######## block 1 ########
**Block 1: M2 wires**

Cells faint in the background.
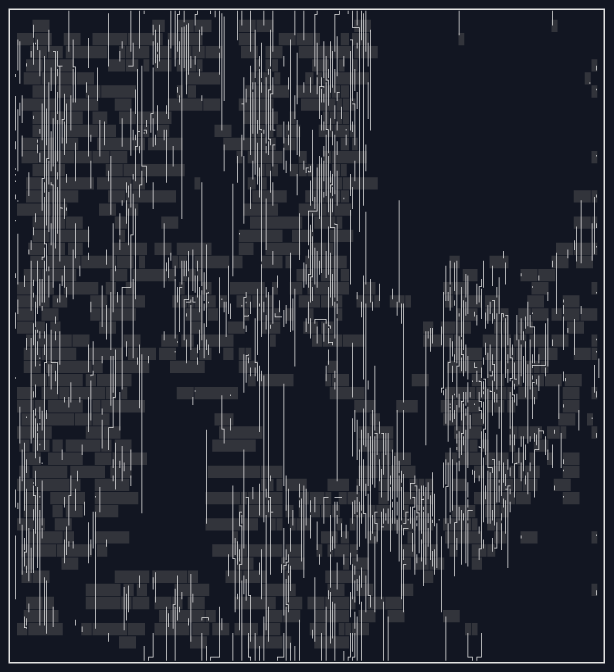
**Block 1: clock wires, drivers and flops**

Bar = 20 um.
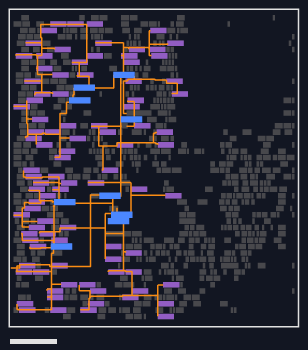
File: src/rtl/octree_fetch_pkg.sv
// Shared types and constants for the octree fetch walker.
// Holds the node header layout, the walker FSM state encoding and the
// fixed field positions used by the header decoder.
package octree_pkg;

    localparam int LEAF_BIT    = 31;
    localparam int MASK_WIDTH  = 8;
    localparam int BASE_WIDTH  = 23;
    localparam int COLOR_WIDTH = 24;

    // Node header word: leaf flag, child-valid mask, child base address
    typedef struct packed {
        logic                  leaf;
        logic [MASK_WIDTH-1:0] mask;
        logic [BASE_WIDTH-1:0] base;
    } node_hdr_t;

    // Walker states; the top exposes the encoding on dbg_state
    typedef enum logic [1:0] {
        IDLE  = 2'd0,
        FETCH = 2'd1,
        EVAL  = 2'd2,
        DONE  = 2'd3
    } fetch_state_e;

endpackage

File: src/rtl/octree_fetch_node_decode.sv
// Combinational node header decoder.
// Splits a header word into leaf / mask / base, picks the child index
// {z,y,x} from the coordinate bit selected by the current depth and
// forms the child header address base + 2*index at 23-bit width.
module octree_node_decode
    import octree_pkg::*;
#(
    parameter int COORD_WIDTH = 4,
    parameter int DEPTH_WIDTH = $clog2(COORD_WIDTH + 1)
) (
    input  logic [31:0]            header,
    input  logic [COORD_WIDTH-1:0] cx,
    input  logic [COORD_WIDTH-1:0] cy,
    input  logic [COORD_WIDTH-1:0] cz,
    input  logic [DEPTH_WIDTH-1:0] depth,
    output logic                   leaf,
    output logic                   child_valid,
    output logic [BASE_WIDTH-1:0]  child_addr
);

    node_hdr_t hdr;
    logic [2:0] child_idx;
    logic       depth_ok;

    assign hdr  = node_hdr_t'(header);
    assign leaf = hdr.leaf;

    // Select the coordinate bit for this level; level 0 uses the MSB.
    // At depth == COORD_WIDTH there is no bit left, so the index stays 0
    // and child_valid is forced low.
    always_comb begin
        child_idx = 3'd0;
        depth_ok  = 1'b0;
        for (int b = 0; b < COORD_WIDTH; b++) begin
            if (int'(depth) == COORD_WIDTH - 1 - b) begin
                child_idx = {cz[b], cy[b], cx[b]};
                depth_ok  = 1'b1;
            end
        end
    end

    assign child_valid = depth_ok & hdr.mask[child_idx];
    assign child_addr  = hdr.base + {{(BASE_WIDTH-4){1'b0}}, child_idx, 1'b0};

endmodule

File: src/rtl/octree_fetch.sv
// Octree voxel lookup walker.
// Accepts one (x,y,z) query, walks the octree stored in a synchronous ROM
// from ROOT_ADDR down, and returns leaf colour / miss / error with the
// termination depth. Each level costs one FETCH and one EVAL cycle.
// Optional feature macro: OCTREE_FETCH_STATS_EN enables the per-query
// ROM fetch counter on r_fetches; without it r_fetches is tied to 0.
//
// Handshakes: a transfer happens on a rising edge where valid and ready
// are both high. q_ready is high only in IDLE; r_valid is high only in
// DONE and every r_* output is held constant until r_ready is seen.
module octree_fetch
    import octree_pkg::*;
#(
    parameter int          ADDRESS_WIDTH = 32,
    parameter int          DATA_WIDTH    = 32,
    parameter int          COORD_WIDTH   = 4,
    parameter int          ROM_DEPTH     = 38,
    parameter int unsigned ROOT_ADDR     = 0
) (
    input  logic                               clk,
    input  logic                               rst,
    input  logic                               q_valid,
    output logic                               q_ready,
    input  logic [COORD_WIDTH-1:0]             q_x,
    input  logic [COORD_WIDTH-1:0]             q_y,
    input  logic [COORD_WIDTH-1:0]             q_z,
    output logic [ADDRESS_WIDTH-1:0]           addr1,
    output logic [ADDRESS_WIDTH-1:0]           addr2,
    output logic                               ren,
    input  logic [DATA_WIDTH-1:0]              dout1,
    input  logic [DATA_WIDTH-1:0]              dout2,
    output logic                               r_valid,
    input  logic                               r_ready,
    output logic                               r_hit,
    output logic                               r_err,
    output logic [COLOR_WIDTH-1:0]             r_color,
    output logic [$clog2(COORD_WIDTH+1)-1:0]   r_depth,
    output logic [7:0]                         r_fetches,
    output logic [1:0]                         dbg_state
);

    localparam int DEPW = $clog2(COORD_WIDTH + 1);
    localparam logic [ADDRESS_WIDTH:0] ROM_LIMIT = (ADDRESS_WIDTH+1)'(ROM_DEPTH);
    localparam logic [ADDRESS_WIDTH-1:0] ROOT_HDR = ADDRESS_WIDTH'(ROOT_ADDR);
    localparam logic [ADDRESS_WIDTH-1:0] ROOT_PAY = ADDRESS_WIDTH'(ROOT_ADDR + 1);

    fetch_state_e               state_q;
    logic                       q_ready_q;
    logic                       ren_q;
    logic [ADDRESS_WIDTH-1:0]   addr1_q;
    logic [ADDRESS_WIDTH-1:0]   addr2_q;
    logic [COORD_WIDTH-1:0]     x_q;
    logic [COORD_WIDTH-1:0]     y_q;
    logic [COORD_WIDTH-1:0]     z_q;
    logic [DEPW-1:0]            depth_q;
    logic                       r_valid_q;
    logic                       r_hit_q;
    logic                       r_err_q;
    logic [COLOR_WIDTH-1:0]     r_color_q;

    logic                       hdr_leaf;
    logic                       hdr_child_valid;
    logic [BASE_WIDTH-1:0]      hdr_child_addr;
    logic [ADDRESS_WIDTH-1:0]   child_addr_ext;
    logic [ADDRESS_WIDTH:0]     child_pay_wide;
    logic                       child_oor;
    logic                       accept;
    logic                       unused_payload_hi;

    octree_node_decode #(
        .COORD_WIDTH (COORD_WIDTH),
        .DEPTH_WIDTH (DEPW)
    ) u_decode (
        .header      (dout1[31:0]),
        .cx          (x_q),
        .cy          (y_q),
        .cz          (z_q),
        .depth       (depth_q),
        .leaf        (hdr_leaf),
        .child_valid (hdr_child_valid),
        .child_addr  (hdr_child_addr)
    );

    // The payload address of the child is checked one bit wider than the
    // address bus so base near the top of the address space cannot wrap.
    assign child_addr_ext    = ADDRESS_WIDTH'(hdr_child_addr);
    assign child_pay_wide    = {1'b0, child_addr_ext} + {{ADDRESS_WIDTH{1'b0}}, 1'b1};
    assign child_oor         = (child_pay_wide >= ROM_LIMIT);
    assign accept            = (state_q == IDLE) && q_valid && q_ready_q;
    assign unused_payload_hi = ^dout2[DATA_WIDTH-1:COLOR_WIDTH];

    // Walker FSM: all outputs are registered and change with the state.
    always_ff @(posedge clk) begin
        if (rst) begin
            state_q   <= IDLE;
            q_ready_q <= 1'b0;
            ren_q     <= 1'b0;
            addr1_q   <= '0;
            addr2_q   <= '0;
            x_q       <= '0;
            y_q       <= '0;
            z_q       <= '0;
            depth_q   <= '0;
            r_valid_q <= 1'b0;
            r_hit_q   <= 1'b0;
            r_err_q   <= 1'b0;
            r_color_q <= '0;
        end else begin
            case (state_q)
                IDLE: begin
                    if (accept) begin
                        x_q       <= q_x;
                        y_q       <= q_y;
                        z_q       <= q_z;
                        depth_q   <= '0;
                        addr1_q   <= ROOT_HDR;
                        addr2_q   <= ROOT_PAY;
                        ren_q     <= 1'b1;
                        q_ready_q <= 1'b0;
                        r_hit_q   <= 1'b0;
                        r_err_q   <= 1'b0;
                        r_color_q <= '0;
                        state_q   <= FETCH;
                    end else begin
                        q_ready_q <= 1'b1;
                    end
                end
                FETCH: begin
                    ren_q   <= 1'b0;
                    state_q <= EVAL;
                end
                EVAL: begin
                    if (hdr_leaf) begin
                        r_hit_q   <= 1'b1;
                        r_color_q <= dout2[COLOR_WIDTH-1:0];
                        r_valid_q <= 1'b1;
                        state_q   <= DONE;
                    end else if (depth_q == DEPW'(COORD_WIDTH)) begin
                        r_err_q   <= 1'b1;
                        r_valid_q <= 1'b1;
                        state_q   <= DONE;
                    end else if (!hdr_child_valid) begin
                        r_valid_q <= 1'b1;
                        state_q   <= DONE;
                    end else if (child_oor) begin
                        r_err_q   <= 1'b1;
                        r_valid_q <= 1'b1;
                        state_q   <= DONE;
                    end else begin
                        addr1_q   <= child_addr_ext;
                        addr2_q   <= child_pay_wide[ADDRESS_WIDTH-1:0];
                        depth_q   <= depth_q + DEPW'(1);
                        ren_q     <= 1'b1;
                        state_q   <= FETCH;
                    end
                end
                DONE: begin
                    if (r_ready) begin
                        r_valid_q <= 1'b0;
                        q_ready_q <= 1'b1;
                        state_q   <= IDLE;
                    end
                end
                default: begin
                    state_q <= IDLE;
                end
            endcase
        end
    end

`ifdef OCTREE_FETCH_STATS_EN
    logic [7:0] fetch_cnt_q;

    // Count FETCH cycles of the current query, saturating at 255.
    always_ff @(posedge clk) begin
        if (rst) begin
            fetch_cnt_q <= 8'd0;
        end else if (accept) begin
            fetch_cnt_q <= 8'd0;
        end else if (state_q == FETCH && fetch_cnt_q != 8'hFF) begin
            fetch_cnt_q <= fetch_cnt_q + 8'd1;
        end
    end

    assign r_fetches = fetch_cnt_q;
`else
    assign r_fetches = 8'd0;
`endif

    assign q_ready   = q_ready_q;
    assign ren       = ren_q;
    assign addr1     = addr1_q;
    assign addr2     = addr2_q;
    assign r_valid   = r_valid_q;
    assign r_hit     = r_hit_q;
    assign r_err     = r_err_q;
    assign r_color   = r_color_q;
    assign r_depth   = depth_q;
    assign dbg_state = state_q;

endmodule
File: config.mk
export PLATFORM = sky130hd
export DESIGN_NAME = octree_fetch
export DESIGN_NICKNAME = d
export VERILOG_FILES = /design/src/rtl/octree_fetch_pkg.sv /design/src/rtl/octree_fetch_node_decode.sv /design/src/rtl/octree_fetch.sv
export SDC_FILE = /design/constraint.sdc
export NUM_CORES = 1
export LEC_CHECK = 0
export CAP_MARGIN = 10
export CORE_ASPECT_RATIO = 1.1
export CORE_UTILIZATION = 30
export CTS_CLUSTER_DIAMETER = 150
export DETAILED_ROUTE_END_ITERATION = 8
export MAX_ROUTING_LAYER = met4
export PLACE_DENSITY = 0.63
export RECOVER_POWER = 100
export SYNTH_ARGS = -nofsm -noshare
export SYNTH_HDL_FRONTEND = slang
export SYNTH_SLANG_ARGS = --single-unit
File: constraint.sdc
create_clock -name clk -period 9.6 [get_ports clk]
set_input_delay 2.88 -clock clk [delete_from_list [all_inputs] [get_ports clk]]
set_output_delay 2.88 -clock clk [all_outputs]
set_load 0.02 [all_outputs]
==> flow_metrics.rpt <==
FLOW METRICS REPORT
----------------------------------------------------
[Run status]
  Run status ........................ finished, violations left
  Failing checks ........................ max-capacitance violations, max-slew violations

[Timing]
  Worst clock skew ........................ 0.009042 ns
  Count of final max-slew check failures ........................ 17
  Hold violation total from the final report ........................ 0
  Final critical-path share of the clock period ........................ 83.53%
  Worst hold slack ........................ 0.4612 ns
  Least setup slack across all paths after layout ........................ 1.581 ns

[Power]
  Internal power ........................ 693.3 uW
  Proportion of power drawn by the clock network ........................ 41.7%
  Standby leakage power ........................ 0.002896 uW
  Sequential cell fraction of total power ........................ 43.4%

[Worst setup path]
  Number of buffers and inverters on the critical path ........................ 2
  Crit Path Max Fanout ........................ 37

[Clocking]
  TritonCTS Buffers ........................ 9

[Cells and area]
  Relative area change from synthesis to final layout ........................ 38.77%
  Number of nets in the final layout ........................ 793
  Non-filler instance count after layout ........................ 907

[Logic synthesis]
  Yosys top cell area share ........................ 38.46%
  Cells after synthesis ........................ 566
  Fraction of the yosys area taken by sequential cells ........................ 38.46%
  Yosys xor share ........................ 3.980%

[Floorplan]
  Vertical die dimension ........................ 135.2 um
  Die outline area ........................ 16650 um2

[Route]
  DRC violations left ........................ 0
  Total met3 wirelength after detailed routing ........................ 1126 um

[Flow run]
  Max Cap Viol ........................ 1

----------------------------------------------------
## Picture notes: 'M2 wires' of block 1
nets with wire on the layer = 697
share of all routed wire = 45%
longest straight run = 42.5 um
wire length reported by the detailed router: 13610 um
DR vias: 4584
met2 track demand over resource: 26.84%

## Picture notes: 'clock wires, drivers and flops' of block 1
clock wires -> orange  # length 1060 um
flip-flops -> purple  # count 93
clock-net drivers -> blue  # count 9
routed clock nets = 10

metal layers:
| layer | track usage, % | vias to the layer above |
|---|---|---|
| met5 | - | - |
| met4 | 5.489 | 0 |
| met3 | 4.630 | 21 |
| met2 | 26.84 | 175 |
| met1 | 20.45 | 2133 |
| li1 | - | 2255 |
cell type report:
| type | instances | area share [%] |
|---|---|---|
| clock inverters | 6 | 1.378 |
| inverters | 16 | 0.8940 |
| well taps | 200 | 3.725 |
| multi-input cells | 427 | 39.86 |
| flip-flops and latches | 93 | 27.71 |
| clock buffers | 10 | 3.557 |
| repair buffers | 155 | 22.87 |

######## block 2 ########
**Block 2: clock wires, drivers and flops**

Bar = 20 um.
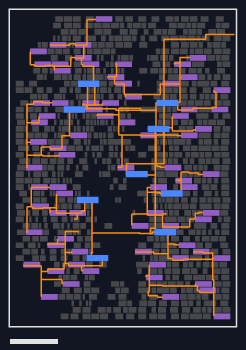
**Block 2: gate families picked out**

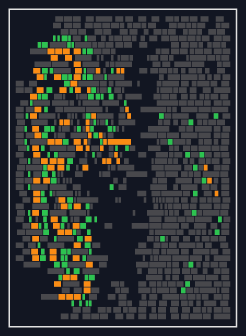
**Block 2: M2 wires**

Cells faint in the background.
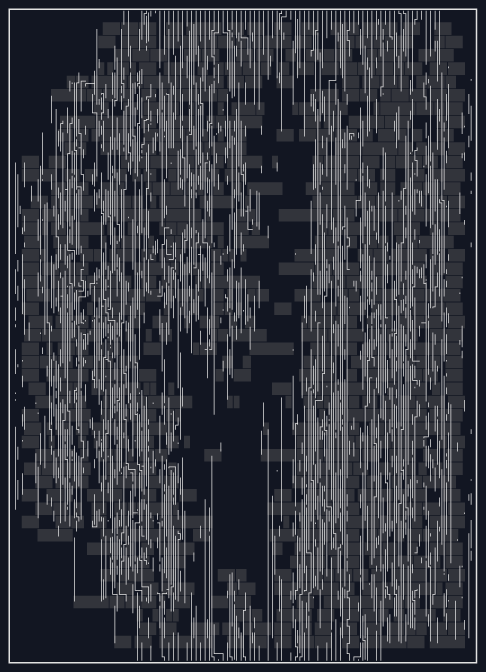
<file path="src/rtl/mem_access_stage.sv">
// MEM stage controller: issues the dcache request for the EX/MEM op and stalls until dhit.
// It holds the result until the pipeline advances and owns the LL/SC link register.
module mem_access_stage #(
    parameter int unsigned WORD_W   = 32,
    parameter int unsigned WDOG_MAX = 255
) (
    input  logic              CLK,
    input  logic              RST,
    input  logic              op_valid,
    input  logic              op_read,
    input  logic              op_write,
    input  logic              op_ll,
    input  logic              op_sc,
    input  logic [WORD_W-1:0] op_addr,
    input  logic [WORD_W-1:0] op_wdata,
    input  logic              advance,
    input  logic              dhit,
    input  logic [WORD_W-1:0] dload,
    input  logic              snoop_inv,
    input  logic [WORD_W-1:0] snoop_addr,
    output logic              dREN,
    output logic              dWEN,
    output logic [WORD_W-1:0] daddr,
    output logic [WORD_W-1:0] dstore,
    output logic              mem_stall,
    output logic [WORD_W-1:0] rdata,
    output logic              rdata_vld,
    output logic              wdog_err
);
    localparam int unsigned WDOG_W = $clog2(WDOG_MAX + 1);

    typedef enum logic [1:0] {
        IDLE   = 2'd0,
        ACCESS = 2'd1,
        HOLD   = 2'd2
    } state_e;

    state_e              state_q, state_d;
    logic                link_vld_q, link_vld_d;
    logic [WORD_W-1:0]   link_addr_q, link_addr_d;
    logic [WORD_W-1:0]   rdata_q, rdata_d;
    logic [WDOG_W-1:0]   wdog_q, wdog_d;
    logic                wdog_err_q, wdog_err_d;

    logic                is_rd, is_wr, is_ll, is_sc;
    logic                mem_op, link_hit, sc_fail;
    logic                issue, sc_reject, done;
    logic [WORD_W-1:0]   result;

    // Read+write together decodes as a read.
    assign is_rd     = op_read;
    assign is_wr     = op_write & ~op_read;
    assign is_ll     = op_ll & is_rd;
    assign is_sc     = op_sc & is_wr;
    assign mem_op    = op_valid & (op_read | op_write);
    assign link_hit  = link_vld_q & (link_addr_q == op_addr);
    assign sc_fail   = is_sc & ~link_hit;
    assign issue     = (state_q == IDLE) & mem_op & ~sc_fail;
    assign sc_reject = (state_q == IDLE) & mem_op & sc_fail;
    assign done      = dhit & (issue | (state_q == ACCESS));
    assign result    = is_rd ? dload : WORD_W'(is_sc);

    always_comb begin
        state_d     = state_q;
        link_vld_d  = link_vld_q;
        link_addr_d = link_addr_q;
        rdata_d     = rdata_q;
        wdog_d      = wdog_q;
        wdog_err_d  = wdog_err_q;

        case (state_q)
            IDLE: begin
                if (issue) begin
                    if (!dhit)        state_d = ACCESS;
                    else if (!advance) state_d = HOLD;
                end
            end
            ACCESS: begin
                if (dhit) state_d = advance ? IDLE : HOLD;
            end
            HOLD: begin
                if (advance) state_d = IDLE;
            end
            default: state_d = IDLE;
        endcase

        // Diagnostic watchdog; saturates so the sticky flag cannot be missed.
        if (state_q == ACCESS) begin
            if (wdog_q == WDOG_W'(WDOG_MAX)) wdog_err_d = 1'b1;
            if (dhit)                             wdog_d = '0;
            else if (wdog_q != WDOG_W'(WDOG_MAX)) wdog_d = wdog_q + WDOG_W'(1);
        end

        if (done)           rdata_d = result;
        else if (sc_reject) rdata_d = '0;

        // Link register, highest priority first.
        if (snoop_inv && (link_addr_q == snoop_addr)) begin
            link_vld_d = 1'b0;
        end else if ((done && is_sc) || sc_reject) begin
            link_vld_d = 1'b0;
        end else if (done && is_ll) begin
            link_vld_d  = 1'b1;
            link_addr_d = op_addr;
        end else if (done && is_wr && (link_addr_q == op_addr)) begin
            link_vld_d = 1'b0;
        end
    end

    always_ff @(posedge CLK) begin
        if (RST) begin
            state_q     <= IDLE;
            link_vld_q  <= 1'b0;
            link_addr_q <= '0;
            rdata_q     <= '0;
            wdog_q      <= '0;
            wdog_err_q  <= 1'b0;
        end else begin
            state_q     <= state_d;
            link_vld_q  <= link_vld_d;
            link_addr_q <= link_addr_d;
            rdata_q     <= rdata_d;
            wdog_q      <= wdog_d;
            wdog_err_q  <= wdog_err_d;
        end
    end

    // Request and result outputs; hit cycles forward dload with no added latency.
    always_comb begin
        dREN      = 1'b0;
        dWEN      = 1'b0;
        mem_stall = 1'b0;
        rdata_vld = 1'b0;
        rdata     = '0;
        daddr     = '0;
        dstore    = '0;
        wdog_err  = 1'b0;
        if (!RST) begin
            daddr    = op_addr;
            dstore   = op_wdata;
            wdog_err = wdog_err_q;
            rdata    = rdata_q;
            case (state_q)
                IDLE: begin
                    dREN      = issue & is_rd;
                    dWEN      = issue & is_wr;
                    mem_stall = issue & ~dhit;
                    if (issue && dhit) begin
                        rdata_vld = 1'b1;
                        rdata     = result;
                    end else if (sc_reject) begin
                        rdata_vld = 1'b1;
                        rdata     = '0;
                    end
                end
                ACCESS: begin
                    dREN      = is_rd;
                    dWEN      = is_wr;
                    mem_stall = ~dhit;
                    if (dhit) begin
                        rdata_vld = 1'b1;
                        rdata     = result;
                    end
                end
                HOLD: begin
                    rdata_vld = 1'b1;
                end
                default: ;
            endcase
        end
    end

endmodule

</file>
<file path="config.mk">
export PLATFORM = sky130hd
export DESIGN_NAME = mem_access_stage
export DESIGN_NICKNAME = d
export VERILOG_FILES = /design/src/rtl/mem_access_stage.sv
export SDC_FILE = /design/constraint.sdc
export NUM_CORES = 1
export LEC_CHECK = 0
export CAP_MARGIN = 20
export CORE_AREA = 2 2 93 131
export DETAILED_ROUTE_END_ITERATION = 10
export DIE_AREA = 0 0 95 133
export GPL_TIMING_DRIVEN = 0
export PLACE_DENSITY = 0.92
export SYNTH_ARGS = -nofsm -noshare
export SYNTH_HDL_FRONTEND = slang
export SYNTH_SLANG_ARGS = --single-unit
</file>
<file path="constraint.sdc">
create_clock -name CLK -period 9.45 [get_ports CLK]
set_input_delay 2.835 -clock CLK [delete_from_list [all_inputs] [get_ports CLK]]
set_output_delay 2.835 -clock CLK [all_outputs]
set_load 0.01 [all_outputs]
</file>
==> flow_metrics.rpt <==
FLOW METRICS REPORT
----------------------------------------------------
[Run status]
  Run status ........................ finished, final reports clean

[Route]
  DRC violations left ........................ 0

[Floorplan]
  Top-Level Pins ........................ 239
  Number of tap instances ........................ 147

[Cells and area]
  Layout cells sized above 1 ........................ 6.413%
  Final non-clock buffer share ........................ 32.56%

[Power]
  Standby leakage power ........................ 0.002776 uW
  Power Density ........................ 114.7 nW/um2
  Clock group ........................ 342 uW

[Clocking]
  TritonCTS Buffers ........................ 9
  Number of buffers inserted by hold repair at cts ........................ 0

[Global routing]
  Number of global-route vias before repair ........................ 5368

[Worst setup path]
  Start-to-end type of the worst setup path ........................ in2out

[Flow run]
  Tool warnings ........................ 26

[Logic synthesis]
  Count of unique library cells instantiated by Yosys ........................ 43

----------------------------------------------------
About 'clock wires, drivers and flops' of block 2:
clock-net drivers -> blue  # count 9
clock wires -> orange  # length 1120 um
flip-flops -> purple  # count 76
routed clock nets = 10

About 'gate families picked out' of block 2:
aoi and oai cells -> orange  # cells 89, most used o32ai_1
nand cells -> green  # cells 128, most used nand2_1
dominant logic cell type in the layout: sky130_fd_sc_hd__clkdlybuf4s50_1
multi-input logic portion of the cell area: 42.07%
non-filler instance count after layout: 989

About 'M2 wires' of block 2:
main direction = vertical
longest straight run = 58.8 um
nets with wire on the layer = 866
met2 track demand over resource: 48.54%
wire length reported by the detailed router: 17880 um

## through the flow
step	hold slack (ns)	power, uW	cell area, um2
final	0.4988	908.3	7920
after detailed placement	0.4801	570.1	7635
after global routing	0.5272	937.0	7920
after global placement	0.4531	566.9	7635
after CTS	0.5003	907.7	7920
after floorplan	0.4290	443.4	5089
## routing by layer
| metal | vias up | track usage (%) | wire length (um) |
|---|---|---|---|
| li1 | 2625 | - | - |
| met1 | 2579 | 30.78 | 6743 |
| met2 | 282 | 48.54 | 9132 |
| met3 | 44 | 5.581 | 1469 |
| met4 | 0 | 10.55 | 536 |
| met5 | - | 0 | 0 |

######## block 3 ########
**Block 3: gate families picked out**

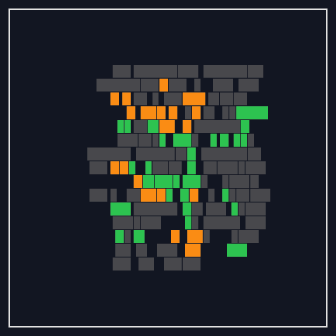
[config.mk]
export PLATFORM = sky130hd
export DESIGN_NAME = modulo_contador_sync_7_bits_descendente
export DESIGN_NICKNAME = d
export VERILOG_FILES = /design/src/rtl/modulo_contador_sync_7_bits_descendente.sv
export SDC_FILE = /design/constraint.sdc
export NUM_CORES = 1
export LEC_CHECK = 0
export ABC_AREA = 1
export CORE_MARGIN = 10
export CORE_UTILIZATION = 30
export DETAILED_ROUTE_END_ITERATION = 8
export GPL_TIMING_DRIVEN = 0
export HOLD_SLACK_MARGIN = 0.08
export PLACE_DENSITY = 0.68
export SETUP_SLACK_MARGIN = 0.15
export SLEW_MARGIN = 10
export SYNTH_ARGS = -nofsm -noshare
export SYNTH_HDL_FRONTEND = slang
export SYNTH_SLANG_ARGS = --single-unit
export TNS_END_PERCENT = 100
[constraint.sdc]
create_clock -name clk -period 1.4 [get_ports clk]
set_clock_uncertainty 0.1 [all_clocks]
set_input_delay 0.28 -clock clk [delete_from_list [all_inputs] [get_ports clk]]
set_output_delay 0.28 -clock clk [all_outputs]
set_load 0.01 [all_outputs]
[src/rtl/modulo_contador_sync_7_bits_descendente.sv]
// 7-bit synchronous down counter with clear, preset, parallel load and cascade borrow.
// Define CONTADOR_DESC_RELOAD_EN to add a reload register (programmable divide-by-(rld+1)).
module modulo_contador_sync_7_bits_descendente (
  input  logic       clk,
  input  logic       clr,
  input  logic       prst,
  input  logic       en,
  input  logic       load,
  input  logic [6:0] d,
  output logic [6:0] q,
  output logic       zero,
  output logic       borrow
);

  localparam logic [6:0] CntMax = 7'd127;

  logic [6:0] cnt_q, cnt_d;
  logic [6:0] wrap_val;
  logic       cnt_is_zero;

  assign cnt_is_zero = (cnt_q == 7'd0);

`ifdef CONTADOR_DESC_RELOAD_EN
  logic [6:0] rld_q, rld_d;

  // Reload value follows the same priority as the counter; clr handled in the flop.
  always_comb begin
    rld_d = rld_q;
    if (prst) begin
      rld_d = CntMax;
    end else if (load) begin
      rld_d = d;
    end
  end

  always_ff @(posedge clk) begin
    if (clr) begin
      rld_q <= CntMax;
    end else begin
      rld_q <= rld_d;
    end
  end

  assign wrap_val = rld_q;
`else
  assign wrap_val = CntMax;
`endif

  always_comb begin
    cnt_d = cnt_q;
    if (prst) begin
      cnt_d = CntMax;
    end else if (load) begin
      cnt_d = d;
    end else if (en) begin
      cnt_d = cnt_is_zero ? wrap_val : cnt_q - 7'd1;
    end
  end

  always_ff @(posedge clk) begin
    if (clr) begin
      cnt_q <= 7'd0;
    end else begin
      cnt_q <= cnt_d;
    end
  end

  assign q      = cnt_q;
  assign zero   = cnt_is_zero;
  // Terminal count: high only when the coming edge will actually underflow.
  assign borrow = en & cnt_is_zero & ~load & ~prst & ~clr;

endmodule

==> flow_metrics.rpt <==
FLOW METRICS REPORT
----------------------------------------------------
[Worst setup path]
  Crit Path Max Fanout ........................ 3
  Worst reg2reg endpoint ........................ q[3]
  Critical Path Sink ........................ borrow
  Type of origin of the critical path ........................ register

[Timing]
  Setup_tns ........................ -0.4094 ns
  Least setup slack across all paths after layout ........................ -0.1801 ns
  Hold violation total from the final report ........................ 0
  Fin crit period ........................ 1.580 ns
  Setup-failing EPs final ........................ 7

[Cells and area]
  Comb gate area ........................ 429.2 um2
  Layout cells sized above 1 ........................ 48.36%

[Route]
  Post-detailed-route count of antenna-violating nets ........................ 0
  Number of violations reported at the end of detailed-routing iteration 0 ........................ 15

[Logic synthesis]
  Most common library cells after synthesis ........................ sky130_fd_sc_hd__nand2_1, sky130_fd_sc_hd__inv_1, sky130_fd_sc_hd__nor2_1, sky130_fd_sc_hd__nand3_1, sky130_fd_sc_hd__a21oi_1
  Flip-flops with a built-in enable ........................ 0
  Largest family of logic cells by area ........................ simple AND/OR/NAND/NOR gates

[Global routing]
  Tot GR Track Use ........................ 8.388%
  GRT met3 Usage ........................ 2.151%

[Run status]
  Run status ........................ finished, violations left
  Failing checks ........................ negative setup slack

[Clocking]
  Register clock-pin slew on the reported worst setup and hold paths ........................ 0.06 ns
  CTS tree ........................ built
  Number of buffers inserted by hold repair at cts ........................ 0
  H-tree depth ........................ 1

[Floorplan]
  Effective utilization at floorplan ........................ 31.30%

----------------------------------------------------
About 'gate families picked out' of block 3:
nand cells -> green  # cells 29, most used nand2_1, where middle
aoi and oai cells -> orange  # cells 20
dominant logic cell type in the layout: sky130_fd_sc_hd__nand2_1
non-filler instance count after layout: 147
multi-input logic portion of the cell area: 42.03%

-- power by group --
group / total (uW) / internal (uW) / switching (uW)
Combinational: 344 / 176 / 168
Clock: 192 / 109 / 82.3
Sequential: 242 / 220 / 22.3
-- final cells by class --
| cell class | count | area share, % |
|---|---|---|
| flip-flops and latches | 7 | 15.69 |
| plain buffers | 1 | 1.103 |
| well taps | 25 | 3.064 |
| repair buffers | 32 | 30.27 |
| multi-input cells | 65 | 42.03 |
| inverters | 13 | 5.270 |
| clock buffers | 4 | 2.574 |

######## block 4 ########
<file path="src/rtl/cpu_ctrl_fsm.sv">
// Main control sequencer of the 8-bit RISC CPU: one 8-state machine cycle per
// instruction (two fetch states, decode, execute), with registered control strobes.
module cpu_ctrl_fsm #(
  parameter logic [2:0] OP_HLT = 3'b000,
  parameter logic [2:0] OP_SKZ = 3'b001,
  parameter logic [2:0] OP_ADD = 3'b010,
  parameter logic [2:0] OP_AND = 3'b011,
  parameter logic [2:0] OP_XOR = 3'b100,
  parameter logic [2:0] OP_LDA = 3'b101,
  parameter logic [2:0] OP_STO = 3'b110,
  parameter logic [2:0] OP_JMP = 3'b111
) (
  input  logic       clk,
  input  logic       rst_n,
  input  logic       ena,
  input  logic [2:0] opcode,
  input  logic       zero,
  output logic       load_ir,
  output logic       inc_pc,
  output logic       load_pc,
  output logic       load_acc,
  output logic       rd,
  output logic       wr,
  output logic       datactl_ena,
  output logic       fetch,
  output logic       halt
);

  typedef enum logic [3:0] {
    IDLE   = 4'd0,
    S0     = 4'd1,
    S1     = 4'd2,
    S2     = 4'd3,
    S3     = 4'd4,
    S4     = 4'd5,
    S5     = 4'd6,
    S6     = 4'd7,
    S7     = 4'd8,
    HALTED = 4'd9
  } state_t;

  state_t state_q, state_d;
  logic   zero_q;

  logic load_ir_q, inc_pc_q, load_pc_q, load_acc_q, rd_q, wr_q, datactl_ena_q, fetch_q, halt_q;
  logic load_ir_d, inc_pc_d, load_pc_d, load_acc_d, rd_d, wr_d, datactl_ena_d, fetch_d, halt_d;

  logic is_alu, is_sto, is_jmp, is_skz, is_hlt;

  always_comb begin
    is_alu = (opcode == OP_ADD) || (opcode == OP_AND) ||
             (opcode == OP_XOR) || (opcode == OP_LDA);
    is_sto = (opcode == OP_STO);
    is_jmp = (opcode == OP_JMP);
    is_skz = (opcode == OP_SKZ);
    is_hlt = (opcode == OP_HLT);
  end

  // Dropping ena abandons the instruction from any running state; HALTED ignores it.
  always_comb begin
    state_d = IDLE;
    if (state_q == HALTED) begin
      state_d = HALTED;
    end else if (ena) begin
      case (state_q)
        IDLE:    state_d = S0;
        S0:      state_d = S1;
        S1:      state_d = S2;
        S2:      state_d = S3;
        S3:      state_d = is_hlt ? HALTED : S4;
        S4:      state_d = S5;
        S5:      state_d = S6;
        S6:      state_d = S7;
        S7:      state_d = S0;
        default: state_d = IDLE;
      endcase
    end
  end

  // Strobes are decoded from the state being entered so they line up with it.
  // S6 sees the zero flag as it is sampled into zero_q on the same edge.
  always_comb begin
    load_ir_d     = 1'b0;
    inc_pc_d      = 1'b0;
    load_pc_d     = 1'b0;
    load_acc_d    = 1'b0;
    rd_d          = 1'b0;
    wr_d          = 1'b0;
    datactl_ena_d = 1'b0;
    fetch_d       = 1'b0;
    halt_d        = 1'b0;
    case (state_d)
      S0, S1: begin
        rd_d      = 1'b1;
        load_ir_d = 1'b1;
        inc_pc_d  = 1'b1;
        fetch_d   = 1'b1;
      end
      S2: fetch_d = 1'b1;
      S3: begin
        fetch_d = 1'b1;
        halt_d  = is_hlt;
      end
      S4: begin
        rd_d          = is_alu;
        datactl_ena_d = is_sto;
        load_pc_d     = is_jmp;
      end
      S5: begin
        rd_d          = is_alu;
        load_acc_d    = is_alu;
        datactl_ena_d = is_sto;
        wr_d          = is_sto;
        load_pc_d     = is_jmp;
      end
      S6: begin
        datactl_ena_d = is_sto;
        inc_pc_d      = is_skz && zero;
      end
      S7:      inc_pc_d = is_skz && zero_q;
      HALTED:  halt_d   = 1'b1;
      default: ;
    endcase
  end

  always_ff @(posedge clk or negedge rst_n) begin
    if (!rst_n) begin
      state_q       <= IDLE;
      zero_q        <= 1'b0;
      load_ir_q     <= 1'b0;
      inc_pc_q      <= 1'b0;
      load_pc_q     <= 1'b0;
      load_acc_q    <= 1'b0;
      rd_q          <= 1'b0;
      wr_q          <= 1'b0;
      datactl_ena_q <= 1'b0;
      fetch_q       <= 1'b0;
      halt_q        <= 1'b0;
    end else begin
      state_q       <= state_d;
      if (state_q == S5) zero_q <= zero;
      load_ir_q     <= load_ir_d;
      inc_pc_q      <= inc_pc_d;
      load_pc_q     <= load_pc_d;
      load_acc_q    <= load_acc_d;
      rd_q          <= rd_d;
      wr_q          <= wr_d;
      datactl_ena_q <= datactl_ena_d;
      fetch_q       <= fetch_d;
      halt_q        <= halt_d;
    end
  end

  assign load_ir     = load_ir_q;
  assign inc_pc      = inc_pc_q;
  assign load_pc     = load_pc_q;
  assign load_acc    = load_acc_q;
  assign rd          = rd_q;
  assign wr          = wr_q;
  assign datactl_ena = datactl_ena_q;
  assign fetch       = fetch_q;
  assign halt        = halt_q;

endmodule

</file>
<file path="config.mk">
export PLATFORM = sky130hd
export DESIGN_NAME = cpu_ctrl_fsm
export DESIGN_NICKNAME = d
export VERILOG_FILES = /design/src/rtl/cpu_ctrl_fsm.sv
export SDC_FILE = /design/constraint.sdc
export NUM_CORES = 1
export LEC_CHECK = 0
export ABC_AREA = 1
export CAP_MARGIN = 10
export CORE_UTILIZATION = 40
export CTS_BUF_LIST = sky130_fd_sc_hd__clkbuf_8
export CTS_CLUSTER_DIAMETER = 50
export DETAILED_ROUTE_END_ITERATION = 8
export PLACE_DENSITY_LB_ADDON = 0.3
export SLEW_MARGIN = 20
export SYNTH_ARGS = -nofsm -noshare
export SYNTH_HDL_FRONTEND = slang
export SYNTH_SLANG_ARGS = --single-unit
</file>
<file path="constraint.sdc">
create_clock -name clk -period 2.3 [get_ports clk]
set_clock_uncertainty 0.15 [all_clocks]
set_input_delay 0.46 -clock clk [delete_from_list [all_inputs] [get_ports clk]]
set_output_delay 0.46 -clock clk [all_outputs]
set_load 0.01 [all_outputs]
</file>
**Block 4: clock wires, drivers and flops**

Bar = 10 um.
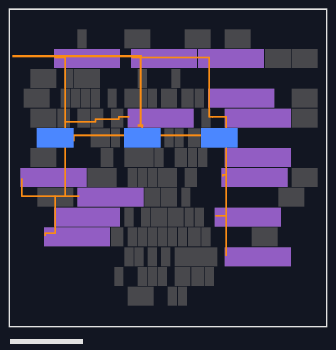
clock wires -> orange  # length 150 um
flip-flops -> purple  # count 14
clock-net drivers -> blue  # count 3
routed clock nets = 4
Clock group: 228 uW
source-to-sink clock delay at the later pin of the worst-skew pair: 0.24 ns
proportion of power drawn by the clock network: 26.1%

**Block 4: M2 wires**

Cells faint in the background.
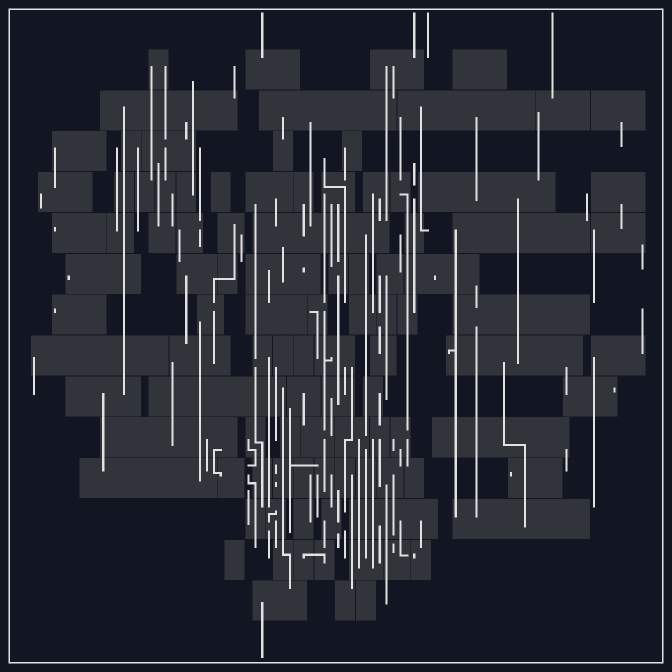
nets with wire on the layer = 94
wire length on this layer = 549 um
main direction = vertical
share of all routed wire = 46%

==> final cells by class <==
cell class                 instances  area (um2)
fill                             135       648.1
sequential                        14       350.3
multi-input combinational         55       282.8
timing repair buffer              15       150.1
clock buffer                       4       55.05
inverter                          14       52.55
tap                               16       20.02
==> sequential cells by signal, summed over array words and instances, names as in the netlist <==
register	flops
fetch	1
load_ir	1
load_acc	1
inc_pc	1
halt	1
datactl_ena	1
zero_q	1
rd	1
wr	1
state_q	4
load_pc	1
==> worst max-delay path, delay by kind of cell <==
kind	cells	cell delay, ns
buffers and inverters	3	0.68
AND/OR/NAND/NOR	8	0.73
==> flow_metrics.rpt <==
FLOW METRICS REPORT
----------------------------------------------------
[Cells and area]
  Non-filler instance count after layout ........................ 118
  Relative area change from synthesis to final layout ........................ 32.85%

[Route]
  Post-detailed-route count of antenna-violating nets ........................ 0
  Top routing layer in use ........................ met4

[Clocking]
  Maximum buffer depth of the clock tree ........................ 2
  Register clock-pin slew on the reported worst setup and hold paths ........................ 0.05 ns

[Logic synthesis]
  Yosys synthesis chip area ........................ 685.7 um2
  Flip-flops with a built-in enable ........................ 0
  Largest cells by area after synthesis ........................ sky130_fd_sc_hd__dfrtp_1, sky130_fd_sc_hd__nand2_1, sky130_fd_sc_hd__inv_1, sky130_fd_sc_hd__nand3_1, sky130_fd_sc_hd__nor2_1
  Leading register cell type out of synthesis ........................ sky130_fd_sc_hd__dfrtp_1

[Power]
  Sequential cell fraction of total power ........................ 38.7%
  Final Power ........................ 872.7 uW
  Maximum vdd drop ........................ 628.4 uV

[Run status]
  Run status ........................ finished, final reports clean

[Flow run]
  Tool warnings ........................ 26

[Worst setup path]
  Start-to-end type of the worst setup path ........................ in2reg
  Register-to-register setup slack ........................ 0.73 ns
  Worst reg2reg endpoint ........................ load_pc

[Global routing]
  GRT met3 Usage ........................ 6.667%

[Timing]
  Final critical-path share of the clock period ........................ 80.31%

----------------------------------------------------

######## block 5 ########
**Block 5: gate families picked out**

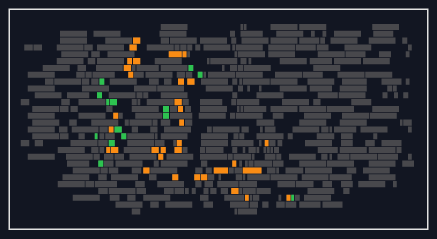
**Block 5: cell placement**

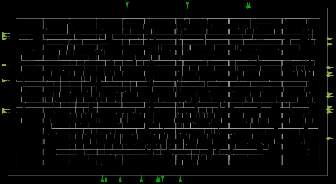
**Block 5: clock wires, drivers and flops**

Bar = 50 um.
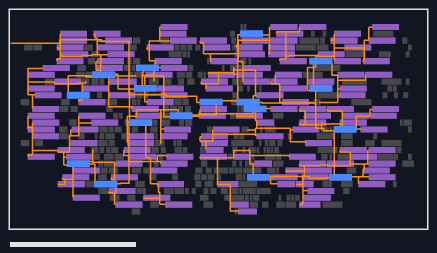
===== config.mk =====
export PLATFORM = sky130hd
export DESIGN_NAME = lram_responder
export DESIGN_NICKNAME = d
export VERILOG_FILES = /design/src/rtl/lram_responder.sv
export SDC_FILE = /design/constraint.sdc
export NUM_CORES = 1
export LEC_CHECK = 0
export CAP_MARGIN = 20
export CORE_ASPECT_RATIO = 0.5
export CORE_MARGIN = 4
export CORE_UTILIZATION = 47
export CTS_CLUSTER_DIAMETER = 80
export DETAILED_ROUTE_END_ITERATION = 16
export GPL_TIMING_DRIVEN = 0
export SYNTH_ARGS = -nofsm -noshare
export SYNTH_HDL_FRONTEND = slang
export SYNTH_SLANG_ARGS = --single-unit

===== constraint.sdc =====
create_clock -name clock_i -period 2 [get_ports clock_i]
set_input_delay 0.4 -clock clock_i [delete_from_list [all_inputs] [get_ports clock_i]]
set_output_delay 0.4 -clock clock_i [all_outputs]
set_load 0.005 [all_outputs]

===== src/rtl/lram_responder.sv =====
// -----------------------------------------------------------------------------
// lram_responder
//
// Valid/ready responder in front of an LRAM-style word array. Requests
// (read or write) are accepted one per cycle, travel through a fixed-depth
// registered read pipeline, and land in a first-word-fall-through response
// FIFO. Responses leave strictly in acceptance order. rsp_rdata is the array
// word as it was before the request (READ_FIRST), for reads and writes alike.
//
// The pipeline never stalls. Flow control is credit based: a request is only
// accepted when (valid pipeline stages + FIFO entries) < FIFO_DEPTH, so every
// response reaching the end of the pipeline is guaranteed a FIFO slot.
//
// Ports
//   clock_i      single clock, everything on posedge
//   reset_i      synchronous active-high reset
//   req_valid_i  request present
//   req_ready_o  a request can be accepted this cycle
//   req_addr_i   word address
//   req_wen_i    1 = write, 0 = read
//   req_wdata_i  write data (ignored for reads)
//   rsp_valid_o  response present at FIFO head
//   rsp_ready_i  initiator consumes the head response
//   rsp_rdata_o  array word before the request was applied
//   rsp_wen_o    echo of req_wen_i
//   rsp_addr_o   echo of req_addr_i
// -----------------------------------------------------------------------------
module lram_responder #(
    parameter int ADDR_WIDTH   = 3,
    parameter int DATA_WIDTH   = 8,
    parameter int READ_LATENCY = 2,
    parameter int FIFO_DEPTH   = 4
) (
    input  logic                  clock_i,
    input  logic                  reset_i,
    input  logic                  req_valid_i,
    output logic                  req_ready_o,
    input  logic [ADDR_WIDTH-1:0] req_addr_i,
    input  logic                  req_wen_i,
    input  logic [DATA_WIDTH-1:0] req_wdata_i,
    output logic                  rsp_valid_o,
    input  logic                  rsp_ready_i,
    output logic [DATA_WIDTH-1:0] rsp_rdata_o,
    output logic                  rsp_wen_o,
    output logic [ADDR_WIDTH-1:0] rsp_addr_o
);

    localparam int WORDS   = 1 << ADDR_WIDTH;
    localparam int OCC_W   = $clog2(READ_LATENCY + 1);
    localparam int CNT_W   = $clog2(FIFO_DEPTH + 1);
    localparam int SUM_W   = CNT_W + 1;
    localparam int PTR_W   = (FIFO_DEPTH > 1) ? $clog2(FIFO_DEPTH) : 1;
    localparam int ENTRY_W = 1 + ADDR_WIDTH + DATA_WIDTH;

    // Elaboration-time parameter sanity checks
    if (READ_LATENCY < 1 || READ_LATENCY > 4) begin : g_bad_latency
        $error("lram_responder: READ_LATENCY must be in 1..4");
    end
    if (FIFO_DEPTH < READ_LATENCY) begin : g_bad_depth
        $error("lram_responder: FIFO_DEPTH must be >= READ_LATENCY");
    end

    // -------------------------------------------------------------------------
    // Array and accept
    // -------------------------------------------------------------------------
    logic [DATA_WIDTH-1:0] mem_q [0:WORDS-1];
    logic                  accept;

    // Pipeline stage registers, index 0 is the first stage
    logic                  st_valid_q [0:READ_LATENCY-1];
    logic                  st_wen_q   [0:READ_LATENCY-1];
    logic [ADDR_WIDTH-1:0] st_addr_q  [0:READ_LATENCY-1];
    logic [DATA_WIDTH-1:0] st_data_q  [0:READ_LATENCY-1];

    // FIFO state
    logic [ENTRY_W-1:0]    fifo_mem_q [0:FIFO_DEPTH-1];
    logic [PTR_W-1:0]      wr_ptr_q, wr_ptr_d;
    logic [PTR_W-1:0]      rd_ptr_q, rd_ptr_d;
    logic [CNT_W-1:0]      fifo_cnt_q, fifo_cnt_d;
    logic                  push, pop;

    logic [OCC_W-1:0]      pipe_occ;
    logic [SUM_W-1:0]      credits_used;
    logic [ENTRY_W-1:0]    head;

    // Credits depend only on registered state (and reset), never on rsp_ready,
    // so a same-cycle pop frees its credit one cycle later.
    always_comb begin
        pipe_occ = '0;
        for (int i = 0; i < READ_LATENCY; i++) begin
            pipe_occ = pipe_occ + OCC_W'(st_valid_q[i]);
        end
    end

    assign credits_used = SUM_W'(pipe_occ) + SUM_W'(fifo_cnt_q);
    assign req_ready_o  = !reset_i && (credits_used < SUM_W'(FIFO_DEPTH));
    assign accept       = req_valid_i && req_ready_o;

    // Array is deliberately not reset; accepted writes survive a reset.
    always_ff @(posedge clock_i) begin
        if (accept && req_wen_i) begin
            mem_q[req_addr_i] <= req_wdata_i;
        end
    end

    // -------------------------------------------------------------------------
    // Read pipeline. The first stage samples the array on the accept edge,
    // i.e. before the write of the same request lands (READ_FIRST), while a
    // request accepted one edge later already sees that write.
    // -------------------------------------------------------------------------
    always_ff @(posedge clock_i) begin
        if (reset_i) begin
            for (int i = 0; i < READ_LATENCY; i++) begin
                st_valid_q[i] <= 1'b0;
                st_wen_q[i]   <= 1'b0;
                st_addr_q[i]  <= '0;
                st_data_q[i]  <= '0;
            end
        end else begin
            st_valid_q[0] <= accept;
            if (accept) begin
                st_wen_q[0]  <= req_wen_i;
                st_addr_q[0] <= req_addr_i;
                st_data_q[0] <= mem_q[req_addr_i];
            end
            for (int i = 1; i < READ_LATENCY; i++) begin
                st_valid_q[i] <= st_valid_q[i-1];
                st_wen_q[i]   <= st_wen_q[i-1];
                st_addr_q[i]  <= st_addr_q[i-1];
                st_data_q[i]  <= st_data_q[i-1];
            end
        end
    end

    // -------------------------------------------------------------------------
    // Response FIFO (first-word-fall-through)
    // -------------------------------------------------------------------------
    assign push        = st_valid_q[READ_LATENCY-1];
    assign rsp_valid_o = (fifo_cnt_q != '0);
    assign pop         = rsp_valid_o && rsp_ready_i;

    function automatic logic [PTR_W-1:0] ptr_inc(input logic [PTR_W-1:0] p);
        if (p == PTR_W'(FIFO_DEPTH - 1)) begin
            return '0;
        end
        return p + PTR_W'(1);
    endfunction

    always_comb begin
        wr_ptr_d   = push ? ptr_inc(wr_ptr_q) : wr_ptr_q;
        rd_ptr_d   = pop  ? ptr_inc(rd_ptr_q) : rd_ptr_q;
        fifo_cnt_d = fifo_cnt_q;
        case ({push, pop})
            2'b10:   fifo_cnt_d = fifo_cnt_q + CNT_W'(1);
            2'b01:   fifo_cnt_d = fifo_cnt_q - CNT_W'(1);
            default: fifo_cnt_d = fifo_cnt_q;
        endcase
    end

    always_ff @(posedge clock_i) begin
        if (reset_i) begin
            wr_ptr_q   <= '0;
            rd_ptr_q   <= '0;
            fifo_cnt_q <= '0;
        end else begin
            wr_ptr_q   <= wr_ptr_d;
            rd_ptr_q   <= rd_ptr_d;
            fifo_cnt_q <= fifo_cnt_d;
        end
    end

    // Storage needs no reset: it is only observed through a valid head.
    always_ff @(posedge clock_i) begin
        if (!reset_i && push) begin
            fifo_mem_q[wr_ptr_q] <= {st_wen_q[READ_LATENCY-1],
                                     st_addr_q[READ_LATENCY-1],
                                     st_data_q[READ_LATENCY-1]};
        end
    end

    // Outputs read zero whenever the FIFO is empty (including after reset).
    assign head = rsp_valid_o ? fifo_mem_q[rd_ptr_q] : '0;
    assign {rsp_wen_o, rsp_addr_o, rsp_rdata_o} = head;

endmodule


==> flow_metrics.rpt <==
FLOW METRICS REPORT
----------------------------------------------------
[Logic synthesis]
  Post-synth mux share ........................ 7.425%
  Post-synthesis sequential element count ........................ 147
  Yosys synthesis chip area ........................ 5864 um2

[Timing]
  Least setup slack across all paths after layout ........................ -0.1426 ns
  Setup-failing EPs final ........................ 12
  Count of final max-slew check failures ........................ 0

[Worst setup path]
  CP Data Arrival Time ........................ 1.74 ns

[Run status]
  Failing checks ........................ negative setup slack
  Run status ........................ finished, violations left

[Min path]
  Source of the worst hold timing path ........................ st_data_q[0][10]

[Floorplan]
  Effective utilization at floorplan ........................ 48.80%

[Clocking]
  Maximum buffer depth of the clock tree ........................ 2

[Power]
  Reported net switching power ........................ 2007 uW
  Maximum vdd drop ........................ 598.9 uV

[Placed design]
  Count of port buffers added during placement ........................ 27

[Cells and area]
  Highest-count cells in the layout ignoring fill and taps ........................ sky130_fd_sc_hd__edfxtp_1, sky130_fd_sc_hd__nor2b_1, sky130_fd_sc_hd__clkbuf_16

----------------------------------------------------
Notes on 'gate families picked out' of block 5 above:
aoi and oai cells -> orange  # cells 33, most used a31oi_1
nand cells -> green  # cells 14, most used nand2b_1, where left middle
multi-input logic portion of the cell area: 22.40%
dominant logic cell type in the layout: sky130_fd_sc_hd__edfxtp_1
non-filler instance count after layout: 590

Notes on 'cell placement' of block 5 above:
Row Count: 28
final core utilization: 60.07%
CORE AREA: 12020 um2
number of tap instances: 165
Seq Cell Count: 147

Notes on 'clock wires, drivers and flops' of block 5 above:
clock wires -> orange  # length 1620 um
flip-flops -> purple  # count 147
clock-net drivers -> blue  # count 17
routed clock nets = 18
flops lie = widely spread

-- worst max-delay path by stage --
stage | start | cells after the start | slack, ns | endpoint
5_1_grt | register | 4 | -0.21 | rsp_rdata_o[6]
6_report | register | 4 | -0.14 | rsp_rdata_o[6]
4_1_cts | register | 4 | -0.17 | rsp_rdata_o[6]
3_5_place_dp | req_addr_i[0] | 4 | -0.59 | mem_q[0][1]
3_3_place_gp | req_addr_i[0] | 4 | -0.62 | mem_q[0][1]
2_1_floorplan | fifo_cnt_q[0] | 4 | 0.20 | mem_q[1][0]

######## block 6 ########
**Block 6: M2 wires**

Cells faint in the background.
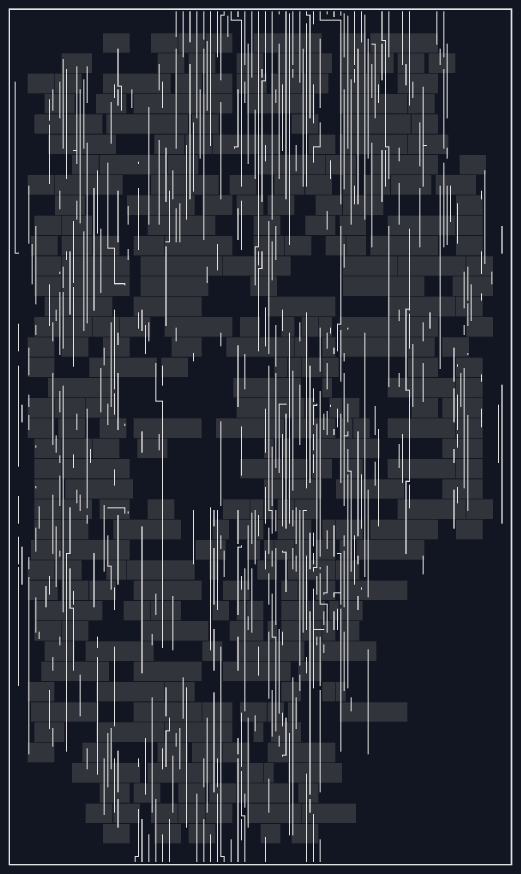
**Block 6: gate families picked out**

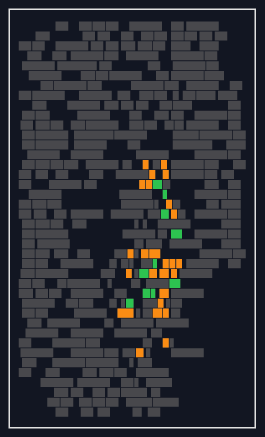
--- src/rtl/mem_bus_pkg.sv ---
// Shared definitions for the requester-side memory bus controller:
// FSM state encoding, memory RW encoding and the default MFC timeout.
package mem_bus_pkg;

  typedef enum logic [2:0] {
    IDLE    = 3'd0,
    SETUP   = 3'd1,
    ASSERT  = 3'd2,
    RELEASE = 3'd3,
    DONE    = 3'd4
  } state_t;

  localparam logic RW_READ  = 1'b1;
  localparam logic RW_WRITE = 1'b0;

  localparam int TIMEOUT_DEFAULT = 64;

endpackage

--- src/rtl/sync2.sv ---
// Generic two-flop synchroniser for asynchronous status lines such as MFC.
// The first stage may go metastable; only the second stage is used downstream.
module sync2 #(
  parameter int W = 1
) (
  input  logic         clk,
  input  logic         reset,
  input  logic [W-1:0] d,
  output logic [W-1:0] q
);

  logic [W-1:0] meta;

  // Two back-to-back flops, both cleared by the asynchronous reset.
  always_ff @(posedge clk or posedge reset) begin
    if (reset) begin
      meta <= '0;
      q    <= '0;
    end else begin
      meta <= d;
      q    <= meta;
    end
  end

endmodule

--- src/rtl/mem_bus_ctrl.sv ---
// Requester-side bus controller: turns a clocked load/store request into the
// asynchronous memory's EN/RW/addr/data strobe protocol, waits on the
// synchronised MFC handshake, and reports done (and err on timeout).
module mem_bus_ctrl
  import mem_bus_pkg::*;
#(
  parameter int AW      = 16,
  parameter int DW      = 16,
  parameter int TIMEOUT = TIMEOUT_DEFAULT,
  parameter int TW      = 8
) (
  input  logic          clk,
  input  logic          reset,
  input  logic          req,
  input  logic          rw,
  input  logic [AW-1:0] addr,
  input  logic [DW-1:0] wdata,
  output logic          busy,
  output logic          done,
  output logic          err,
  output logic [DW-1:0] rdata,
  output logic          mem_en,
  output logic          mem_rw,
  output logic [AW-1:0] mem_addr,
  output logic [DW-1:0] mem_wdata,
  input  logic [DW-1:0] mem_rdata,
  input  logic          mem_mfc
);

  state_t        state, state_next;
  logic [TW-1:0] cnt, cnt_next, cnt_inc;
  logic          cnt_hit;
  logic          tmo_flag, tmo_next;
  logic          accept, capture, en_next;
  logic          mfc_s;

  sync2 #(.W(1)) u_mfc_sync (
    .clk   (clk),
    .reset (reset),
    .d     (mem_mfc),
    .q     (mfc_s)
  );

  assign cnt_inc = (cnt >= TW'(TIMEOUT)) ? cnt : cnt + 1'b1;
  assign cnt_hit = (cnt >= TW'(TIMEOUT - 1));

  // Next-state, wait counter and timeout flag, plus the accept/capture strobes.
  always_comb begin
    state_next = state;
    cnt_next   = cnt;
    tmo_next   = tmo_flag;
    accept     = 1'b0;
    capture    = 1'b0;
    unique case (state)
      IDLE: begin
        if (req) begin
          accept     = 1'b1;
          state_next = SETUP;
        end
      end
      SETUP: begin
        if (!mfc_s) begin
          cnt_next   = '0;
          state_next = ASSERT;
        end else if (cnt_hit) begin
          cnt_next   = cnt_inc;
          tmo_next   = 1'b1;
          state_next = DONE;
        end else begin
          cnt_next = cnt_inc;
        end
      end
      ASSERT: begin
        if (mfc_s) begin
          capture    = (mem_rw == RW_READ);
          cnt_next   = '0;
          state_next = RELEASE;
        end else if (cnt_hit) begin
          cnt_next   = cnt_inc;
          tmo_next   = 1'b1;
          state_next = DONE;
        end else begin
          cnt_next = cnt_inc;
        end
      end
      RELEASE: begin
        if (!mfc_s) begin
          state_next = DONE;
        end else if (cnt_hit) begin
          cnt_next   = cnt_inc;
          tmo_next   = 1'b1;
          state_next = DONE;
        end else begin
          cnt_next = cnt_inc;
        end
      end
      DONE: begin
        cnt_next   = '0;
        tmo_next   = 1'b0;
        state_next = IDLE;
      end
      default: begin
        cnt_next   = '0;
        tmo_next   = 1'b0;
        state_next = IDLE;
      end
    endcase
  end

  // EN comes from a flop so the asynchronous memory never sees a decode glitch.
  assign en_next = (state_next == ASSERT);

  // FSM state, counter and timeout flag registers.
  always_ff @(posedge clk or posedge reset) begin
    if (reset) begin
      state    <= IDLE;
      cnt      <= '0;
      tmo_flag <= 1'b0;
      mem_en   <= 1'b0;
    end else begin
      state    <= state_next;
      cnt      <= cnt_next;
      tmo_flag <= tmo_next;
      mem_en   <= en_next;
    end
  end

  // Request latch (held until the next acceptance) and read-data capture.
  always_ff @(posedge clk or posedge reset) begin
    if (reset) begin
      mem_rw    <= 1'b0;
      mem_addr  <= '0;
      mem_wdata <= '0;
      rdata     <= '0;
    end else begin
      if (accept) begin
        mem_rw    <= rw;
        mem_addr  <= addr;
        mem_wdata <= wdata;
      end
      if (capture) begin
        rdata <= mem_rdata;
      end
    end
  end

  assign busy = (state != IDLE);
  assign done = (state == DONE);
  assign err  = (state == DONE) && tmo_flag;

endmodule
--- config.mk ---
export PLATFORM = sky130hd
export DESIGN_NAME = mem_bus_ctrl
export DESIGN_NICKNAME = d
export VERILOG_FILES = /design/src/rtl/mem_bus_pkg.sv /design/src/rtl/sync2.sv /design/src/rtl/mem_bus_ctrl.sv
export SDC_FILE = /design/constraint.sdc
export NUM_CORES = 1
export LEC_CHECK = 0
export ABC_CLOCK_PERIOD_IN_PS = 2370
export CAP_MARGIN = 10
export CORE_ASPECT_RATIO = 1.75
export CORE_MARGIN = 2
export CORE_UTILIZATION = 39
export CTS_CLUSTER_SIZE = 8
export DETAILED_ROUTE_END_ITERATION = 16
export GPL_ROUTABILITY_DRIVEN = 0
export PLACE_DENSITY = 0.76
export SYNTH_ARGS = -nofsm -noshare
export SYNTH_HDL_FRONTEND = slang
export SYNTH_SLANG_ARGS = --single-unit
--- constraint.sdc ---
create_clock -name clk -period 2.37 [get_ports clk]
set_clock_uncertainty 0.2 [all_clocks]
set_input_delay 0.5925 -clock clk [delete_from_list [all_inputs] [get_ports clk]]
set_output_delay 0.5925 -clock clk [all_outputs]
set_load 0.05 [all_outputs]
==> flow_metrics.rpt <==
FLOW METRICS REPORT
----------------------------------------------------
[Worst setup path]
  Slowest stage cell, crit path ........................ sky130_fd_sc_hd__clkdlybuf4s50_1
  Worst path max stage delay ........................ 0.83 ns
  Critical-path cell list ........................ clkdlybuf4s50_1
  Worst reg2reg endpoint ........................ mem_addr[11]

[Cells and area]
  Number of nets in the final layout ........................ 361
  Relative area change from synthesis to final layout ........................ 56.01%
  Highest-count cells in the layout ignoring fill and taps ........................ sky130_fd_sc_hd__clkdlybuf4s50_1, sky130_fd_sc_hd__dfrtp_1, sky130_fd_sc_hd__mux2_2
  Seq Cell Count ........................ 64

[Route]
  WL per Instance ........................ 15.46 um
  DRC violations left ........................ 0

[Global routing]
  Initial antenna violation count ........................ 0
  Pin count of the biggest net entering global routing ........................ 47

[Timing]
  Maximum frequency from static timing analysis ........................ 434.2 MHz
  Actual slew at the worst max-slew pin ........................ 0.6900 ns
  Final critical-path share of the clock period ........................ 97.18%
  Fin crit period ........................ 2.303 ns

[Floorplan]
  Die span in x ........................ 67.19 um
  Number of tap instances ........................ 84
  Top-Level Pins ........................ 106

[Power]
  Proportion of power drawn by the clock network ........................ 20.3%
  Maximum vdd drop ........................ 902.9 uV
  Standby leakage power ........................ 0.001798 uW

[Logic synthesis]
  Avg Inst Size Synth ........................ 14.19 um2
  Cell Area, Synth ........................ 2725 um2
  Yosys synthesis chip area ........................ 2725 um2

[Run status]
  Run status ........................ finished, final reports clean

[Clocking]
  CTS Root Cell ........................ sky130_fd_sc_hd__clkbuf_16
  H-tree depth ........................ 3

[Placed design]
  Count of port buffers added during placement ........................ 105

----------------------------------------------------
About 'M2 wires' of block 6:
longest straight run = 33.0 um
nets with wire on the layer = 332
main direction = vertical
share of all routed wire = 55%
met2 track demand over resource: 29.97%
DR vias: 1954
wire length reported by the detailed router: 6122 um

About 'gate families picked out' of block 6:
nand cells -> green  # cells 10, most used nand2_1
aoi and oai cells -> orange  # cells 25, most used o21ai_0
dominant logic cell type in the layout: sky130_fd_sc_hd__clkdlybuf4s50_1
non-filler instance count after layout: 396
multi-input logic portion of the cell area: 24.22%

## logic make-up after synthesis
| family | Yosys count | synth area share, % |
|---|---|---|
| multiplexers | 50 | 21.99 |
| AND-OR/OR-AND | 28 | 6.704 |
| buffers and inverters | 15 | 3.856 |
| adder cells (fa/ha/maj) | 2 | 0.8723 |
| AND/OR/NAND/NOR | 33 | 7.806 |
| flip-flops | 64 | 58.77 |

######## block 7 ########
**Block 7: M2 wires**

Cells faint in the background.
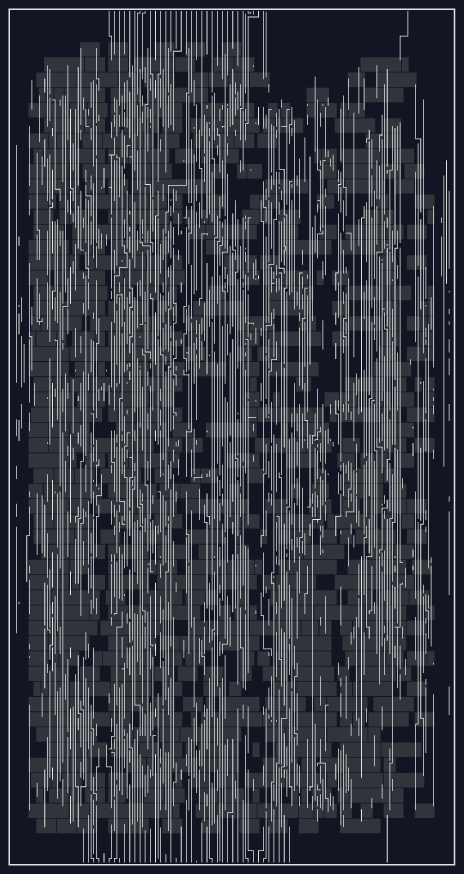
File: src/rtl/alu_issue_controller_if.sv
// Instruction intake, issue, writeback and status bundle for alu_issue_controller.
// The master side is the fetch/testbench driver; the slave side is the controller.
interface alu_issue_controller_if;
    logic        in_valid;
    logic        in_ready;
    logic [31:0] in_instruction;
    logic        flush;
    logic        fault_clear;

    logic        issue_valid;
    logic [2:0]  issue_op;
    logic        issue_form;
    logic [1:0]  issue_vec_perci;
    logic        issue_const;
    logic [31:0] issue_constant;
    logic [3:0]  issue_a_sel;
    logic [3:0]  issue_b_sel;
    logic [3:0]  issue_c_sel;
    logic [3:0]  issue_d_sel;

    logic [1:0]  wb_valid;
    logic [3:0]  wb_y1_sel;
    logic [3:0]  wb_y2_sel;

    logic [15:0] busy_mask;
    logic        fault;
    logic [31:0] fault_instruction;
    logic        idle;

    modport master (
        output in_valid, in_instruction, flush, fault_clear,
        input  in_ready, issue_valid, issue_op, issue_form, issue_vec_perci,
               issue_const, issue_constant, issue_a_sel, issue_b_sel,
               issue_c_sel, issue_d_sel, wb_valid, wb_y1_sel, wb_y2_sel,
               busy_mask, fault, fault_instruction, idle
    );

    modport slave (
        input  in_valid, in_instruction, flush, fault_clear,
        output in_ready, issue_valid, issue_op, issue_form, issue_vec_perci,
               issue_const, issue_constant, issue_a_sel, issue_b_sel,
               issue_c_sel, issue_d_sel, wb_valid, wb_y1_sel, wb_y2_sel,
               busy_mask, fault, fault_instruction, idle
    );
endinterface

File: src/rtl/alu_issue_controller.sv
// ALU issue sequencer: decodes instructions, blocks on a 16-entry register scoreboard,
// issues hazard-free ops and retires their register writes ALU_LATENCY cycles later.
module alu_issue_controller #(
    parameter int ALU_LATENCY = 2
) (
    input  logic                 clk,
    input  logic                 reset,
    alu_issue_controller_if.slave bus
);
    localparam int STAGES = ALU_LATENCY;

    typedef enum logic [1:0] {RUN, DRAIN, HALT} state_t;

    typedef struct packed {
        logic       y1_we;
        logic       y2_we;
        logic [3:0] y1_sel;
        logic [3:0] y2_sel;
    } wb_entry_t;

    state_t                   state;
    logic [15:0]              busy;
    logic [STAGES:0]          vld_pipe;
    wb_entry_t [STAGES:0]     wb_pipe;

    logic                     issue_valid_q;
    logic [2:0]               issue_op_q;
    logic                     issue_form_q;
    logic [1:0]               issue_vec_q;
    logic                     issue_const_q;
    logic [31:0]              issue_constant_q;
    logic [3:0]               a_q, b_q, c_q, d_q;
    logic                     fault_q;
    logic [31:0]              fault_instr_q;

    logic                     c_const, c_form, c_invalid;
    logic [3:0]               sel_a, sel_b, sel_c, sel_d;
    logic [15:0]              src_mask, dst_mask, clear_mask, release_busy;
    logic                     hazard, ready, accept, do_issue, do_trap;
    wb_entry_t                new_entry;
    logic                     new_vld;

    assign c_const   = bus.in_instruction[28];
    assign c_form    = bus.in_instruction[24];
    assign c_invalid = c_const & c_form;
    assign sel_a     = bus.in_instruction[15:12];
    assign sel_b     = bus.in_instruction[11:8];
    assign sel_c     = bus.in_instruction[7:4];
    assign sel_d     = bus.in_instruction[3:0];

    // Register 0 is hardwired zero: never a source hazard, never a destination.
    always_comb begin
        src_mask = '0;
        dst_mask = '0;
        if (!c_const) begin
            src_mask[sel_a] = 1'b1;
            src_mask[sel_b] = 1'b1;
            src_mask[sel_c] = 1'b1;
            src_mask[sel_d] = 1'b1;
            dst_mask[sel_a] = 1'b1;
            dst_mask[sel_c] = 1'b1;
        end else if (!c_form) begin
            dst_mask[sel_a] = 1'b1;
        end
        src_mask[0] = 1'b0;
        dst_mask[0] = 1'b0;
    end

    always_comb begin
        clear_mask = '0;
        if (vld_pipe[STAGES] && wb_pipe[STAGES].y1_we) clear_mask[wb_pipe[STAGES].y1_sel] = 1'b1;
        if (vld_pipe[STAGES] && wb_pipe[STAGES].y2_we) clear_mask[wb_pipe[STAGES].y2_sel] = 1'b1;
    end

    // Registers retiring this cycle are already free for the next instruction.
    assign release_busy = busy & ~clear_mask;
    assign hazard       = ~c_invalid & (|((src_mask | dst_mask) & release_busy));
    assign ready        = (state == RUN) & ~bus.flush & ~hazard;
    assign accept       = bus.in_valid & ready;
    assign do_issue     = accept & ~c_invalid;
    assign do_trap      = accept & c_invalid;

    always_comb begin
        new_entry        = '0;
        new_entry.y1_we  = do_issue & (sel_a != 4'd0);
        new_entry.y1_sel = sel_a;
        new_entry.y2_we  = do_issue & ~c_const & (sel_c != 4'd0);
        new_entry.y2_sel = c_const ? 4'd0 : sel_c;
        if (!do_issue) new_entry = '0;
        new_vld = new_entry.y1_we | new_entry.y2_we;
    end

    always_ff @(posedge clk) begin
        if (reset) begin
            state            <= RUN;
            busy             <= '0;
            vld_pipe         <= '0;
            wb_pipe          <= '0;
            issue_valid_q    <= 1'b0;
            issue_op_q       <= '0;
            issue_form_q     <= 1'b0;
            issue_vec_q      <= '0;
            issue_const_q    <= 1'b0;
            issue_constant_q <= '0;
            a_q              <= '0;
            b_q              <= '0;
            c_q              <= '0;
            d_q              <= '0;
            fault_q          <= 1'b0;
            fault_instr_q    <= '0;
        end else begin
            issue_valid_q <= do_issue;
            if (do_issue) begin
                issue_op_q       <= bus.in_instruction[27:25];
                issue_form_q     <= c_form;
                issue_vec_q      <= bus.in_instruction[23:22];
                issue_const_q    <= c_const;
                issue_constant_q <= (c_const && !c_form) ?
                                    {14'b0, bus.in_instruction[21:16], bus.in_instruction[11:0]} : 32'd0;
                a_q              <= sel_a;
                b_q              <= sel_b;
                c_q              <= sel_c;
                d_q              <= sel_d;
            end

            // A new reservation overrides a retirement of the same register.
            busy <= release_busy | (do_issue ? dst_mask : 16'd0);

            vld_pipe   <= {vld_pipe[STAGES-1:0], new_vld};
            wb_pipe[0] <= new_entry;
            for (int i = 1; i <= STAGES; i++) wb_pipe[i] <= wb_pipe[i-1];

            case (state)
                RUN: begin
                    if (bus.flush) begin
                        state <= DRAIN;
                    end else if (do_trap) begin
                        state         <= HALT;
                        fault_q       <= 1'b1;
                        fault_instr_q <= bus.in_instruction;
                    end
                end
                DRAIN: begin
                    if (!bus.flush && busy == 16'd0 && vld_pipe == '0) state <= RUN;
                end
                HALT: begin
                    if (bus.fault_clear) begin
                        state   <= RUN;
                        fault_q <= 1'b0;
                    end
                end
                default: state <= RUN;
            endcase
        end
    end

    assign bus.in_ready          = ready;
    assign bus.issue_valid       = issue_valid_q;
    assign bus.issue_op          = issue_op_q;
    assign bus.issue_form        = issue_form_q;
    assign bus.issue_vec_perci   = issue_vec_q;
    assign bus.issue_const       = issue_const_q;
    assign bus.issue_constant    = issue_constant_q;
    assign bus.issue_a_sel       = a_q;
    assign bus.issue_b_sel       = b_q;
    assign bus.issue_c_sel       = c_q;
    assign bus.issue_d_sel       = d_q;
    assign bus.wb_valid          = vld_pipe[STAGES] ? {wb_pipe[STAGES].y2_we, wb_pipe[STAGES].y1_we} : 2'b00;
    assign bus.wb_y1_sel         = wb_pipe[STAGES].y1_sel;
    assign bus.wb_y2_sel         = wb_pipe[STAGES].y2_sel;
    assign bus.busy_mask         = busy;
    assign bus.fault             = fault_q;
    assign bus.fault_instruction = fault_instr_q;
    assign bus.idle              = (state == RUN) && (busy == 16'd0) && (vld_pipe == '0);
endmodule

File: src/flat_wrapper.sv
// flat-port wrapper written by rule: the top's interface ports become plain ports
module alu_issue_controller_flat 
#(
    parameter int ALU_LATENCY = 2
)
  (clk, reset, bus_in_valid, bus_in_instruction, bus_flush, bus_fault_clear, bus_in_ready, bus_issue_valid, bus_issue_op, bus_issue_form, bus_issue_vec_perci, bus_issue_const, bus_issue_constant, bus_issue_a_sel, bus_issue_b_sel, bus_issue_c_sel, bus_issue_d_sel, bus_wb_valid, bus_wb_y1_sel, bus_wb_y2_sel, bus_busy_mask, bus_fault, bus_fault_instruction, bus_idle);
  alu_issue_controller_if bus_i ();
  input  logic clk;
  input  logic reset;
  input wire logic [$bits(bus_i.in_valid)-1:0] bus_in_valid;
  input wire logic [$bits(bus_i.in_instruction)-1:0] bus_in_instruction;
  input wire logic [$bits(bus_i.flush)-1:0] bus_flush;
  input wire logic [$bits(bus_i.fault_clear)-1:0] bus_fault_clear;
  output wire logic [$bits(bus_i.in_ready)-1:0] bus_in_ready;
  output wire logic [$bits(bus_i.issue_valid)-1:0] bus_issue_valid;
  output wire logic [$bits(bus_i.issue_op)-1:0] bus_issue_op;
  output wire logic [$bits(bus_i.issue_form)-1:0] bus_issue_form;
  output wire logic [$bits(bus_i.issue_vec_perci)-1:0] bus_issue_vec_perci;
  output wire logic [$bits(bus_i.issue_const)-1:0] bus_issue_const;
  output wire logic [$bits(bus_i.issue_constant)-1:0] bus_issue_constant;
  output wire logic [$bits(bus_i.issue_a_sel)-1:0] bus_issue_a_sel;
  output wire logic [$bits(bus_i.issue_b_sel)-1:0] bus_issue_b_sel;
  output wire logic [$bits(bus_i.issue_c_sel)-1:0] bus_issue_c_sel;
  output wire logic [$bits(bus_i.issue_d_sel)-1:0] bus_issue_d_sel;
  output wire logic [$bits(bus_i.wb_valid)-1:0] bus_wb_valid;
  output wire logic [$bits(bus_i.wb_y1_sel)-1:0] bus_wb_y1_sel;
  output wire logic [$bits(bus_i.wb_y2_sel)-1:0] bus_wb_y2_sel;
  output wire logic [$bits(bus_i.busy_mask)-1:0] bus_busy_mask;
  output wire logic [$bits(bus_i.fault)-1:0] bus_fault;
  output wire logic [$bits(bus_i.fault_instruction)-1:0] bus_fault_instruction;
  output wire logic [$bits(bus_i.idle)-1:0] bus_idle;
  assign bus_i.in_valid = bus_in_valid;
  assign bus_i.in_instruction = bus_in_instruction;
  assign bus_i.flush = bus_flush;
  assign bus_i.fault_clear = bus_fault_clear;
  assign bus_in_ready = bus_i.in_ready;
  assign bus_issue_valid = bus_i.issue_valid;
  assign bus_issue_op = bus_i.issue_op;
  assign bus_issue_form = bus_i.issue_form;
  assign bus_issue_vec_perci = bus_i.issue_vec_perci;
  assign bus_issue_const = bus_i.issue_const;
  assign bus_issue_constant = bus_i.issue_constant;
  assign bus_issue_a_sel = bus_i.issue_a_sel;
  assign bus_issue_b_sel = bus_i.issue_b_sel;
  assign bus_issue_c_sel = bus_i.issue_c_sel;
  assign bus_issue_d_sel = bus_i.issue_d_sel;
  assign bus_wb_valid = bus_i.wb_valid;
  assign bus_wb_y1_sel = bus_i.wb_y1_sel;
  assign bus_wb_y2_sel = bus_i.wb_y2_sel;
  assign bus_busy_mask = bus_i.busy_mask;
  assign bus_fault = bus_i.fault;
  assign bus_fault_instruction = bus_i.fault_instruction;
  assign bus_idle = bus_i.idle;
  alu_issue_controller #(.ALU_LATENCY(ALU_LATENCY)) u_core (.clk(clk), .reset(reset), .bus(bus_i));
endmodule
File: config.mk
export PLATFORM = sky130hd
export DESIGN_NAME = alu_issue_controller_flat
export DESIGN_NICKNAME = d
export VERILOG_FILES = /design/src/rtl/alu_issue_controller_if.sv /design/src/rtl/alu_issue_controller.sv /design/src/flat_wrapper.sv
export SDC_FILE = /design/constraint.sdc
export NUM_CORES = 1
export LEC_CHECK = 0
export CAP_MARGIN = 20
export CORE_ASPECT_RATIO = 2
export CORE_MARGIN = 3
export CORE_UTILIZATION = 52
export DETAILED_ROUTE_END_ITERATION = 8
export PLACE_DENSITY = 0.89
export SLEW_MARGIN = 10
export SYNTH_ARGS = -nofsm -noshare
export SYNTH_HDL_FRONTEND = slang
export SYNTH_SLANG_ARGS = --single-unit
File: constraint.sdc
create_clock -name clk -period 6.35 [get_ports clk]
set_input_delay 1.27 -clock clk [delete_from_list [all_inputs] [get_ports clk]]
set_output_delay 1.27 -clock clk [all_outputs]
set_load 0.02 [all_outputs]
==> flow_metrics.rpt <==
FLOW METRICS REPORT
----------------------------------------------------
[Run status]
  Run status ........................ finished, final reports clean

[Flow run]
  Max Cap Viol ........................ 0

[Global routing]
  First-pass GRT wire length ........................ 30580 um
  Pin count of the biggest net entering global routing ........................ 67
  Overall overflow remaining after global route ........................ 0

[Route]
  Met1 WL ........................ 6718 um
  WL per Instance ........................ 23.32 um
  Number of violations reported at the end of detailed-routing iteration 0 ........................ 394

[Power]
  Standby leakage power ........................ 0.002516 uW
  Maximum vdd drop ........................ 234.5 uV

[Clocking]
  Post-CTS setup buffer count ........................ 0
  Clock sink count ........................ 126

[Logic synthesis]
  Largest cells by area after synthesis ........................ sky130_fd_sc_hd__dfxtp_1, sky130_fd_sc_hd__mux2i_1, sky130_fd_sc_hd__nor2_1, sky130_fd_sc_hd__buf_4, sky130_fd_sc_hd__a32o_1
  Count of unique library cells instantiated by Yosys ........................ 51
  Flip-flops with a built-in enable ........................ 0
  Avg Inst Size Synth ........................ 9.513 um2
  Share of synthesized cell area in full adder, half adder and majority cells ........................ 0%
  Yosys synthesis chip area ........................ 5584 um2
  Fraction of the yosys area taken by sequential cells ........................ 45.17%

[Timing]
  Count of final max-slew check failures ........................ 0
  Fin crit period ........................ 5.737 ns
  Final critical-path share of the clock period ........................ 90.35%

[Cells and area]
  Antenna diode instance count ........................ 0
  Highest-count cells in the layout ignoring fill and taps ........................ sky130_fd_sc_hd__clkdlybuf4s50_1, sky130_fd_sc_hd__dfxtp_1, sky130_fd_sc_hd__nor2_1

[Worst setup path]
  Crit Reg-Reg Startpoint ........................ u_core.vld_pipe[2]

[Placed design]
  Worst setup slack before clock tree synthesis ........................ 0.7190 ns

[Floorplan]
  Vertical die dimension ........................ 152.6 um

----------------------------------------------------
Notes on 'M2 wires' of block 7 above:
longest straight run = 58.8 um
wire length on this layer = 10600 um
share of all routed wire = 54%

[critical path, delay by kind of cell]
kind                   cells  cell delay, ns
AND/OR/NAND/NOR            3            1.38
buffers and inverters      2            1.30
AND-OR/OR-AND              2            0.52
[layout make-up]
cell class | instances | area [um2]
timing repair buffer | 147 | 1449
fill | 790 | 2878
tap | 135 | 168.9
clock inverter | 15 | 148.9
multi-input combinational | 399 | 2680
sequential | 126 | 2522
clock buffer | 17 | 425.4
inverter | 2 | 7.507
[power breakdown]
group,total (uW),internal (uW),switching [uW]
registers,819,808,11.0
clock network,930,521,409
logic,213,81.0,132
total,1960,1410,552

######## block 8 ########
**Block 8: placed cells, one color a class**

Bar = 100 um.
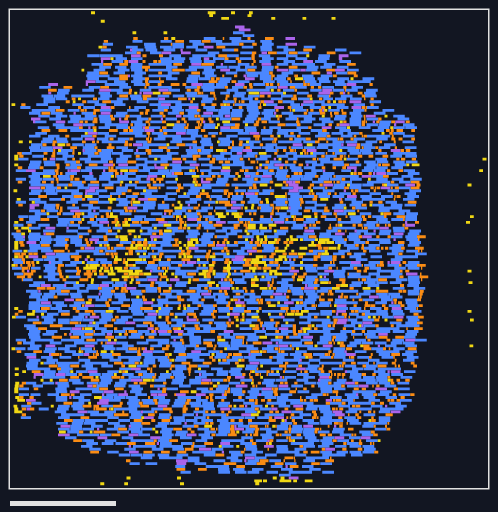
$ cat src/rtl/data_mem_stage.sv
// Memory stage behind the ALU: one word load or store per request against a local RAM.
// Stores and loads commit LATENCY+1 edges after acceptance. Misaligned addresses are flagged and dropped.
module data_mem_stage #(
    parameter int DEPTH   = 64,
    parameter int LATENCY = 2
) (
    input  logic        i_clk,
    input  logic        i_rst,
    input  logic        i_req,
    input  logic        i_we,
    input  logic [31:0] i_addr,
    input  logic [31:0] i_wdata,
    output logic [31:0] o_rdata,
    output logic        o_valid,
    output logic        o_busy,
    output logic        o_misaligned
);

    localparam int         IDX_W   = $clog2(DEPTH);
    localparam logic [3:0] LAT_CNT = 4'(LATENCY);

    typedef enum logic [1:0] {
        ST_IDLE = 2'd0,
        ST_WAIT = 2'd1,
        ST_DONE = 2'd2
    } state_e;

    state_e             state_q, state_d;
    logic [3:0]         cnt_q, cnt_d;
    logic [IDX_W+1:0]   addr_q, addr_d;
    logic               we_q, we_d;
    logic [31:0]        wdata_q, wdata_d;
    logic [31:0]        rdata_q, rdata_d;
    logic               valid_q, valid_d;
    logic               busy_q, busy_d;
    logic               mis_q, mis_d;
    logic               mem_we_s;
    logic               unused_addr_s;

    logic [31:0]        mem [0:DEPTH-1];

    // Word index within the RAM; upper byte-address bits wrap.
    function automatic logic [IDX_W-1:0] word_idx(input logic [IDX_W+1:0] a);
        return a[IDX_W+1:2];
    endfunction

    function automatic logic is_misaligned(input logic [1:0] lsb);
        return (lsb != 2'b00);
    endfunction

    assign unused_addr_s = ^i_addr[31:IDX_W+2];

    // Next-state, capture and output computation.
    always_comb begin
        state_d  = state_q;
        cnt_d    = cnt_q;
        addr_d   = addr_q;
        we_d     = we_q;
        wdata_d  = wdata_q;
        rdata_d  = rdata_q;
        mem_we_s = 1'b0;
        case (state_q)
            ST_IDLE: begin
                if (i_req) begin
                    addr_d  = i_addr[IDX_W+1:0];
                    we_d    = i_we;
                    wdata_d = i_wdata;
                    if (is_misaligned(i_addr[1:0])) begin
                        state_d = ST_DONE;
                    end else begin
                        state_d = ST_WAIT;
                        cnt_d   = LAT_CNT;
                    end
                end else begin
                    state_d = ST_IDLE;
                end
            end
            ST_WAIT: begin
                if (cnt_q != 4'd0) begin
                    cnt_d = cnt_q - 4'd1;
                end else begin
                    state_d = ST_DONE;
                    // Commit edge: the store write and the load capture share it.
                    if (we_q) begin
                        mem_we_s = 1'b1;
                    end else begin
                        rdata_d = mem[word_idx(addr_q)];
                    end
                end
            end
            ST_DONE: begin
                state_d = ST_IDLE;
            end
            default: begin
                state_d = ST_IDLE;
                cnt_d   = 4'd0;
            end
        endcase
        valid_d = (state_d == ST_DONE);
        busy_d  = (state_d != ST_IDLE);
        mis_d   = (state_d == ST_DONE) && is_misaligned(addr_d[1:0]);
    end

    // Control state, captured request and registered outputs.
    always_ff @(posedge i_clk or posedge i_rst) begin
        if (i_rst) begin
            state_q <= ST_IDLE;
            cnt_q   <= 4'd0;
            addr_q  <= '0;
            we_q    <= 1'b0;
            wdata_q <= 32'd0;
            rdata_q <= 32'd0;
            valid_q <= 1'b0;
            busy_q  <= 1'b0;
            mis_q   <= 1'b0;
        end else begin
            state_q <= state_d;
            cnt_q   <= cnt_d;
            addr_q  <= addr_d;
            we_q    <= we_d;
            wdata_q <= wdata_d;
            rdata_q <= rdata_d;
            valid_q <= valid_d;
            busy_q  <= busy_d;
            mis_q   <= mis_d;
        end
    end

    // RAM array write port; contents deliberately survive reset.
    always_ff @(posedge i_clk) begin
        if (mem_we_s) begin
            mem[word_idx(addr_q)] <= wdata_q;
        end
    end

    assign o_rdata      = rdata_q;
    assign o_valid      = valid_q;
    assign o_busy       = busy_q;
    assign o_misaligned = mis_q;

endmodule

$ cat config.mk
export PLATFORM = sky130hd
export DESIGN_NAME = data_mem_stage
export DESIGN_NICKNAME = d
export VERILOG_FILES = /design/src/rtl/data_mem_stage.sv
export SDC_FILE = /design/constraint.sdc
export NUM_CORES = 2
export LEC_CHECK = 0
export CAP_MARGIN = 20
export CORE_UTILIZATION = 40
export DETAILED_ROUTE_END_ITERATION = 8
export SLEW_MARGIN = 5
export SYNTH_ARGS = -nofsm -noshare
export SYNTH_HDL_FRONTEND = slang
export SYNTH_SLANG_ARGS = --single-unit
$ cat constraint.sdc
create_clock -name i_clk -period 3.3 [get_ports i_clk]
set_input_delay 0.66 -clock i_clk [delete_from_list [all_inputs] [get_ports i_clk]]
set_output_delay 0.66 -clock i_clk [all_outputs]
set_load 0.01 [all_outputs]
==> flow_metrics.rpt <==
FLOW METRICS REPORT
----------------------------------------------------
[Cells and area]
  Number of filler instances in the final layout ........................ 16690
  Layout cells sized above 1 ........................ 23.27%
  Flip-flop count of the largest register, all copies and words added ........................ 2048
  Seq Cell Count ........................ 2130
  Proportion of cell area occupied by registers ........................ 66.49%
  Non-filler instance count after layout ........................ 7541
  Final clock-cell share ........................ 6.867%

[Clocking]
  H-tree depth ........................ 4

[Power]
  Clock group ........................ 23000 uW
  Combinational Power ........................ 26200 uW

[Timing]
  Setup-failing EPs final ........................ 0
  Actual slew at the worst max-slew pin ........................ 1.208 ns
  Hold violation total from the final report ........................ 0

[Flow run]
  Max Cap Viol ........................ 0

[Logic synthesis]
  Share of flip-flops with an asynchronous set or reset ........................ 3.850%
  Synth area leader ........................ sky130_fd_sc_hd__edfxtp_1
  Fraction of the mapped netlist area in compound gates ........................ 7.576%

[Worst setup path]
  Worst path max stage delay ........................ 0.76 ns
  CP Data Arrival Time ........................ 4.01 ns
  Start-to-end type of the worst setup path ........................ reg2reg

[Route]
  Wire length reported by the detailed router ........................ 252100 um
  DR vias ........................ 46000
  Post-detailed-route count of antenna-violating nets ........................ 0

[Run status]
  Run status ........................ finished, final reports clean

[Placed design]
  Hpwl dp ........................ 152400 um

[Floorplan]
  Top-Level Pins ........................ 103

----------------------------------------------------
Notes on 'placed cells, one color a class' of block 8 above:
clock drivers and dummy loads -> purple  # cells 382, share of their area 7.1%
registers -> blue  # cells 2130, share of their area 69%
remaining buffers and delay cells -> yellow  # cells 508, share of their area 5.8%
remaining logic cells -> orange  # cells 1845, share of their area 18%

-- worst max-delay path, delay by kind of cell, from the launching register on --
family	cells	cell delay (ns)
AND/OR/NAND/NOR	1	0.24
buffers and inverters	3	0.67
flip-flops	1	0.76
AND-OR/OR-AND	4	1.42
-- metal layers --
metal  GRT usage (%)  vias up  part of all wire (%)
met5               0        -                 0.013
met3           6.219      453                    11
li1                -    18620                     -
met1           33.04    24180                    39
met4           8.851        6                   3.8
met2           37.95     2745                    46
-- what timing repair did --
item                       CTS  global route
setup endpoints to repair    1             1
buffers inserted             1             0
gates resized                0             1

######## block 9 ########
--- config.mk ---
export PLATFORM = sky130hd
export DESIGN_NAME = fifo_wr_arbiter
export DESIGN_NICKNAME = d
export VERILOG_FILES = /design/src/rtl/fifo_wr_pkg.sv /design/src/rtl/rr_arb2.sv /design/src/rtl/fifo_wr_arbiter.sv
export SDC_FILE = /design/constraint.sdc
export NUM_CORES = 1
export LEC_CHECK = 0
export CORE_AREA = 8 8 58 65
export DETAILED_ROUTE_END_ITERATION = 10
export DIE_AREA = 0 0 66 73
export PLACE_DENSITY_LB_ADDON = 0.15
export SLEW_MARGIN = 15
export SYNTH_ARGS = -nofsm -noshare
export SYNTH_HDL_FRONTEND = slang
export SYNTH_HIERARCHICAL = 1
export SYNTH_SLANG_ARGS = --single-unit
--- constraint.sdc ---
create_clock -name clk -period 1.61 [get_ports clk]
set_input_delay 0.322 -clock clk [delete_from_list [all_inputs] [get_ports clk]]
set_output_delay 0.322 -clock clk [all_outputs]
set_load 0.01 [all_outputs]
--- src/rtl/fifo_wr_pkg.sv ---
`default_nettype none
// +--------------------------------------------------------------------+
// | fifo_wr_pkg : shared types and constants for the FIFO write arbiter|
// | Revision    : 1.0                                                  |
// +--------------------------------------------------------------------+
package fifo_wr_pkg;

   localparam int unsigned FIFO_DATA_WIDTH = 8;

   localparam int unsigned REQ_IDX_A = 0;
   localparam int unsigned REQ_IDX_B = 1;

   typedef enum logic [1:0] {
      IDLE    = 2'd0,
      SEND_LO = 2'd1,
      SEND_HI = 2'd2,
      SEND_B  = 2'd3
   } wr_state_e;

endpackage : fifo_wr_pkg
`default_nettype wire

--- src/rtl/rr_arb2.sv ---
`default_nettype none
// +--------------------------------------------------------------------+
// | rr_arb2  : two-input arbiter with one-hot grant output             |
// |            FIFO_WR_ROUND_ROBIN_EN selects round robin, else fixed  |
// | Revision : 1.0                                                     |
// +--------------------------------------------------------------------+
module rr_arb2
   import fifo_wr_pkg::*;
(
   input  logic       clk,
   input  logic       rst_n,
   input  logic [1:0] req,
   output logic [1:0] gnt
);

`ifdef FIFO_WR_ROUND_ROBIN_EN
   // Pointer holds 1 when B was granted last; reset value lets A win first.
   logic last_b_q;
   logic last_b_d;

   always_comb begin
      gnt      = 2'b00;
      last_b_d = last_b_q;
      if (req[REQ_IDX_A] && (!req[REQ_IDX_B] || last_b_q)) begin
         gnt[REQ_IDX_A] = 1'b1;
      end else if (req[REQ_IDX_B]) begin
         gnt[REQ_IDX_B] = 1'b1;
      end
      if (|gnt) begin
         last_b_d = gnt[REQ_IDX_B];
      end
   end

   always_ff @(posedge clk or negedge rst_n) begin
      if (!rst_n) begin
         last_b_q <= 1'b1;
      end else begin
         last_b_q <= last_b_d;
      end
   end
`else
   logic w_unused;

   always_comb begin
      gnt            = 2'b00;
      gnt[REQ_IDX_A] = req[REQ_IDX_A];
      gnt[REQ_IDX_B] = req[REQ_IDX_B] & ~req[REQ_IDX_A];
   end

   // Fixed priority is stateless; clock and reset are kept for a uniform port list.
   assign w_unused = &{1'b0, clk, rst_n};
`endif

endmodule : rr_arb2
`default_nettype wire

--- src/rtl/fifo_wr_arbiter.sv ---
`default_nettype none
// +--------------------------------------------------------------------+
// | fifo_wr_arbiter : shares the FIFO write port between a 2-byte and  |
// |                   a 1-byte requester, serialising bytes on !full   |
// |                   Option: FIFO_WR_ROUND_ROBIN_EN (tie arbitration) |
// | Revision        : 1.0                                              |
// +--------------------------------------------------------------------+
module fifo_wr_arbiter
   import fifo_wr_pkg::*;
#(
   parameter int unsigned DATA_WIDTH = FIFO_DATA_WIDTH
)(
   input  logic                    clk,
   input  logic                    rst_n,
   input  logic                    req_a,
   input  logic [2*DATA_WIDTH-1:0] data_a,
   input  logic                    req_b,
   input  logic [DATA_WIDTH-1:0]   data_b,
   input  logic                    wr_full,
   output logic                    gnt_a,
   output logic                    gnt_b,
   output logic                    wr_inc,
   output logic [DATA_WIDTH-1:0]   wr_data,
   output logic                    busy
);

   wr_state_e               state_q;
   wr_state_e               state_d;
   logic [2*DATA_WIDTH-1:0] hold_q;
   logic [2*DATA_WIDTH-1:0] hold_d;
   logic [1:0]              w_arb_req;
   logic [1:0]              w_gnt;

   // Requests only reach the arbiter in IDLE, so grants and pointer updates
   // cannot happen mid-transfer.
   always_comb begin
      w_arb_req            = 2'b00;
      w_arb_req[REQ_IDX_A] = req_a && (state_q == IDLE);
      w_arb_req[REQ_IDX_B] = req_b && (state_q == IDLE);
   end

   rr_arb2 u_arb (
      .clk   (clk),
      .rst_n (rst_n),
      .req   (w_arb_req),
      .gnt   (w_gnt)
   );

   assign gnt_a = w_gnt[REQ_IDX_A];
   assign gnt_b = w_gnt[REQ_IDX_B];
   assign busy  = (state_q != IDLE);

   always_comb begin
      state_d = state_q;
      hold_d  = hold_q;
      wr_inc  = 1'b0;
      wr_data = '0;
      case (state_q)
         IDLE: begin
            if (gnt_a) begin
               hold_d  = data_a;
               state_d = SEND_LO;
            end else if (gnt_b) begin
               hold_d  = {{DATA_WIDTH{1'b0}}, data_b};
               state_d = SEND_B;
            end
         end
         SEND_LO: begin
            wr_data = hold_q[DATA_WIDTH-1:0];
            if (!wr_full) begin
               wr_inc  = 1'b1;
               state_d = SEND_HI;
            end
         end
         SEND_HI: begin
            wr_data = hold_q[2*DATA_WIDTH-1:DATA_WIDTH];
            if (!wr_full) begin
               wr_inc  = 1'b1;
               state_d = IDLE;
            end
         end
         SEND_B: begin
            wr_data = hold_q[DATA_WIDTH-1:0];
            if (!wr_full) begin
               wr_inc  = 1'b1;
               state_d = IDLE;
            end
         end
         default: begin
            state_d = IDLE;
         end
      endcase
   end

   always_ff @(posedge clk or negedge rst_n) begin
      if (!rst_n) begin
         state_q <= IDLE;
         hold_q  <= '0;
      end else begin
         state_q <= state_d;
         hold_q  <= hold_d;
      end
   end

endmodule : fifo_wr_arbiter
`default_nettype wire

**Block 9: gate families picked out**

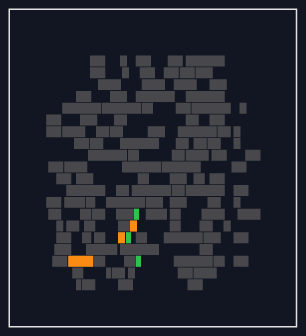
aoi and oai cells -> orange  # cells 3
nand cells -> green  # cells 3, most used nand2_1
non-filler instance count after layout: 157
multi-input logic portion of the cell area: 31.28%

==> flow_metrics.rpt <==
FLOW METRICS REPORT
----------------------------------------------------
[Run status]
  Run status ........................ finished, violations left
  Failing checks ........................ negative setup slack

[Global routing]
  Pin count of the biggest net entering global routing ........................ 19
  GRT met3 Usage ........................ 3.687%
  Most congested layer reported by global routing ........................ met2

[Timing]
  Least setup slack across all paths after layout ........................ -0.1077 ns
  Setup-failing EPs final ........................ 24

[Power]
  Internal power ........................ 1615 uW
  Proportion of power drawn by the clock network ........................ 8.8%

[Floorplan]
  Top-Level Pins ........................ 41
  Die outline area ........................ 4818 um2

[Cells and area]
  Layout cells sized above 1 ........................ 40.32%
  Area occupied by registers ........................ 450.4 um2

[Worst setup path]
  Worst reg2reg endpoint ........................ hold_q[6]

[Logic synthesis]
  Avg Inst Size Synth ........................ 13.34 um2

----------------------------------------------------
-- how the worst max path moves through the flow --
| stage | start | endpoint | slack, ns | depth (start not counted) |
|---|---|---|---|---|
| 5_1_grt | state_q[0] | hold_q[4] | -0.18 | 8 |
| 2_1_floorplan | state_q[0] | hold_q[7] | -0.07 | 6 |
| 4_1_cts | state_q[0] | hold_q[0] | -0.12 | 8 |
| 3_5_place_dp | req_a | hold_q[0] | -0.30 | 7 |
| 6_report | state_q[0] | hold_q[6] | -0.11 | 8 |
| 3_3_place_gp | req_a | hold_q[6] | -0.26 | 7 |

######## block 10 ########
**Block 10: gate families picked out**

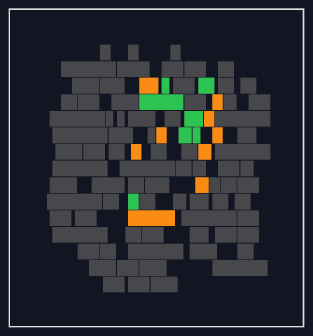
--- src/rtl/prog_fetch.sv ---
// Program-store reader: sequences addresses, captures each word and presents it on valid/ready.
// Optional build macro PROG_FETCH_LOOP_EN makes the last word wrap to word 0 instead of ending.
module prog_fetch #(
  parameter int unsigned INSTR_WIDTH = 5,
  parameter int unsigned ADDR_WIDTH  = 4,
  parameter int unsigned PROG_LEN    = 16,
  parameter logic [INSTR_WIDTH-1:0] HALT_OP = '1
) (
  input  logic                   clk,
  input  logic                   rst_n,
  input  logic                   load_done,
  input  logic                   start,
  input  logic                   stop,
  output logic [ADDR_WIDTH-1:0]  address,
  input  logic [INSTR_WIDTH-1:0] instruction,
  output logic [INSTR_WIDTH-1:0] instr_out,
  output logic                   instr_valid,
  input  logic                   instr_ready,
  output logic                   busy,
  output logic                   done
);

  localparam logic [ADDR_WIDTH-1:0] LastAddr = ADDR_WIDTH'(PROG_LEN - 1);

  typedef enum logic [1:0] {StIdle, StFetch, StPresent, StDone} state_e;

  state_e                 r_state;
  state_e                 w_state_next;
  logic [ADDR_WIDTH-1:0]  r_addr;
  logic [ADDR_WIDTH-1:0]  w_addr_next;
  logic [INSTR_WIDTH-1:0] r_instr;
  logic [INSTR_WIDTH-1:0] w_instr_next;
  logic                   w_abort;

  always_ff @(posedge clk or negedge rst_n) begin
    if (!rst_n) begin
      r_state <= StIdle;
      r_addr  <= '0;
      r_instr <= '0;
    end else begin
      r_state <= w_state_next;
      r_addr  <= w_addr_next;
      r_instr <= w_instr_next;
    end
  end

  // Abort outranks HALT detection and acceptance in every active state.
  always_comb begin
    w_state_next = r_state;
    w_addr_next  = r_addr;
    w_instr_next = r_instr;
    w_abort      = stop || !load_done;
    unique case (r_state)
      StIdle: begin
        w_addr_next = '0;
        if (start && load_done) w_state_next = StFetch;
      end
      StFetch: begin
        if (w_abort) begin
          w_state_next = StIdle;
          w_addr_next  = '0;
        end else if (instruction == HALT_OP) begin
          w_state_next = StDone;
          w_addr_next  = '0;
        end else begin
          w_instr_next = instruction;
          w_state_next = StPresent;
        end
      end
      StPresent: begin
        if (w_abort) begin
          w_state_next = StIdle;
          w_addr_next  = '0;
        end else if (instr_ready) begin
          if (r_addr == LastAddr) begin
`ifdef PROG_FETCH_LOOP_EN
            w_state_next = StFetch;
`else
            w_state_next = StDone;
`endif
            w_addr_next  = '0;
          end else begin
            w_state_next = StFetch;
            w_addr_next  = r_addr + ADDR_WIDTH'(1);
          end
        end
      end
      StDone: begin
        w_state_next = StIdle;
        w_addr_next  = '0;
      end
      default: begin
        w_state_next = StIdle;
        w_addr_next  = '0;
      end
    endcase
  end

  assign address     = r_addr;
  assign instr_out   = r_instr;
  assign instr_valid = (r_state == StPresent);
  assign busy        = (r_state == StFetch) || (r_state == StPresent);
  assign done        = (r_state == StDone);

endmodule

--- config.mk ---
export PLATFORM = sky130hd
export DESIGN_NAME = prog_fetch
export DESIGN_NICKNAME = d
export VERILOG_FILES = /design/src/rtl/prog_fetch.sv
export SDC_FILE = /design/constraint.sdc
export NUM_CORES = 1
export LEC_CHECK = 0
export CAP_MARGIN = 20
export CORE_ASPECT_RATIO = 1.1
export CORE_MARGIN = 5
export CORE_UTILIZATION = 40
export CTS_BUF_LIST = sky130_fd_sc_hd__clkbuf_4
export CTS_CLUSTER_DIAMETER = 100
export DETAILED_ROUTE_END_ITERATION = 10
export PLACE_DENSITY = 0.75
export SETUP_SLACK_MARGIN = 0.02
export SLEW_MARGIN = 20
export SYNTH_ARGS = -nofsm -noshare
export SYNTH_HDL_FRONTEND = slang
export SYNTH_SLANG_ARGS = --single-unit
--- constraint.sdc ---
create_clock -name clk -period 1.55 [get_ports clk]
set_input_delay 0.31 -clock clk [delete_from_list [all_inputs] [get_ports clk]]
set_output_delay 0.31 -clock clk [all_outputs]
set_load 0.01 [all_outputs]
==> flow_metrics.rpt <==
FLOW METRICS REPORT
----------------------------------------------------
[Power]
  Reported net switching power ........................ 412.9 uW

[Worst setup path]
  Timing startpoint of the critical path ........................ r_state[1]
  Logic depth of the worst register-to-register path ........................ 7
  Family of cells with the greatest summed delay on the critical path ........................ flip-flops

[Cells and area]
  Comb gate area ........................ 379.1 um2
  Relative area change from synthesis to final layout ........................ 61.49%
  Design area ........................ 1028 um2

[Run status]
  Run status ........................ finished, final reports clean

[Timing]
  Least setup slack across all paths after layout ........................ 0.02097 ns
  Setup_tns ........................ 0 ns

[Placed design]
  Hpwl dp ........................ 1174 um

[Floorplan]
  Vertical die dimension ........................ 51.85 um

[Route]
  Wire length reported by the detailed router ........................ 1528 um
  Met1 WL ........................ 595 um
  DRC violations left ........................ 0

[Clocking]
  Clock sink count ........................ 11
  Source-to-sink clock delay at the later pin of the worst-skew pair ........................ 0.28 ns

[Logic synthesis]
  Largest family of logic cells by area ........................ AND-OR/OR-AND gates

[Global routing]
  First-pass GRT wire length ........................ 2484 um
  Tot GR Track Use ........................ 14.25%

----------------------------------------------------
## Picture notes: 'gate families picked out' of block 10
nand cells -> green  # cells 7, most used nand2_1
aoi and oai cells -> orange  # cells 9
dominant logic cell type in the layout: sky130_fd_sc_hd__clkdlybuf4s50_1
multi-input logic portion of the cell area: 36.86%
non-filler instance count after layout: 110

-- kinds of logic after synthesis --
group	Yosys count
AOI/OAI and AO/OA	18
adders and majority gates	6
buffers and inverters	2
DFF	11
muxes	3
and+or+nand+nor	14
-- flip-flops by register name, summed over array words and instances, names as in the netlist --
signal and cells:
address 4, r_state 2, instr_out 5
-- per-layer routing --
metal  track usage [%]  up-vias
met5                 0        -
met4             5.381        0
met3             6.228        4
met2             23.35       16
met1             15.67      276
li1                  -      286

######## block 11 ########
[src/rtl/id_fwd_stage.sv]
// Registered decode stage for logic, shift and LUI instructions.
// Resolves operands via forwarding, stalls on load-use, feeds the ID/EX latch.
module id_fwd_stage #(
   parameter int DATA_W  = 32,
   parameter int REG_AW  = 5,
   parameter int NUM_FWD = 2
) (
   input  logic                      clk,
   input  logic                      rst,
   input  logic                      in_valid,
   output logic                      in_ready,
   input  logic [31:0]               pc_i,
   input  logic [31:0]               inst_i,
   output logic                      re1_o,
   output logic                      re2_o,
   output logic [REG_AW-1:0]         raddr1_o,
   output logic [REG_AW-1:0]         raddr2_o,
   input  logic [DATA_W-1:0]         rdata1_i,
   input  logic [DATA_W-1:0]         rdata2_i,
   input  logic [NUM_FWD-1:0]        fwd_we_i,
   input  logic [NUM_FWD*REG_AW-1:0] fwd_waddr_i,
   input  logic [NUM_FWD*DATA_W-1:0] fwd_wdata_i,
   input  logic                      fwd0_is_load_i,
   input  logic                      flush_i,
   output logic                      out_valid,
   input  logic                      out_ready,
   output logic [31:0]               pc_o,
   output logic                      we_o,
   output logic [REG_AW-1:0]         waddr_o,
   output logic [7:0]                aluop_o,
   output logic [2:0]                alusel_o,
   output logic [DATA_W-1:0]         data1_o,
   output logic [DATA_W-1:0]         data2_o,
   output logic                      invalid_inst_o
);

   localparam logic [5:0] OP_SPECIAL = 6'h00;
   localparam logic [5:0] OP_ANDI    = 6'h0C;
   localparam logic [5:0] OP_ORI     = 6'h0D;
   localparam logic [5:0] OP_XORI    = 6'h0E;
   localparam logic [5:0] OP_LUI     = 6'h0F;

   localparam logic [5:0] FN_SLL = 6'h00;
   localparam logic [5:0] FN_SRL = 6'h02;
   localparam logic [5:0] FN_SRA = 6'h03;
   localparam logic [5:0] FN_AND = 6'h24;
   localparam logic [5:0] FN_OR  = 6'h25;
   localparam logic [5:0] FN_XOR = 6'h26;
   localparam logic [5:0] FN_NOR = 6'h27;

   localparam logic [7:0] ALU_AND = 8'h24;
   localparam logic [7:0] ALU_OR  = 8'h25;
   localparam logic [7:0] ALU_XOR = 8'h26;
   localparam logic [7:0] ALU_SLL = 8'h7C;
   localparam logic [7:0] ALU_SRL = 8'h02;
   localparam logic [7:0] ALU_SRA = 8'h03;

   localparam logic [2:0] SEL_NOP   = 3'b000;
   localparam logic [2:0] SEL_LOGIC = 3'b001;
   localparam logic [2:0] SEL_SHIFT = 3'b010;

   logic [5:0]        op;
   logic [5:0]        funct;
   logic [4:0]        sa;
   logic [15:0]       imm;
   logic [REG_AW-1:0] rs;
   logic [REG_AW-1:0] rt;
   logic [REG_AW-1:0] rd;

   assign op    = inst_i[31:26];
   assign rs    = REG_AW'(inst_i[25:21]);
   assign rt    = REG_AW'(inst_i[20:16]);
   assign rd    = REG_AW'(inst_i[15:11]);
   assign sa    = inst_i[10:6];
   assign funct = inst_i[5:0];
   assign imm   = inst_i[15:0];

   logic              dec_re1;
   logic              dec_re2;
   logic              dec_we;
   logic [REG_AW-1:0] dec_waddr;
   logic [7:0]        dec_aluop;
   logic [2:0]        dec_alusel;
   logic [DATA_W-1:0] dec_imm1;
   logic [DATA_W-1:0] dec_imm2;
   logic              dec_inv;

   // Instruction decode: control fields and the non-register operand values
   always_comb begin
      dec_re1    = 1'b0;
      dec_re2    = 1'b0;
      dec_we     = 1'b0;
      dec_waddr  = '0;
      dec_aluop  = 8'h00;
      dec_alusel = SEL_NOP;
      dec_imm1   = '0;
      dec_imm2   = '0;
      dec_inv    = 1'b0;
      unique case (op)
         OP_ORI, OP_ANDI, OP_XORI: begin
            dec_re1    = 1'b1;
            dec_we     = 1'b1;
            dec_waddr  = rt;
            dec_alusel = SEL_LOGIC;
            dec_imm2   = DATA_W'(imm);
            dec_aluop  = (op == OP_ANDI) ? ALU_AND :
                         (op == OP_XORI) ? ALU_XOR : ALU_OR;
         end
         OP_LUI: begin
            dec_we     = 1'b1;
            dec_waddr  = rt;
            dec_alusel = SEL_LOGIC;
            dec_aluop  = ALU_OR;
            dec_imm2   = DATA_W'({imm, 16'h0000});
         end
         OP_SPECIAL: begin
            unique case (funct)
               FN_AND, FN_OR, FN_XOR, FN_NOR: begin
                  dec_re1    = 1'b1;
                  dec_re2    = 1'b1;
                  dec_we     = 1'b1;
                  dec_waddr  = rd;
                  dec_alusel = SEL_LOGIC;
                  dec_aluop  = {2'b00, funct};
               end
               FN_SLL, FN_SRL, FN_SRA: begin
                  dec_re2    = 1'b1;
                  dec_we     = 1'b1;
                  dec_waddr  = rd;
                  dec_alusel = SEL_SHIFT;
                  dec_imm1   = DATA_W'(sa);
                  dec_aluop  = (funct == FN_SLL) ? ALU_SLL :
                               (funct == FN_SRL) ? ALU_SRL : ALU_SRA;
               end
               default: dec_inv = 1'b1;
            endcase
         end
         default: dec_inv = 1'b1;
      endcase
   end

   assign re1_o    = in_valid & dec_re1;
   assign re2_o    = in_valid & dec_re2;
   assign raddr1_o = rs;
   assign raddr2_o = rt;

   // Youngest matching source wins, so scan from oldest and overwrite
   function automatic logic [DATA_W-1:0] resolve(
      input logic [REG_AW-1:0] a,
      input logic [DATA_W-1:0] rf
   );
      logic [DATA_W-1:0] r;
      r = rf;
      for (int k = NUM_FWD - 1; k >= 0; k--) begin
         if (fwd_we_i[k] && fwd_waddr_i[k*REG_AW +: REG_AW] == a)
            r = fwd_wdata_i[k*DATA_W +: DATA_W];
      end
      if (a == '0)
         r = '0;
      return r;
   endfunction

   logic [DATA_W-1:0] opnd1;
   logic [DATA_W-1:0] opnd2;
   logic [REG_AW-1:0] fwd0_addr;
   logic              hazard;
   logic              load;

   // Operand selection: register path with forwarding, else immediate
   always_comb begin
      opnd1 = dec_re1 ? resolve(rs, rdata1_i) : dec_imm1;
      opnd2 = dec_re2 ? resolve(rt, rdata2_i) : dec_imm2;
   end

   assign fwd0_addr = fwd_waddr_i[REG_AW-1:0];

   assign hazard = in_valid & fwd_we_i[0] & fwd0_is_load_i &
                   ((re1_o & (rs == fwd0_addr) & (rs != '0)) |
                    (re2_o & (rt == fwd0_addr) & (rt != '0)));

   logic out_valid_q;
   logic out_valid_d;

   assign in_ready = ~hazard & ~flush_i & (~out_valid_q | out_ready);
   assign load     = in_valid & in_ready;

   logic [31:0]       pc_q,     pc_d;
   logic              we_q,     we_d;
   logic [REG_AW-1:0] waddr_q,  waddr_d;
   logic [7:0]        aluop_q,  aluop_d;
   logic [2:0]        alusel_q, alusel_d;
   logic [DATA_W-1:0] data1_q,  data1_d;
   logic [DATA_W-1:0] data2_q,  data2_d;
   logic              inv_q,    inv_d;

   // ID/EX latch next state: flush, load, bubble, consume, else hold
   always_comb begin
      out_valid_d = out_valid_q;
      pc_d        = pc_q;
      we_d        = we_q;
      waddr_d     = waddr_q;
      aluop_d     = aluop_q;
      alusel_d    = alusel_q;
      data1_d     = data1_q;
      data2_d     = data2_q;
      inv_d       = inv_q;
      if (flush_i) begin
         out_valid_d = 1'b0;
      end else if (load) begin
         out_valid_d = 1'b1;
         pc_d        = pc_i;
         we_d        = dec_we;
         waddr_d     = dec_waddr;
         aluop_d     = dec_aluop;
         alusel_d    = dec_alusel;
         data1_d     = opnd1;
         data2_d     = opnd2;
         inv_d       = dec_inv;
      end else if (hazard & (~out_valid_q | out_ready)) begin
         out_valid_d = 1'b0;
      end else if (out_ready) begin
         out_valid_d = 1'b0;
      end
   end

   // ID/EX latch registers
   always_ff @(posedge clk) begin
      if (rst) begin
         out_valid_q <= 1'b0;
         pc_q        <= '0;
         we_q        <= 1'b0;
         waddr_q     <= '0;
         aluop_q     <= '0;
         alusel_q    <= '0;
         data1_q     <= '0;
         data2_q     <= '0;
         inv_q       <= 1'b0;
      end else begin
         out_valid_q <= out_valid_d;
         pc_q        <= pc_d;
         we_q        <= we_d;
         waddr_q     <= waddr_d;
         aluop_q     <= aluop_d;
         alusel_q    <= alusel_d;
         data1_q     <= data1_d;
         data2_q     <= data2_d;
         inv_q       <= inv_d;
      end
   end

   assign out_valid      = out_valid_q;
   assign pc_o           = pc_q;
   assign we_o           = we_q;
   assign waddr_o        = waddr_q;
   assign aluop_o        = aluop_q;
   assign alusel_o       = alusel_q;
   assign data1_o        = data1_q;
   assign data2_o        = data2_q;
   assign invalid_inst_o = inv_q;

endmodule

[config.mk]
export PLATFORM = sky130hd
export DESIGN_NAME = id_fwd_stage
export DESIGN_NICKNAME = d
export VERILOG_FILES = /design/src/rtl/id_fwd_stage.sv
export SDC_FILE = /design/constraint.sdc
export NUM_CORES = 1
export LEC_CHECK = 0
export CORE_ASPECT_RATIO = 1.75
export CORE_MARGIN = 2
export CORE_UTILIZATION = 35
export CTS_CLUSTER_DIAMETER = 80
export DETAILED_ROUTE_END_ITERATION = 8
export HOLD_SLACK_MARGIN = 0.06
export PLACE_DENSITY = 0.82
export SYNTH_ARGS = -nofsm -noshare
export SYNTH_HDL_FRONTEND = slang
export SYNTH_SLANG_ARGS = --single-unit
[constraint.sdc]
create_clock -name clk -period 2.3 [get_ports clk]
set_input_delay 0.345 -clock clk [delete_from_list [all_inputs] [get_ports clk]]
set_output_delay 0.345 -clock clk [all_outputs]
set_load 0.03 [all_outputs]
**Block 11: placed cells, one color a class**

Bar = 20 um.
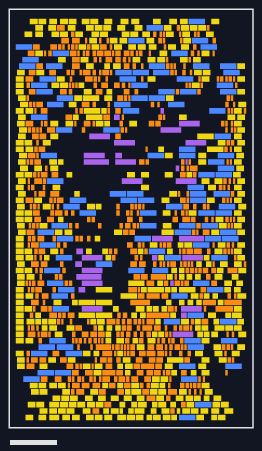
remaining logic cells -> orange  # cells 589, share of their area 33%
remaining buffers and delay cells -> yellow  # cells 443, share of their area 41%
registers -> blue  # cells 113, share of their area 21%
clock drivers and dummy loads -> purple  # cells 31, share of their area 5.5%

**Block 11: gate families picked out**

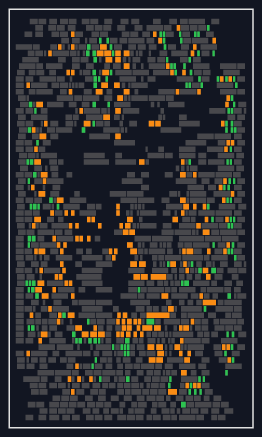
nand cells -> green  # cells 142, most used nand2_1, where widely spread
aoi and oai cells -> orange  # cells 196, most used a21oi_1, where widely spread
multi-input logic portion of the cell area: 31.76%
non-filler instance count after layout: 1403
dominant logic cell type in the layout: sky130_fd_sc_hd__clkdlybuf4s50_1

==> flow_metrics.rpt <==
FLOW METRICS REPORT
----------------------------------------------------
[Power]
  Reported net switching power ........................ 1678 uW
  Sequential cell fraction of total power ........................ 34.0%
  Final Power ........................ 6119 uW

[Clocking]
  Number of buffers inserted by hold repair at cts ........................ 0
  CTS tree ........................ built

[Worst setup path]
  Critical Path Sink ........................ in_ready
  Start-to-end type of the worst setup path ........................ in2out

[Route]
  Top routing layer in use ........................ met4
  Number of violations reported at the end of detailed-routing iteration 0 ........................ 386
  Met2 Wirelength ........................ 13970 um

[Run status]
  Failing checks ........................ negative setup slack
  Run status ........................ finished, violations left

[Cells and area]
  Buffers outside the clock class ........................ 443

[Timing]
  Unrepaired setup endpoints after global routing ........................ true
  Least setup slack across all paths after layout ........................ -0.04434 ns
  Setup-failing EPs final ........................ 4
  Worst slew margin ........................ 59.83%

[Flow run]
  Max Cap Viol ........................ 0

----------------------------------------------------
**Block 11: M2 wires**

Cells faint in the background.
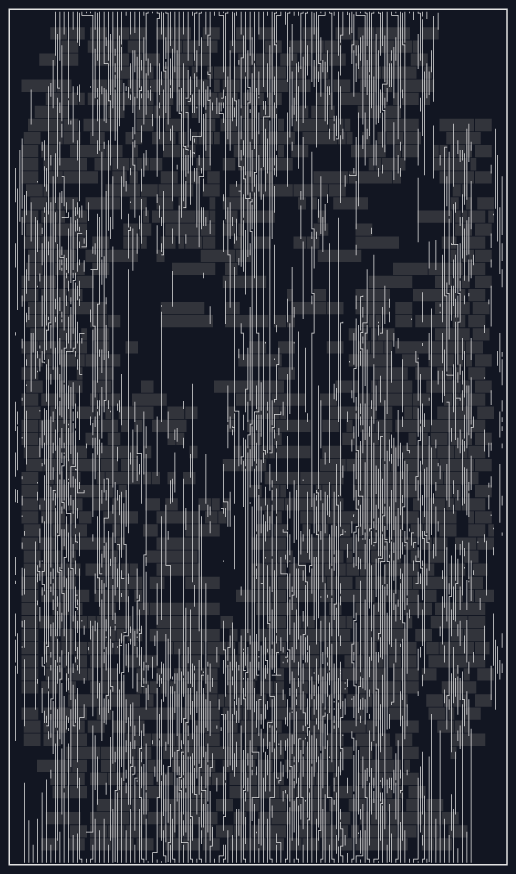
share of all routed wire = 52%
wire length on this layer = 14000 um
DR vias: 7442
wire length reported by the detailed router: 26840 um
met2 track demand over resource: 51.33%

registers in the layout, summed over array words and instances, names as in the netlist:
signal,count
we_o,1
aluop_o,7
pc_o,32
data2_o,32
data1_o,32
waddr_o,5
alusel_o,2
invalid_inst_o,1
out_valid,1
cell families after synthesis:
kind of cell,count (synthesis),share of synthesized area (%)
buffers and inverters,74,6.290
flip-flops,113,37.53
AND-OR/OR-AND,229,25.39
AND/OR/NAND/NOR,306,22.84
XOR/XNOR,20,2.906
multiplexers,30,4.982
other,1,0.06222

######## block 12 ########
**Block 12: placed cells, one color a class**

Bar = 20 um.
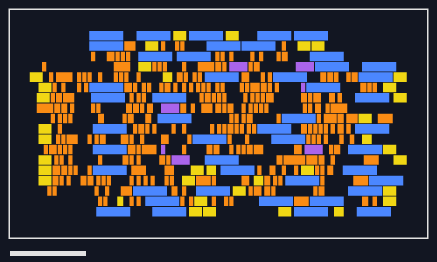
**src/rtl/lif_pkg.sv**
```systemverilog
// Shared types, default widths and saturating helpers for the spike-domain blocks.
package lif_pkg;

  localparam int unsigned SPK_CNT_W = 8;
  localparam int unsigned SPK_WIN_W = 8;
  localparam int unsigned SPK_ISI_W = 8;

  typedef enum logic {
    IDLE  = 1'b0,
    COUNT = 1'b1
  } dec_state_t;

  // Increment val by inc, holding at 2^width-1 instead of wrapping (width 1..32).
  function automatic logic [31:0] sat_inc(input logic [31:0] val, input logic inc,
                                          input int unsigned width);
    logic [31:0] max_val;
    max_val = 32'hFFFF_FFFF >> (32 - width);
    if (inc && (val < max_val)) begin
      sat_inc = val + 32'd1;
    end else begin
      sat_inc = val;
    end
  endfunction

endpackage

```
**src/rtl/spike_edge_det.sv**
```systemverilog
// Registered rising-edge detector for the spike level; history cleared while disabled.
module spike_edge_det (
  input  logic clk,
  input  logic rst_n,
  input  logic ena,
  input  logic spike_in,
  output logic spike_edge_c
);

  logic spk_prev;

  always_ff @(posedge clk or negedge rst_n) begin
    if (!rst_n) begin
      spk_prev <= 1'b0;
    end else begin
      spk_prev <= ena ? spike_in : 1'b0;
    end
  end

  assign spike_edge_c = spike_in & ~spk_prev;

endmodule

```
**src/rtl/spike_rate_decoder.sv**
```systemverilog
// Spike train -> rate: counts rising edges over back-to-back windows, delivers each count on a
// valid/ready port and reports the most recent inter-spike interval.
module spike_rate_decoder
  import lif_pkg::*;
#(
  parameter int unsigned WIN_W = SPK_WIN_W,
  parameter int unsigned CNT_W = SPK_CNT_W,
  parameter int unsigned ISI_W = SPK_ISI_W
) (
  input  logic             clk,
  input  logic             rst_n,
  input  logic             ena,
  input  logic             spike_in,
  input  logic [WIN_W-1:0] window_len,
  output logic [CNT_W-1:0] rate_out,
  output logic             out_valid,
  input  logic             out_ready,
  output logic             overrun,
  output logic [ISI_W-1:0] isi_out,
  output logic             isi_valid
);

  dec_state_t       state_q, state_d;
  logic [WIN_W-1:0] win_cnt, win_d;
  logic [CNT_W-1:0] spk_cnt, spk_d, spk_next;
  logic [ISI_W-1:0] isi_cnt, isi_cnt_d;
  logic             isi_seen, isi_seen_d;
  logic [CNT_W-1:0] rate_d;
  logic             valid_d, overrun_d;
  logic [ISI_W-1:0] isi_out_d;
  logic             isi_valid_d;
  logic             spk_edge;

  spike_edge_det u_edge (
    .clk          (clk),
    .rst_n        (rst_n),
    .ena          (ena),
    .spike_in     (spike_in),
    .spike_edge_c (spk_edge)
  );

  always_ff @(posedge clk or negedge rst_n) begin
    if (!rst_n) begin
      state_q   <= IDLE;
      win_cnt   <= '0;
      spk_cnt   <= '0;
      isi_cnt   <= '0;
      isi_seen  <= 1'b0;
      rate_out  <= '0;
      out_valid <= 1'b0;
      overrun   <= 1'b0;
      isi_out   <= '0;
      isi_valid <= 1'b0;
    end else begin
      state_q   <= state_d;
      win_cnt   <= win_d;
      spk_cnt   <= spk_d;
      isi_cnt   <= isi_cnt_d;
      isi_seen  <= isi_seen_d;
      rate_out  <= rate_d;
      out_valid <= valid_d;
      overrun   <= overrun_d;
      isi_out   <= isi_out_d;
      isi_valid <= isi_valid_d;
    end
  end

  // Next-state, window/spike counters, ISI tracking and output register inputs.
  always_comb begin
    state_d     = state_q;
    win_d       = win_cnt;
    spk_d       = spk_cnt;
    isi_cnt_d   = isi_cnt;
    isi_seen_d  = isi_seen;
    rate_d      = rate_out;
    valid_d     = out_valid;
    overrun_d   = overrun;
    isi_out_d   = isi_out;
    isi_valid_d = 1'b0;
    spk_next    = CNT_W'(sat_inc(32'(spk_cnt), spk_edge, CNT_W));

    if (out_valid && out_ready) begin
      valid_d = 1'b0;
    end
    if (!ena) begin
      overrun_d = 1'b0;
    end

    unique case (state_q)
      IDLE: begin
        win_d      = '0;
        spk_d      = '0;
        isi_cnt_d  = '0;
        isi_seen_d = 1'b0;
        if (ena && (window_len != '0)) begin
          state_d = COUNT;
          win_d   = WIN_W'(window_len - WIN_W'(1));
        end
      end
      COUNT: begin
        if (!ena) begin
          state_d    = IDLE;
          win_d      = '0;
          spk_d      = '0;
          isi_cnt_d  = '0;
          isi_seen_d = 1'b0;
        end else begin
          if (win_cnt == '0) begin
            // Last window cycle: publish the count and re-arm without a gap cycle.
            rate_d  = spk_next;
            valid_d = 1'b1;
            if (out_valid && !out_ready) begin
              overrun_d = 1'b1;
            end
            spk_d = '0;
            if (window_len == '0) begin
              state_d = IDLE;
              win_d   = '0;
            end else begin
              win_d = WIN_W'(window_len - WIN_W'(1));
            end
          end else begin
            win_d = WIN_W'(win_cnt - WIN_W'(1));
            spk_d = spk_next;
          end

          if (spk_edge) begin
            if (isi_seen) begin
              isi_out_d   = isi_cnt;
              isi_valid_d = 1'b1;
            end
            isi_cnt_d  = ISI_W'(1);
            isi_seen_d = 1'b1;
          end else begin
            isi_cnt_d = ISI_W'(sat_inc(32'(isi_cnt), 1'b1, ISI_W));
          end
        end
      end
      default: begin
        state_d = IDLE;
      end
    endcase
  end

endmodule
```
**config.mk**
```make
export PLATFORM = sky130hd
export DESIGN_NAME = spike_rate_decoder
export DESIGN_NICKNAME = d
export VERILOG_FILES = /design/src/rtl/lif_pkg.sv /design/src/rtl/spike_edge_det.sv /design/src/rtl/spike_rate_decoder.sv
export SDC_FILE = /design/constraint.sdc
export NUM_CORES = 1
export LEC_CHECK = 0
export ABC_AREA = 1
export CORE_ASPECT_RATIO = 0.5
export CORE_MARGIN = 5
export CORE_UTILIZATION = 50
export DETAILED_ROUTE_END_ITERATION = 16
export PLACE_DENSITY = 0.7
export REMOVE_ABC_BUFFERS = 1
export SYNTH_ARGS = -nofsm -noshare
export SYNTH_HDL_FRONTEND = slang
export SYNTH_HIERARCHICAL = 1
export SYNTH_SLANG_ARGS = --single-unit
```
**constraint.sdc**
```tcl
create_clock -name clk -period 2.5 [get_ports clk]
set_clock_uncertainty 0.2 [all_clocks]
set_input_delay 0.5 -clock clk [delete_from_list [all_inputs] [get_ports clk]]
set_output_delay 0.5 -clock clk [all_outputs]
set_load 0.01 [all_outputs]
```
==> flow_metrics.rpt <==
FLOW METRICS REPORT
----------------------------------------------------
[Logic synthesis]
  Share of flip-flops with an asynchronous set or reset ........................ 100.0%
  Yosys top cell area share ........................ 46.39%
  Yosys xor share ........................ 2.118%

[Cells and area]
  Multi-input logic portion of the cell area ........................ 38.71%
  Mi-comb count ........................ 237
  Dominant kind of cell ........................ flip-flops and latches

[Worst setup path]
  Logic depth of the worst register-to-register path ........................ 8
  Critical-path cell list ........................ clkdlybuf4s50_1 > inv_1 > nor2_2 > inv_2 > nor3_4 > mux2_2

[Timing]
  Unrepaired setup endpoints after global routing ........................ false

[Floorplan]
  Effective utilization at floorplan ........................ 51.00%

[Power]
  Power Density ........................ 782.9 nW/um2
  Proportion of power drawn by the clock network ........................ 18.4%

[Run status]
  Run status ........................ finished, final reports clean

[Flow run]
  Max Cap Viol ........................ 0

[Route]
  First-pass iteration count of the detailed router ........................ 4

[Min path]
  Hold/Removal Path Class ........................ in2async

----------------------------------------------------
## Picture notes: 'placed cells, one color a class' of block 12
registers -> blue  # cells 46, share of their area 40%
remaining buffers and delay cells -> yellow  # cells 36, share of their area 12%
clock drivers and dummy loads -> purple  # cells 7, share of their area 2.7%
remaining logic cells -> orange  # cells 279, share of their area 45%
design area: 2964 um2
CORE AREA: 4865 um2

layer usage:
| layer | track usage, % | wire length [um] | up-vias |
|---|---|---|---|
| met3 | 4.531 | 194 | 4 |
| met2 | 32.18 | 2514 | 31 |
| met4 | 3.375 | 36 | 0 |
| met5 | 0 | 0 | - |
| met1 | 21.22 | 2419 | 991 |
| li1 | - | - | 1111 |
power by group through the flow:
stage	Clock, uW	Sequential (uW)	Combinational, uW
2_1_floorplan	0	1060	509
3_3_place_gp	0	1030	843
3_5_place_dp	0	1030	872
4_1_cts	439	1020	877
5_1_grt	474	1040	972
6_report	428	1020	869


==> screenshots <==
Clock wires, drivers and flops.
Plate I
Bar = 20 um.
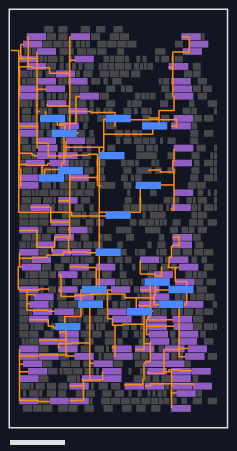
Plate II
Bar = 20 um.
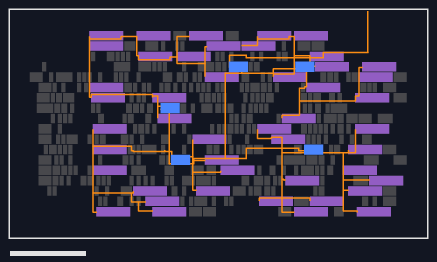
Plate III
Bar = 100 um.
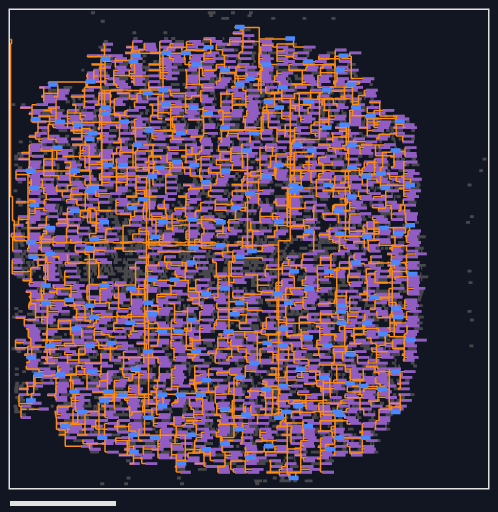
Plate IV
Bar = 20 um.
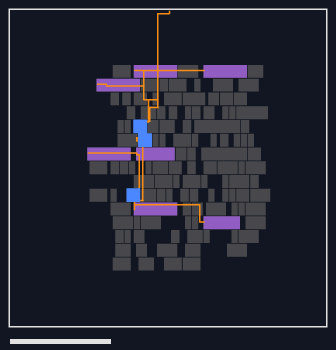
Plate V
Bar = 10 um.
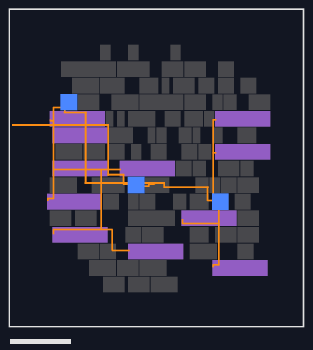
Plate VI
Bar = 20 um.
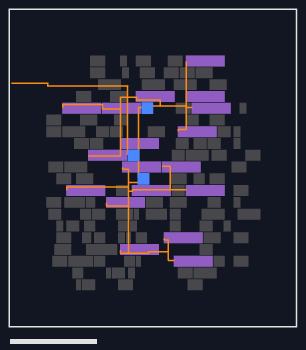
- most sequential cells: Plate III
- smallest die: Plate V
Plate I comes from block 7.
Plate II comes from block 12.
Plate V comes from block 10.
Plate VI comes from block 9.
Plate III comes from block 8.
Plate IV comes from block 3.

Key to Plate II:
flip-flops -> purple  # count 46
clock-net drivers -> blue  # count 5
clock wires -> orange  # length 552 um
flops lie = widely spread
routed clock nets = 6


==> layout pictures side by side <==
Cell placement.
(a)
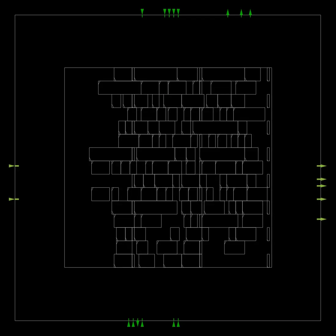
(b)
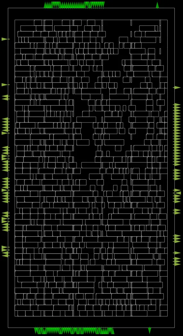
(c)
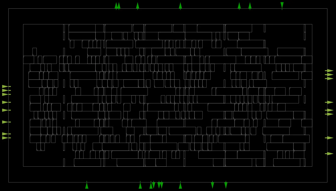
(d)
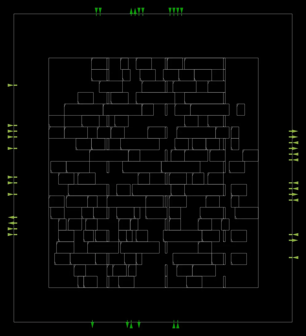
(e)
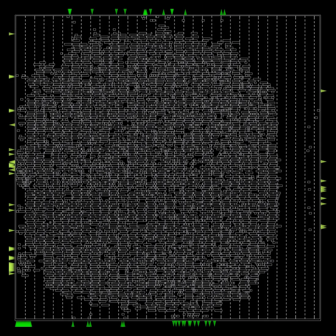
(f)
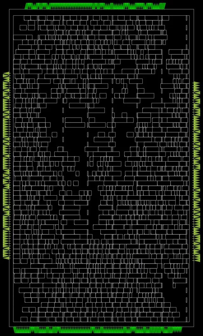
The one with the most cells is (e).
The one with the fewest sequential cells is (a).
- (f) = block 11
- (b) = block 7
- (c) = block 12
- (d) = block 9
- (a) = block 3
- (e) = block 8

Power figures rest on the tool's default switching activity, not on a simulated workload.
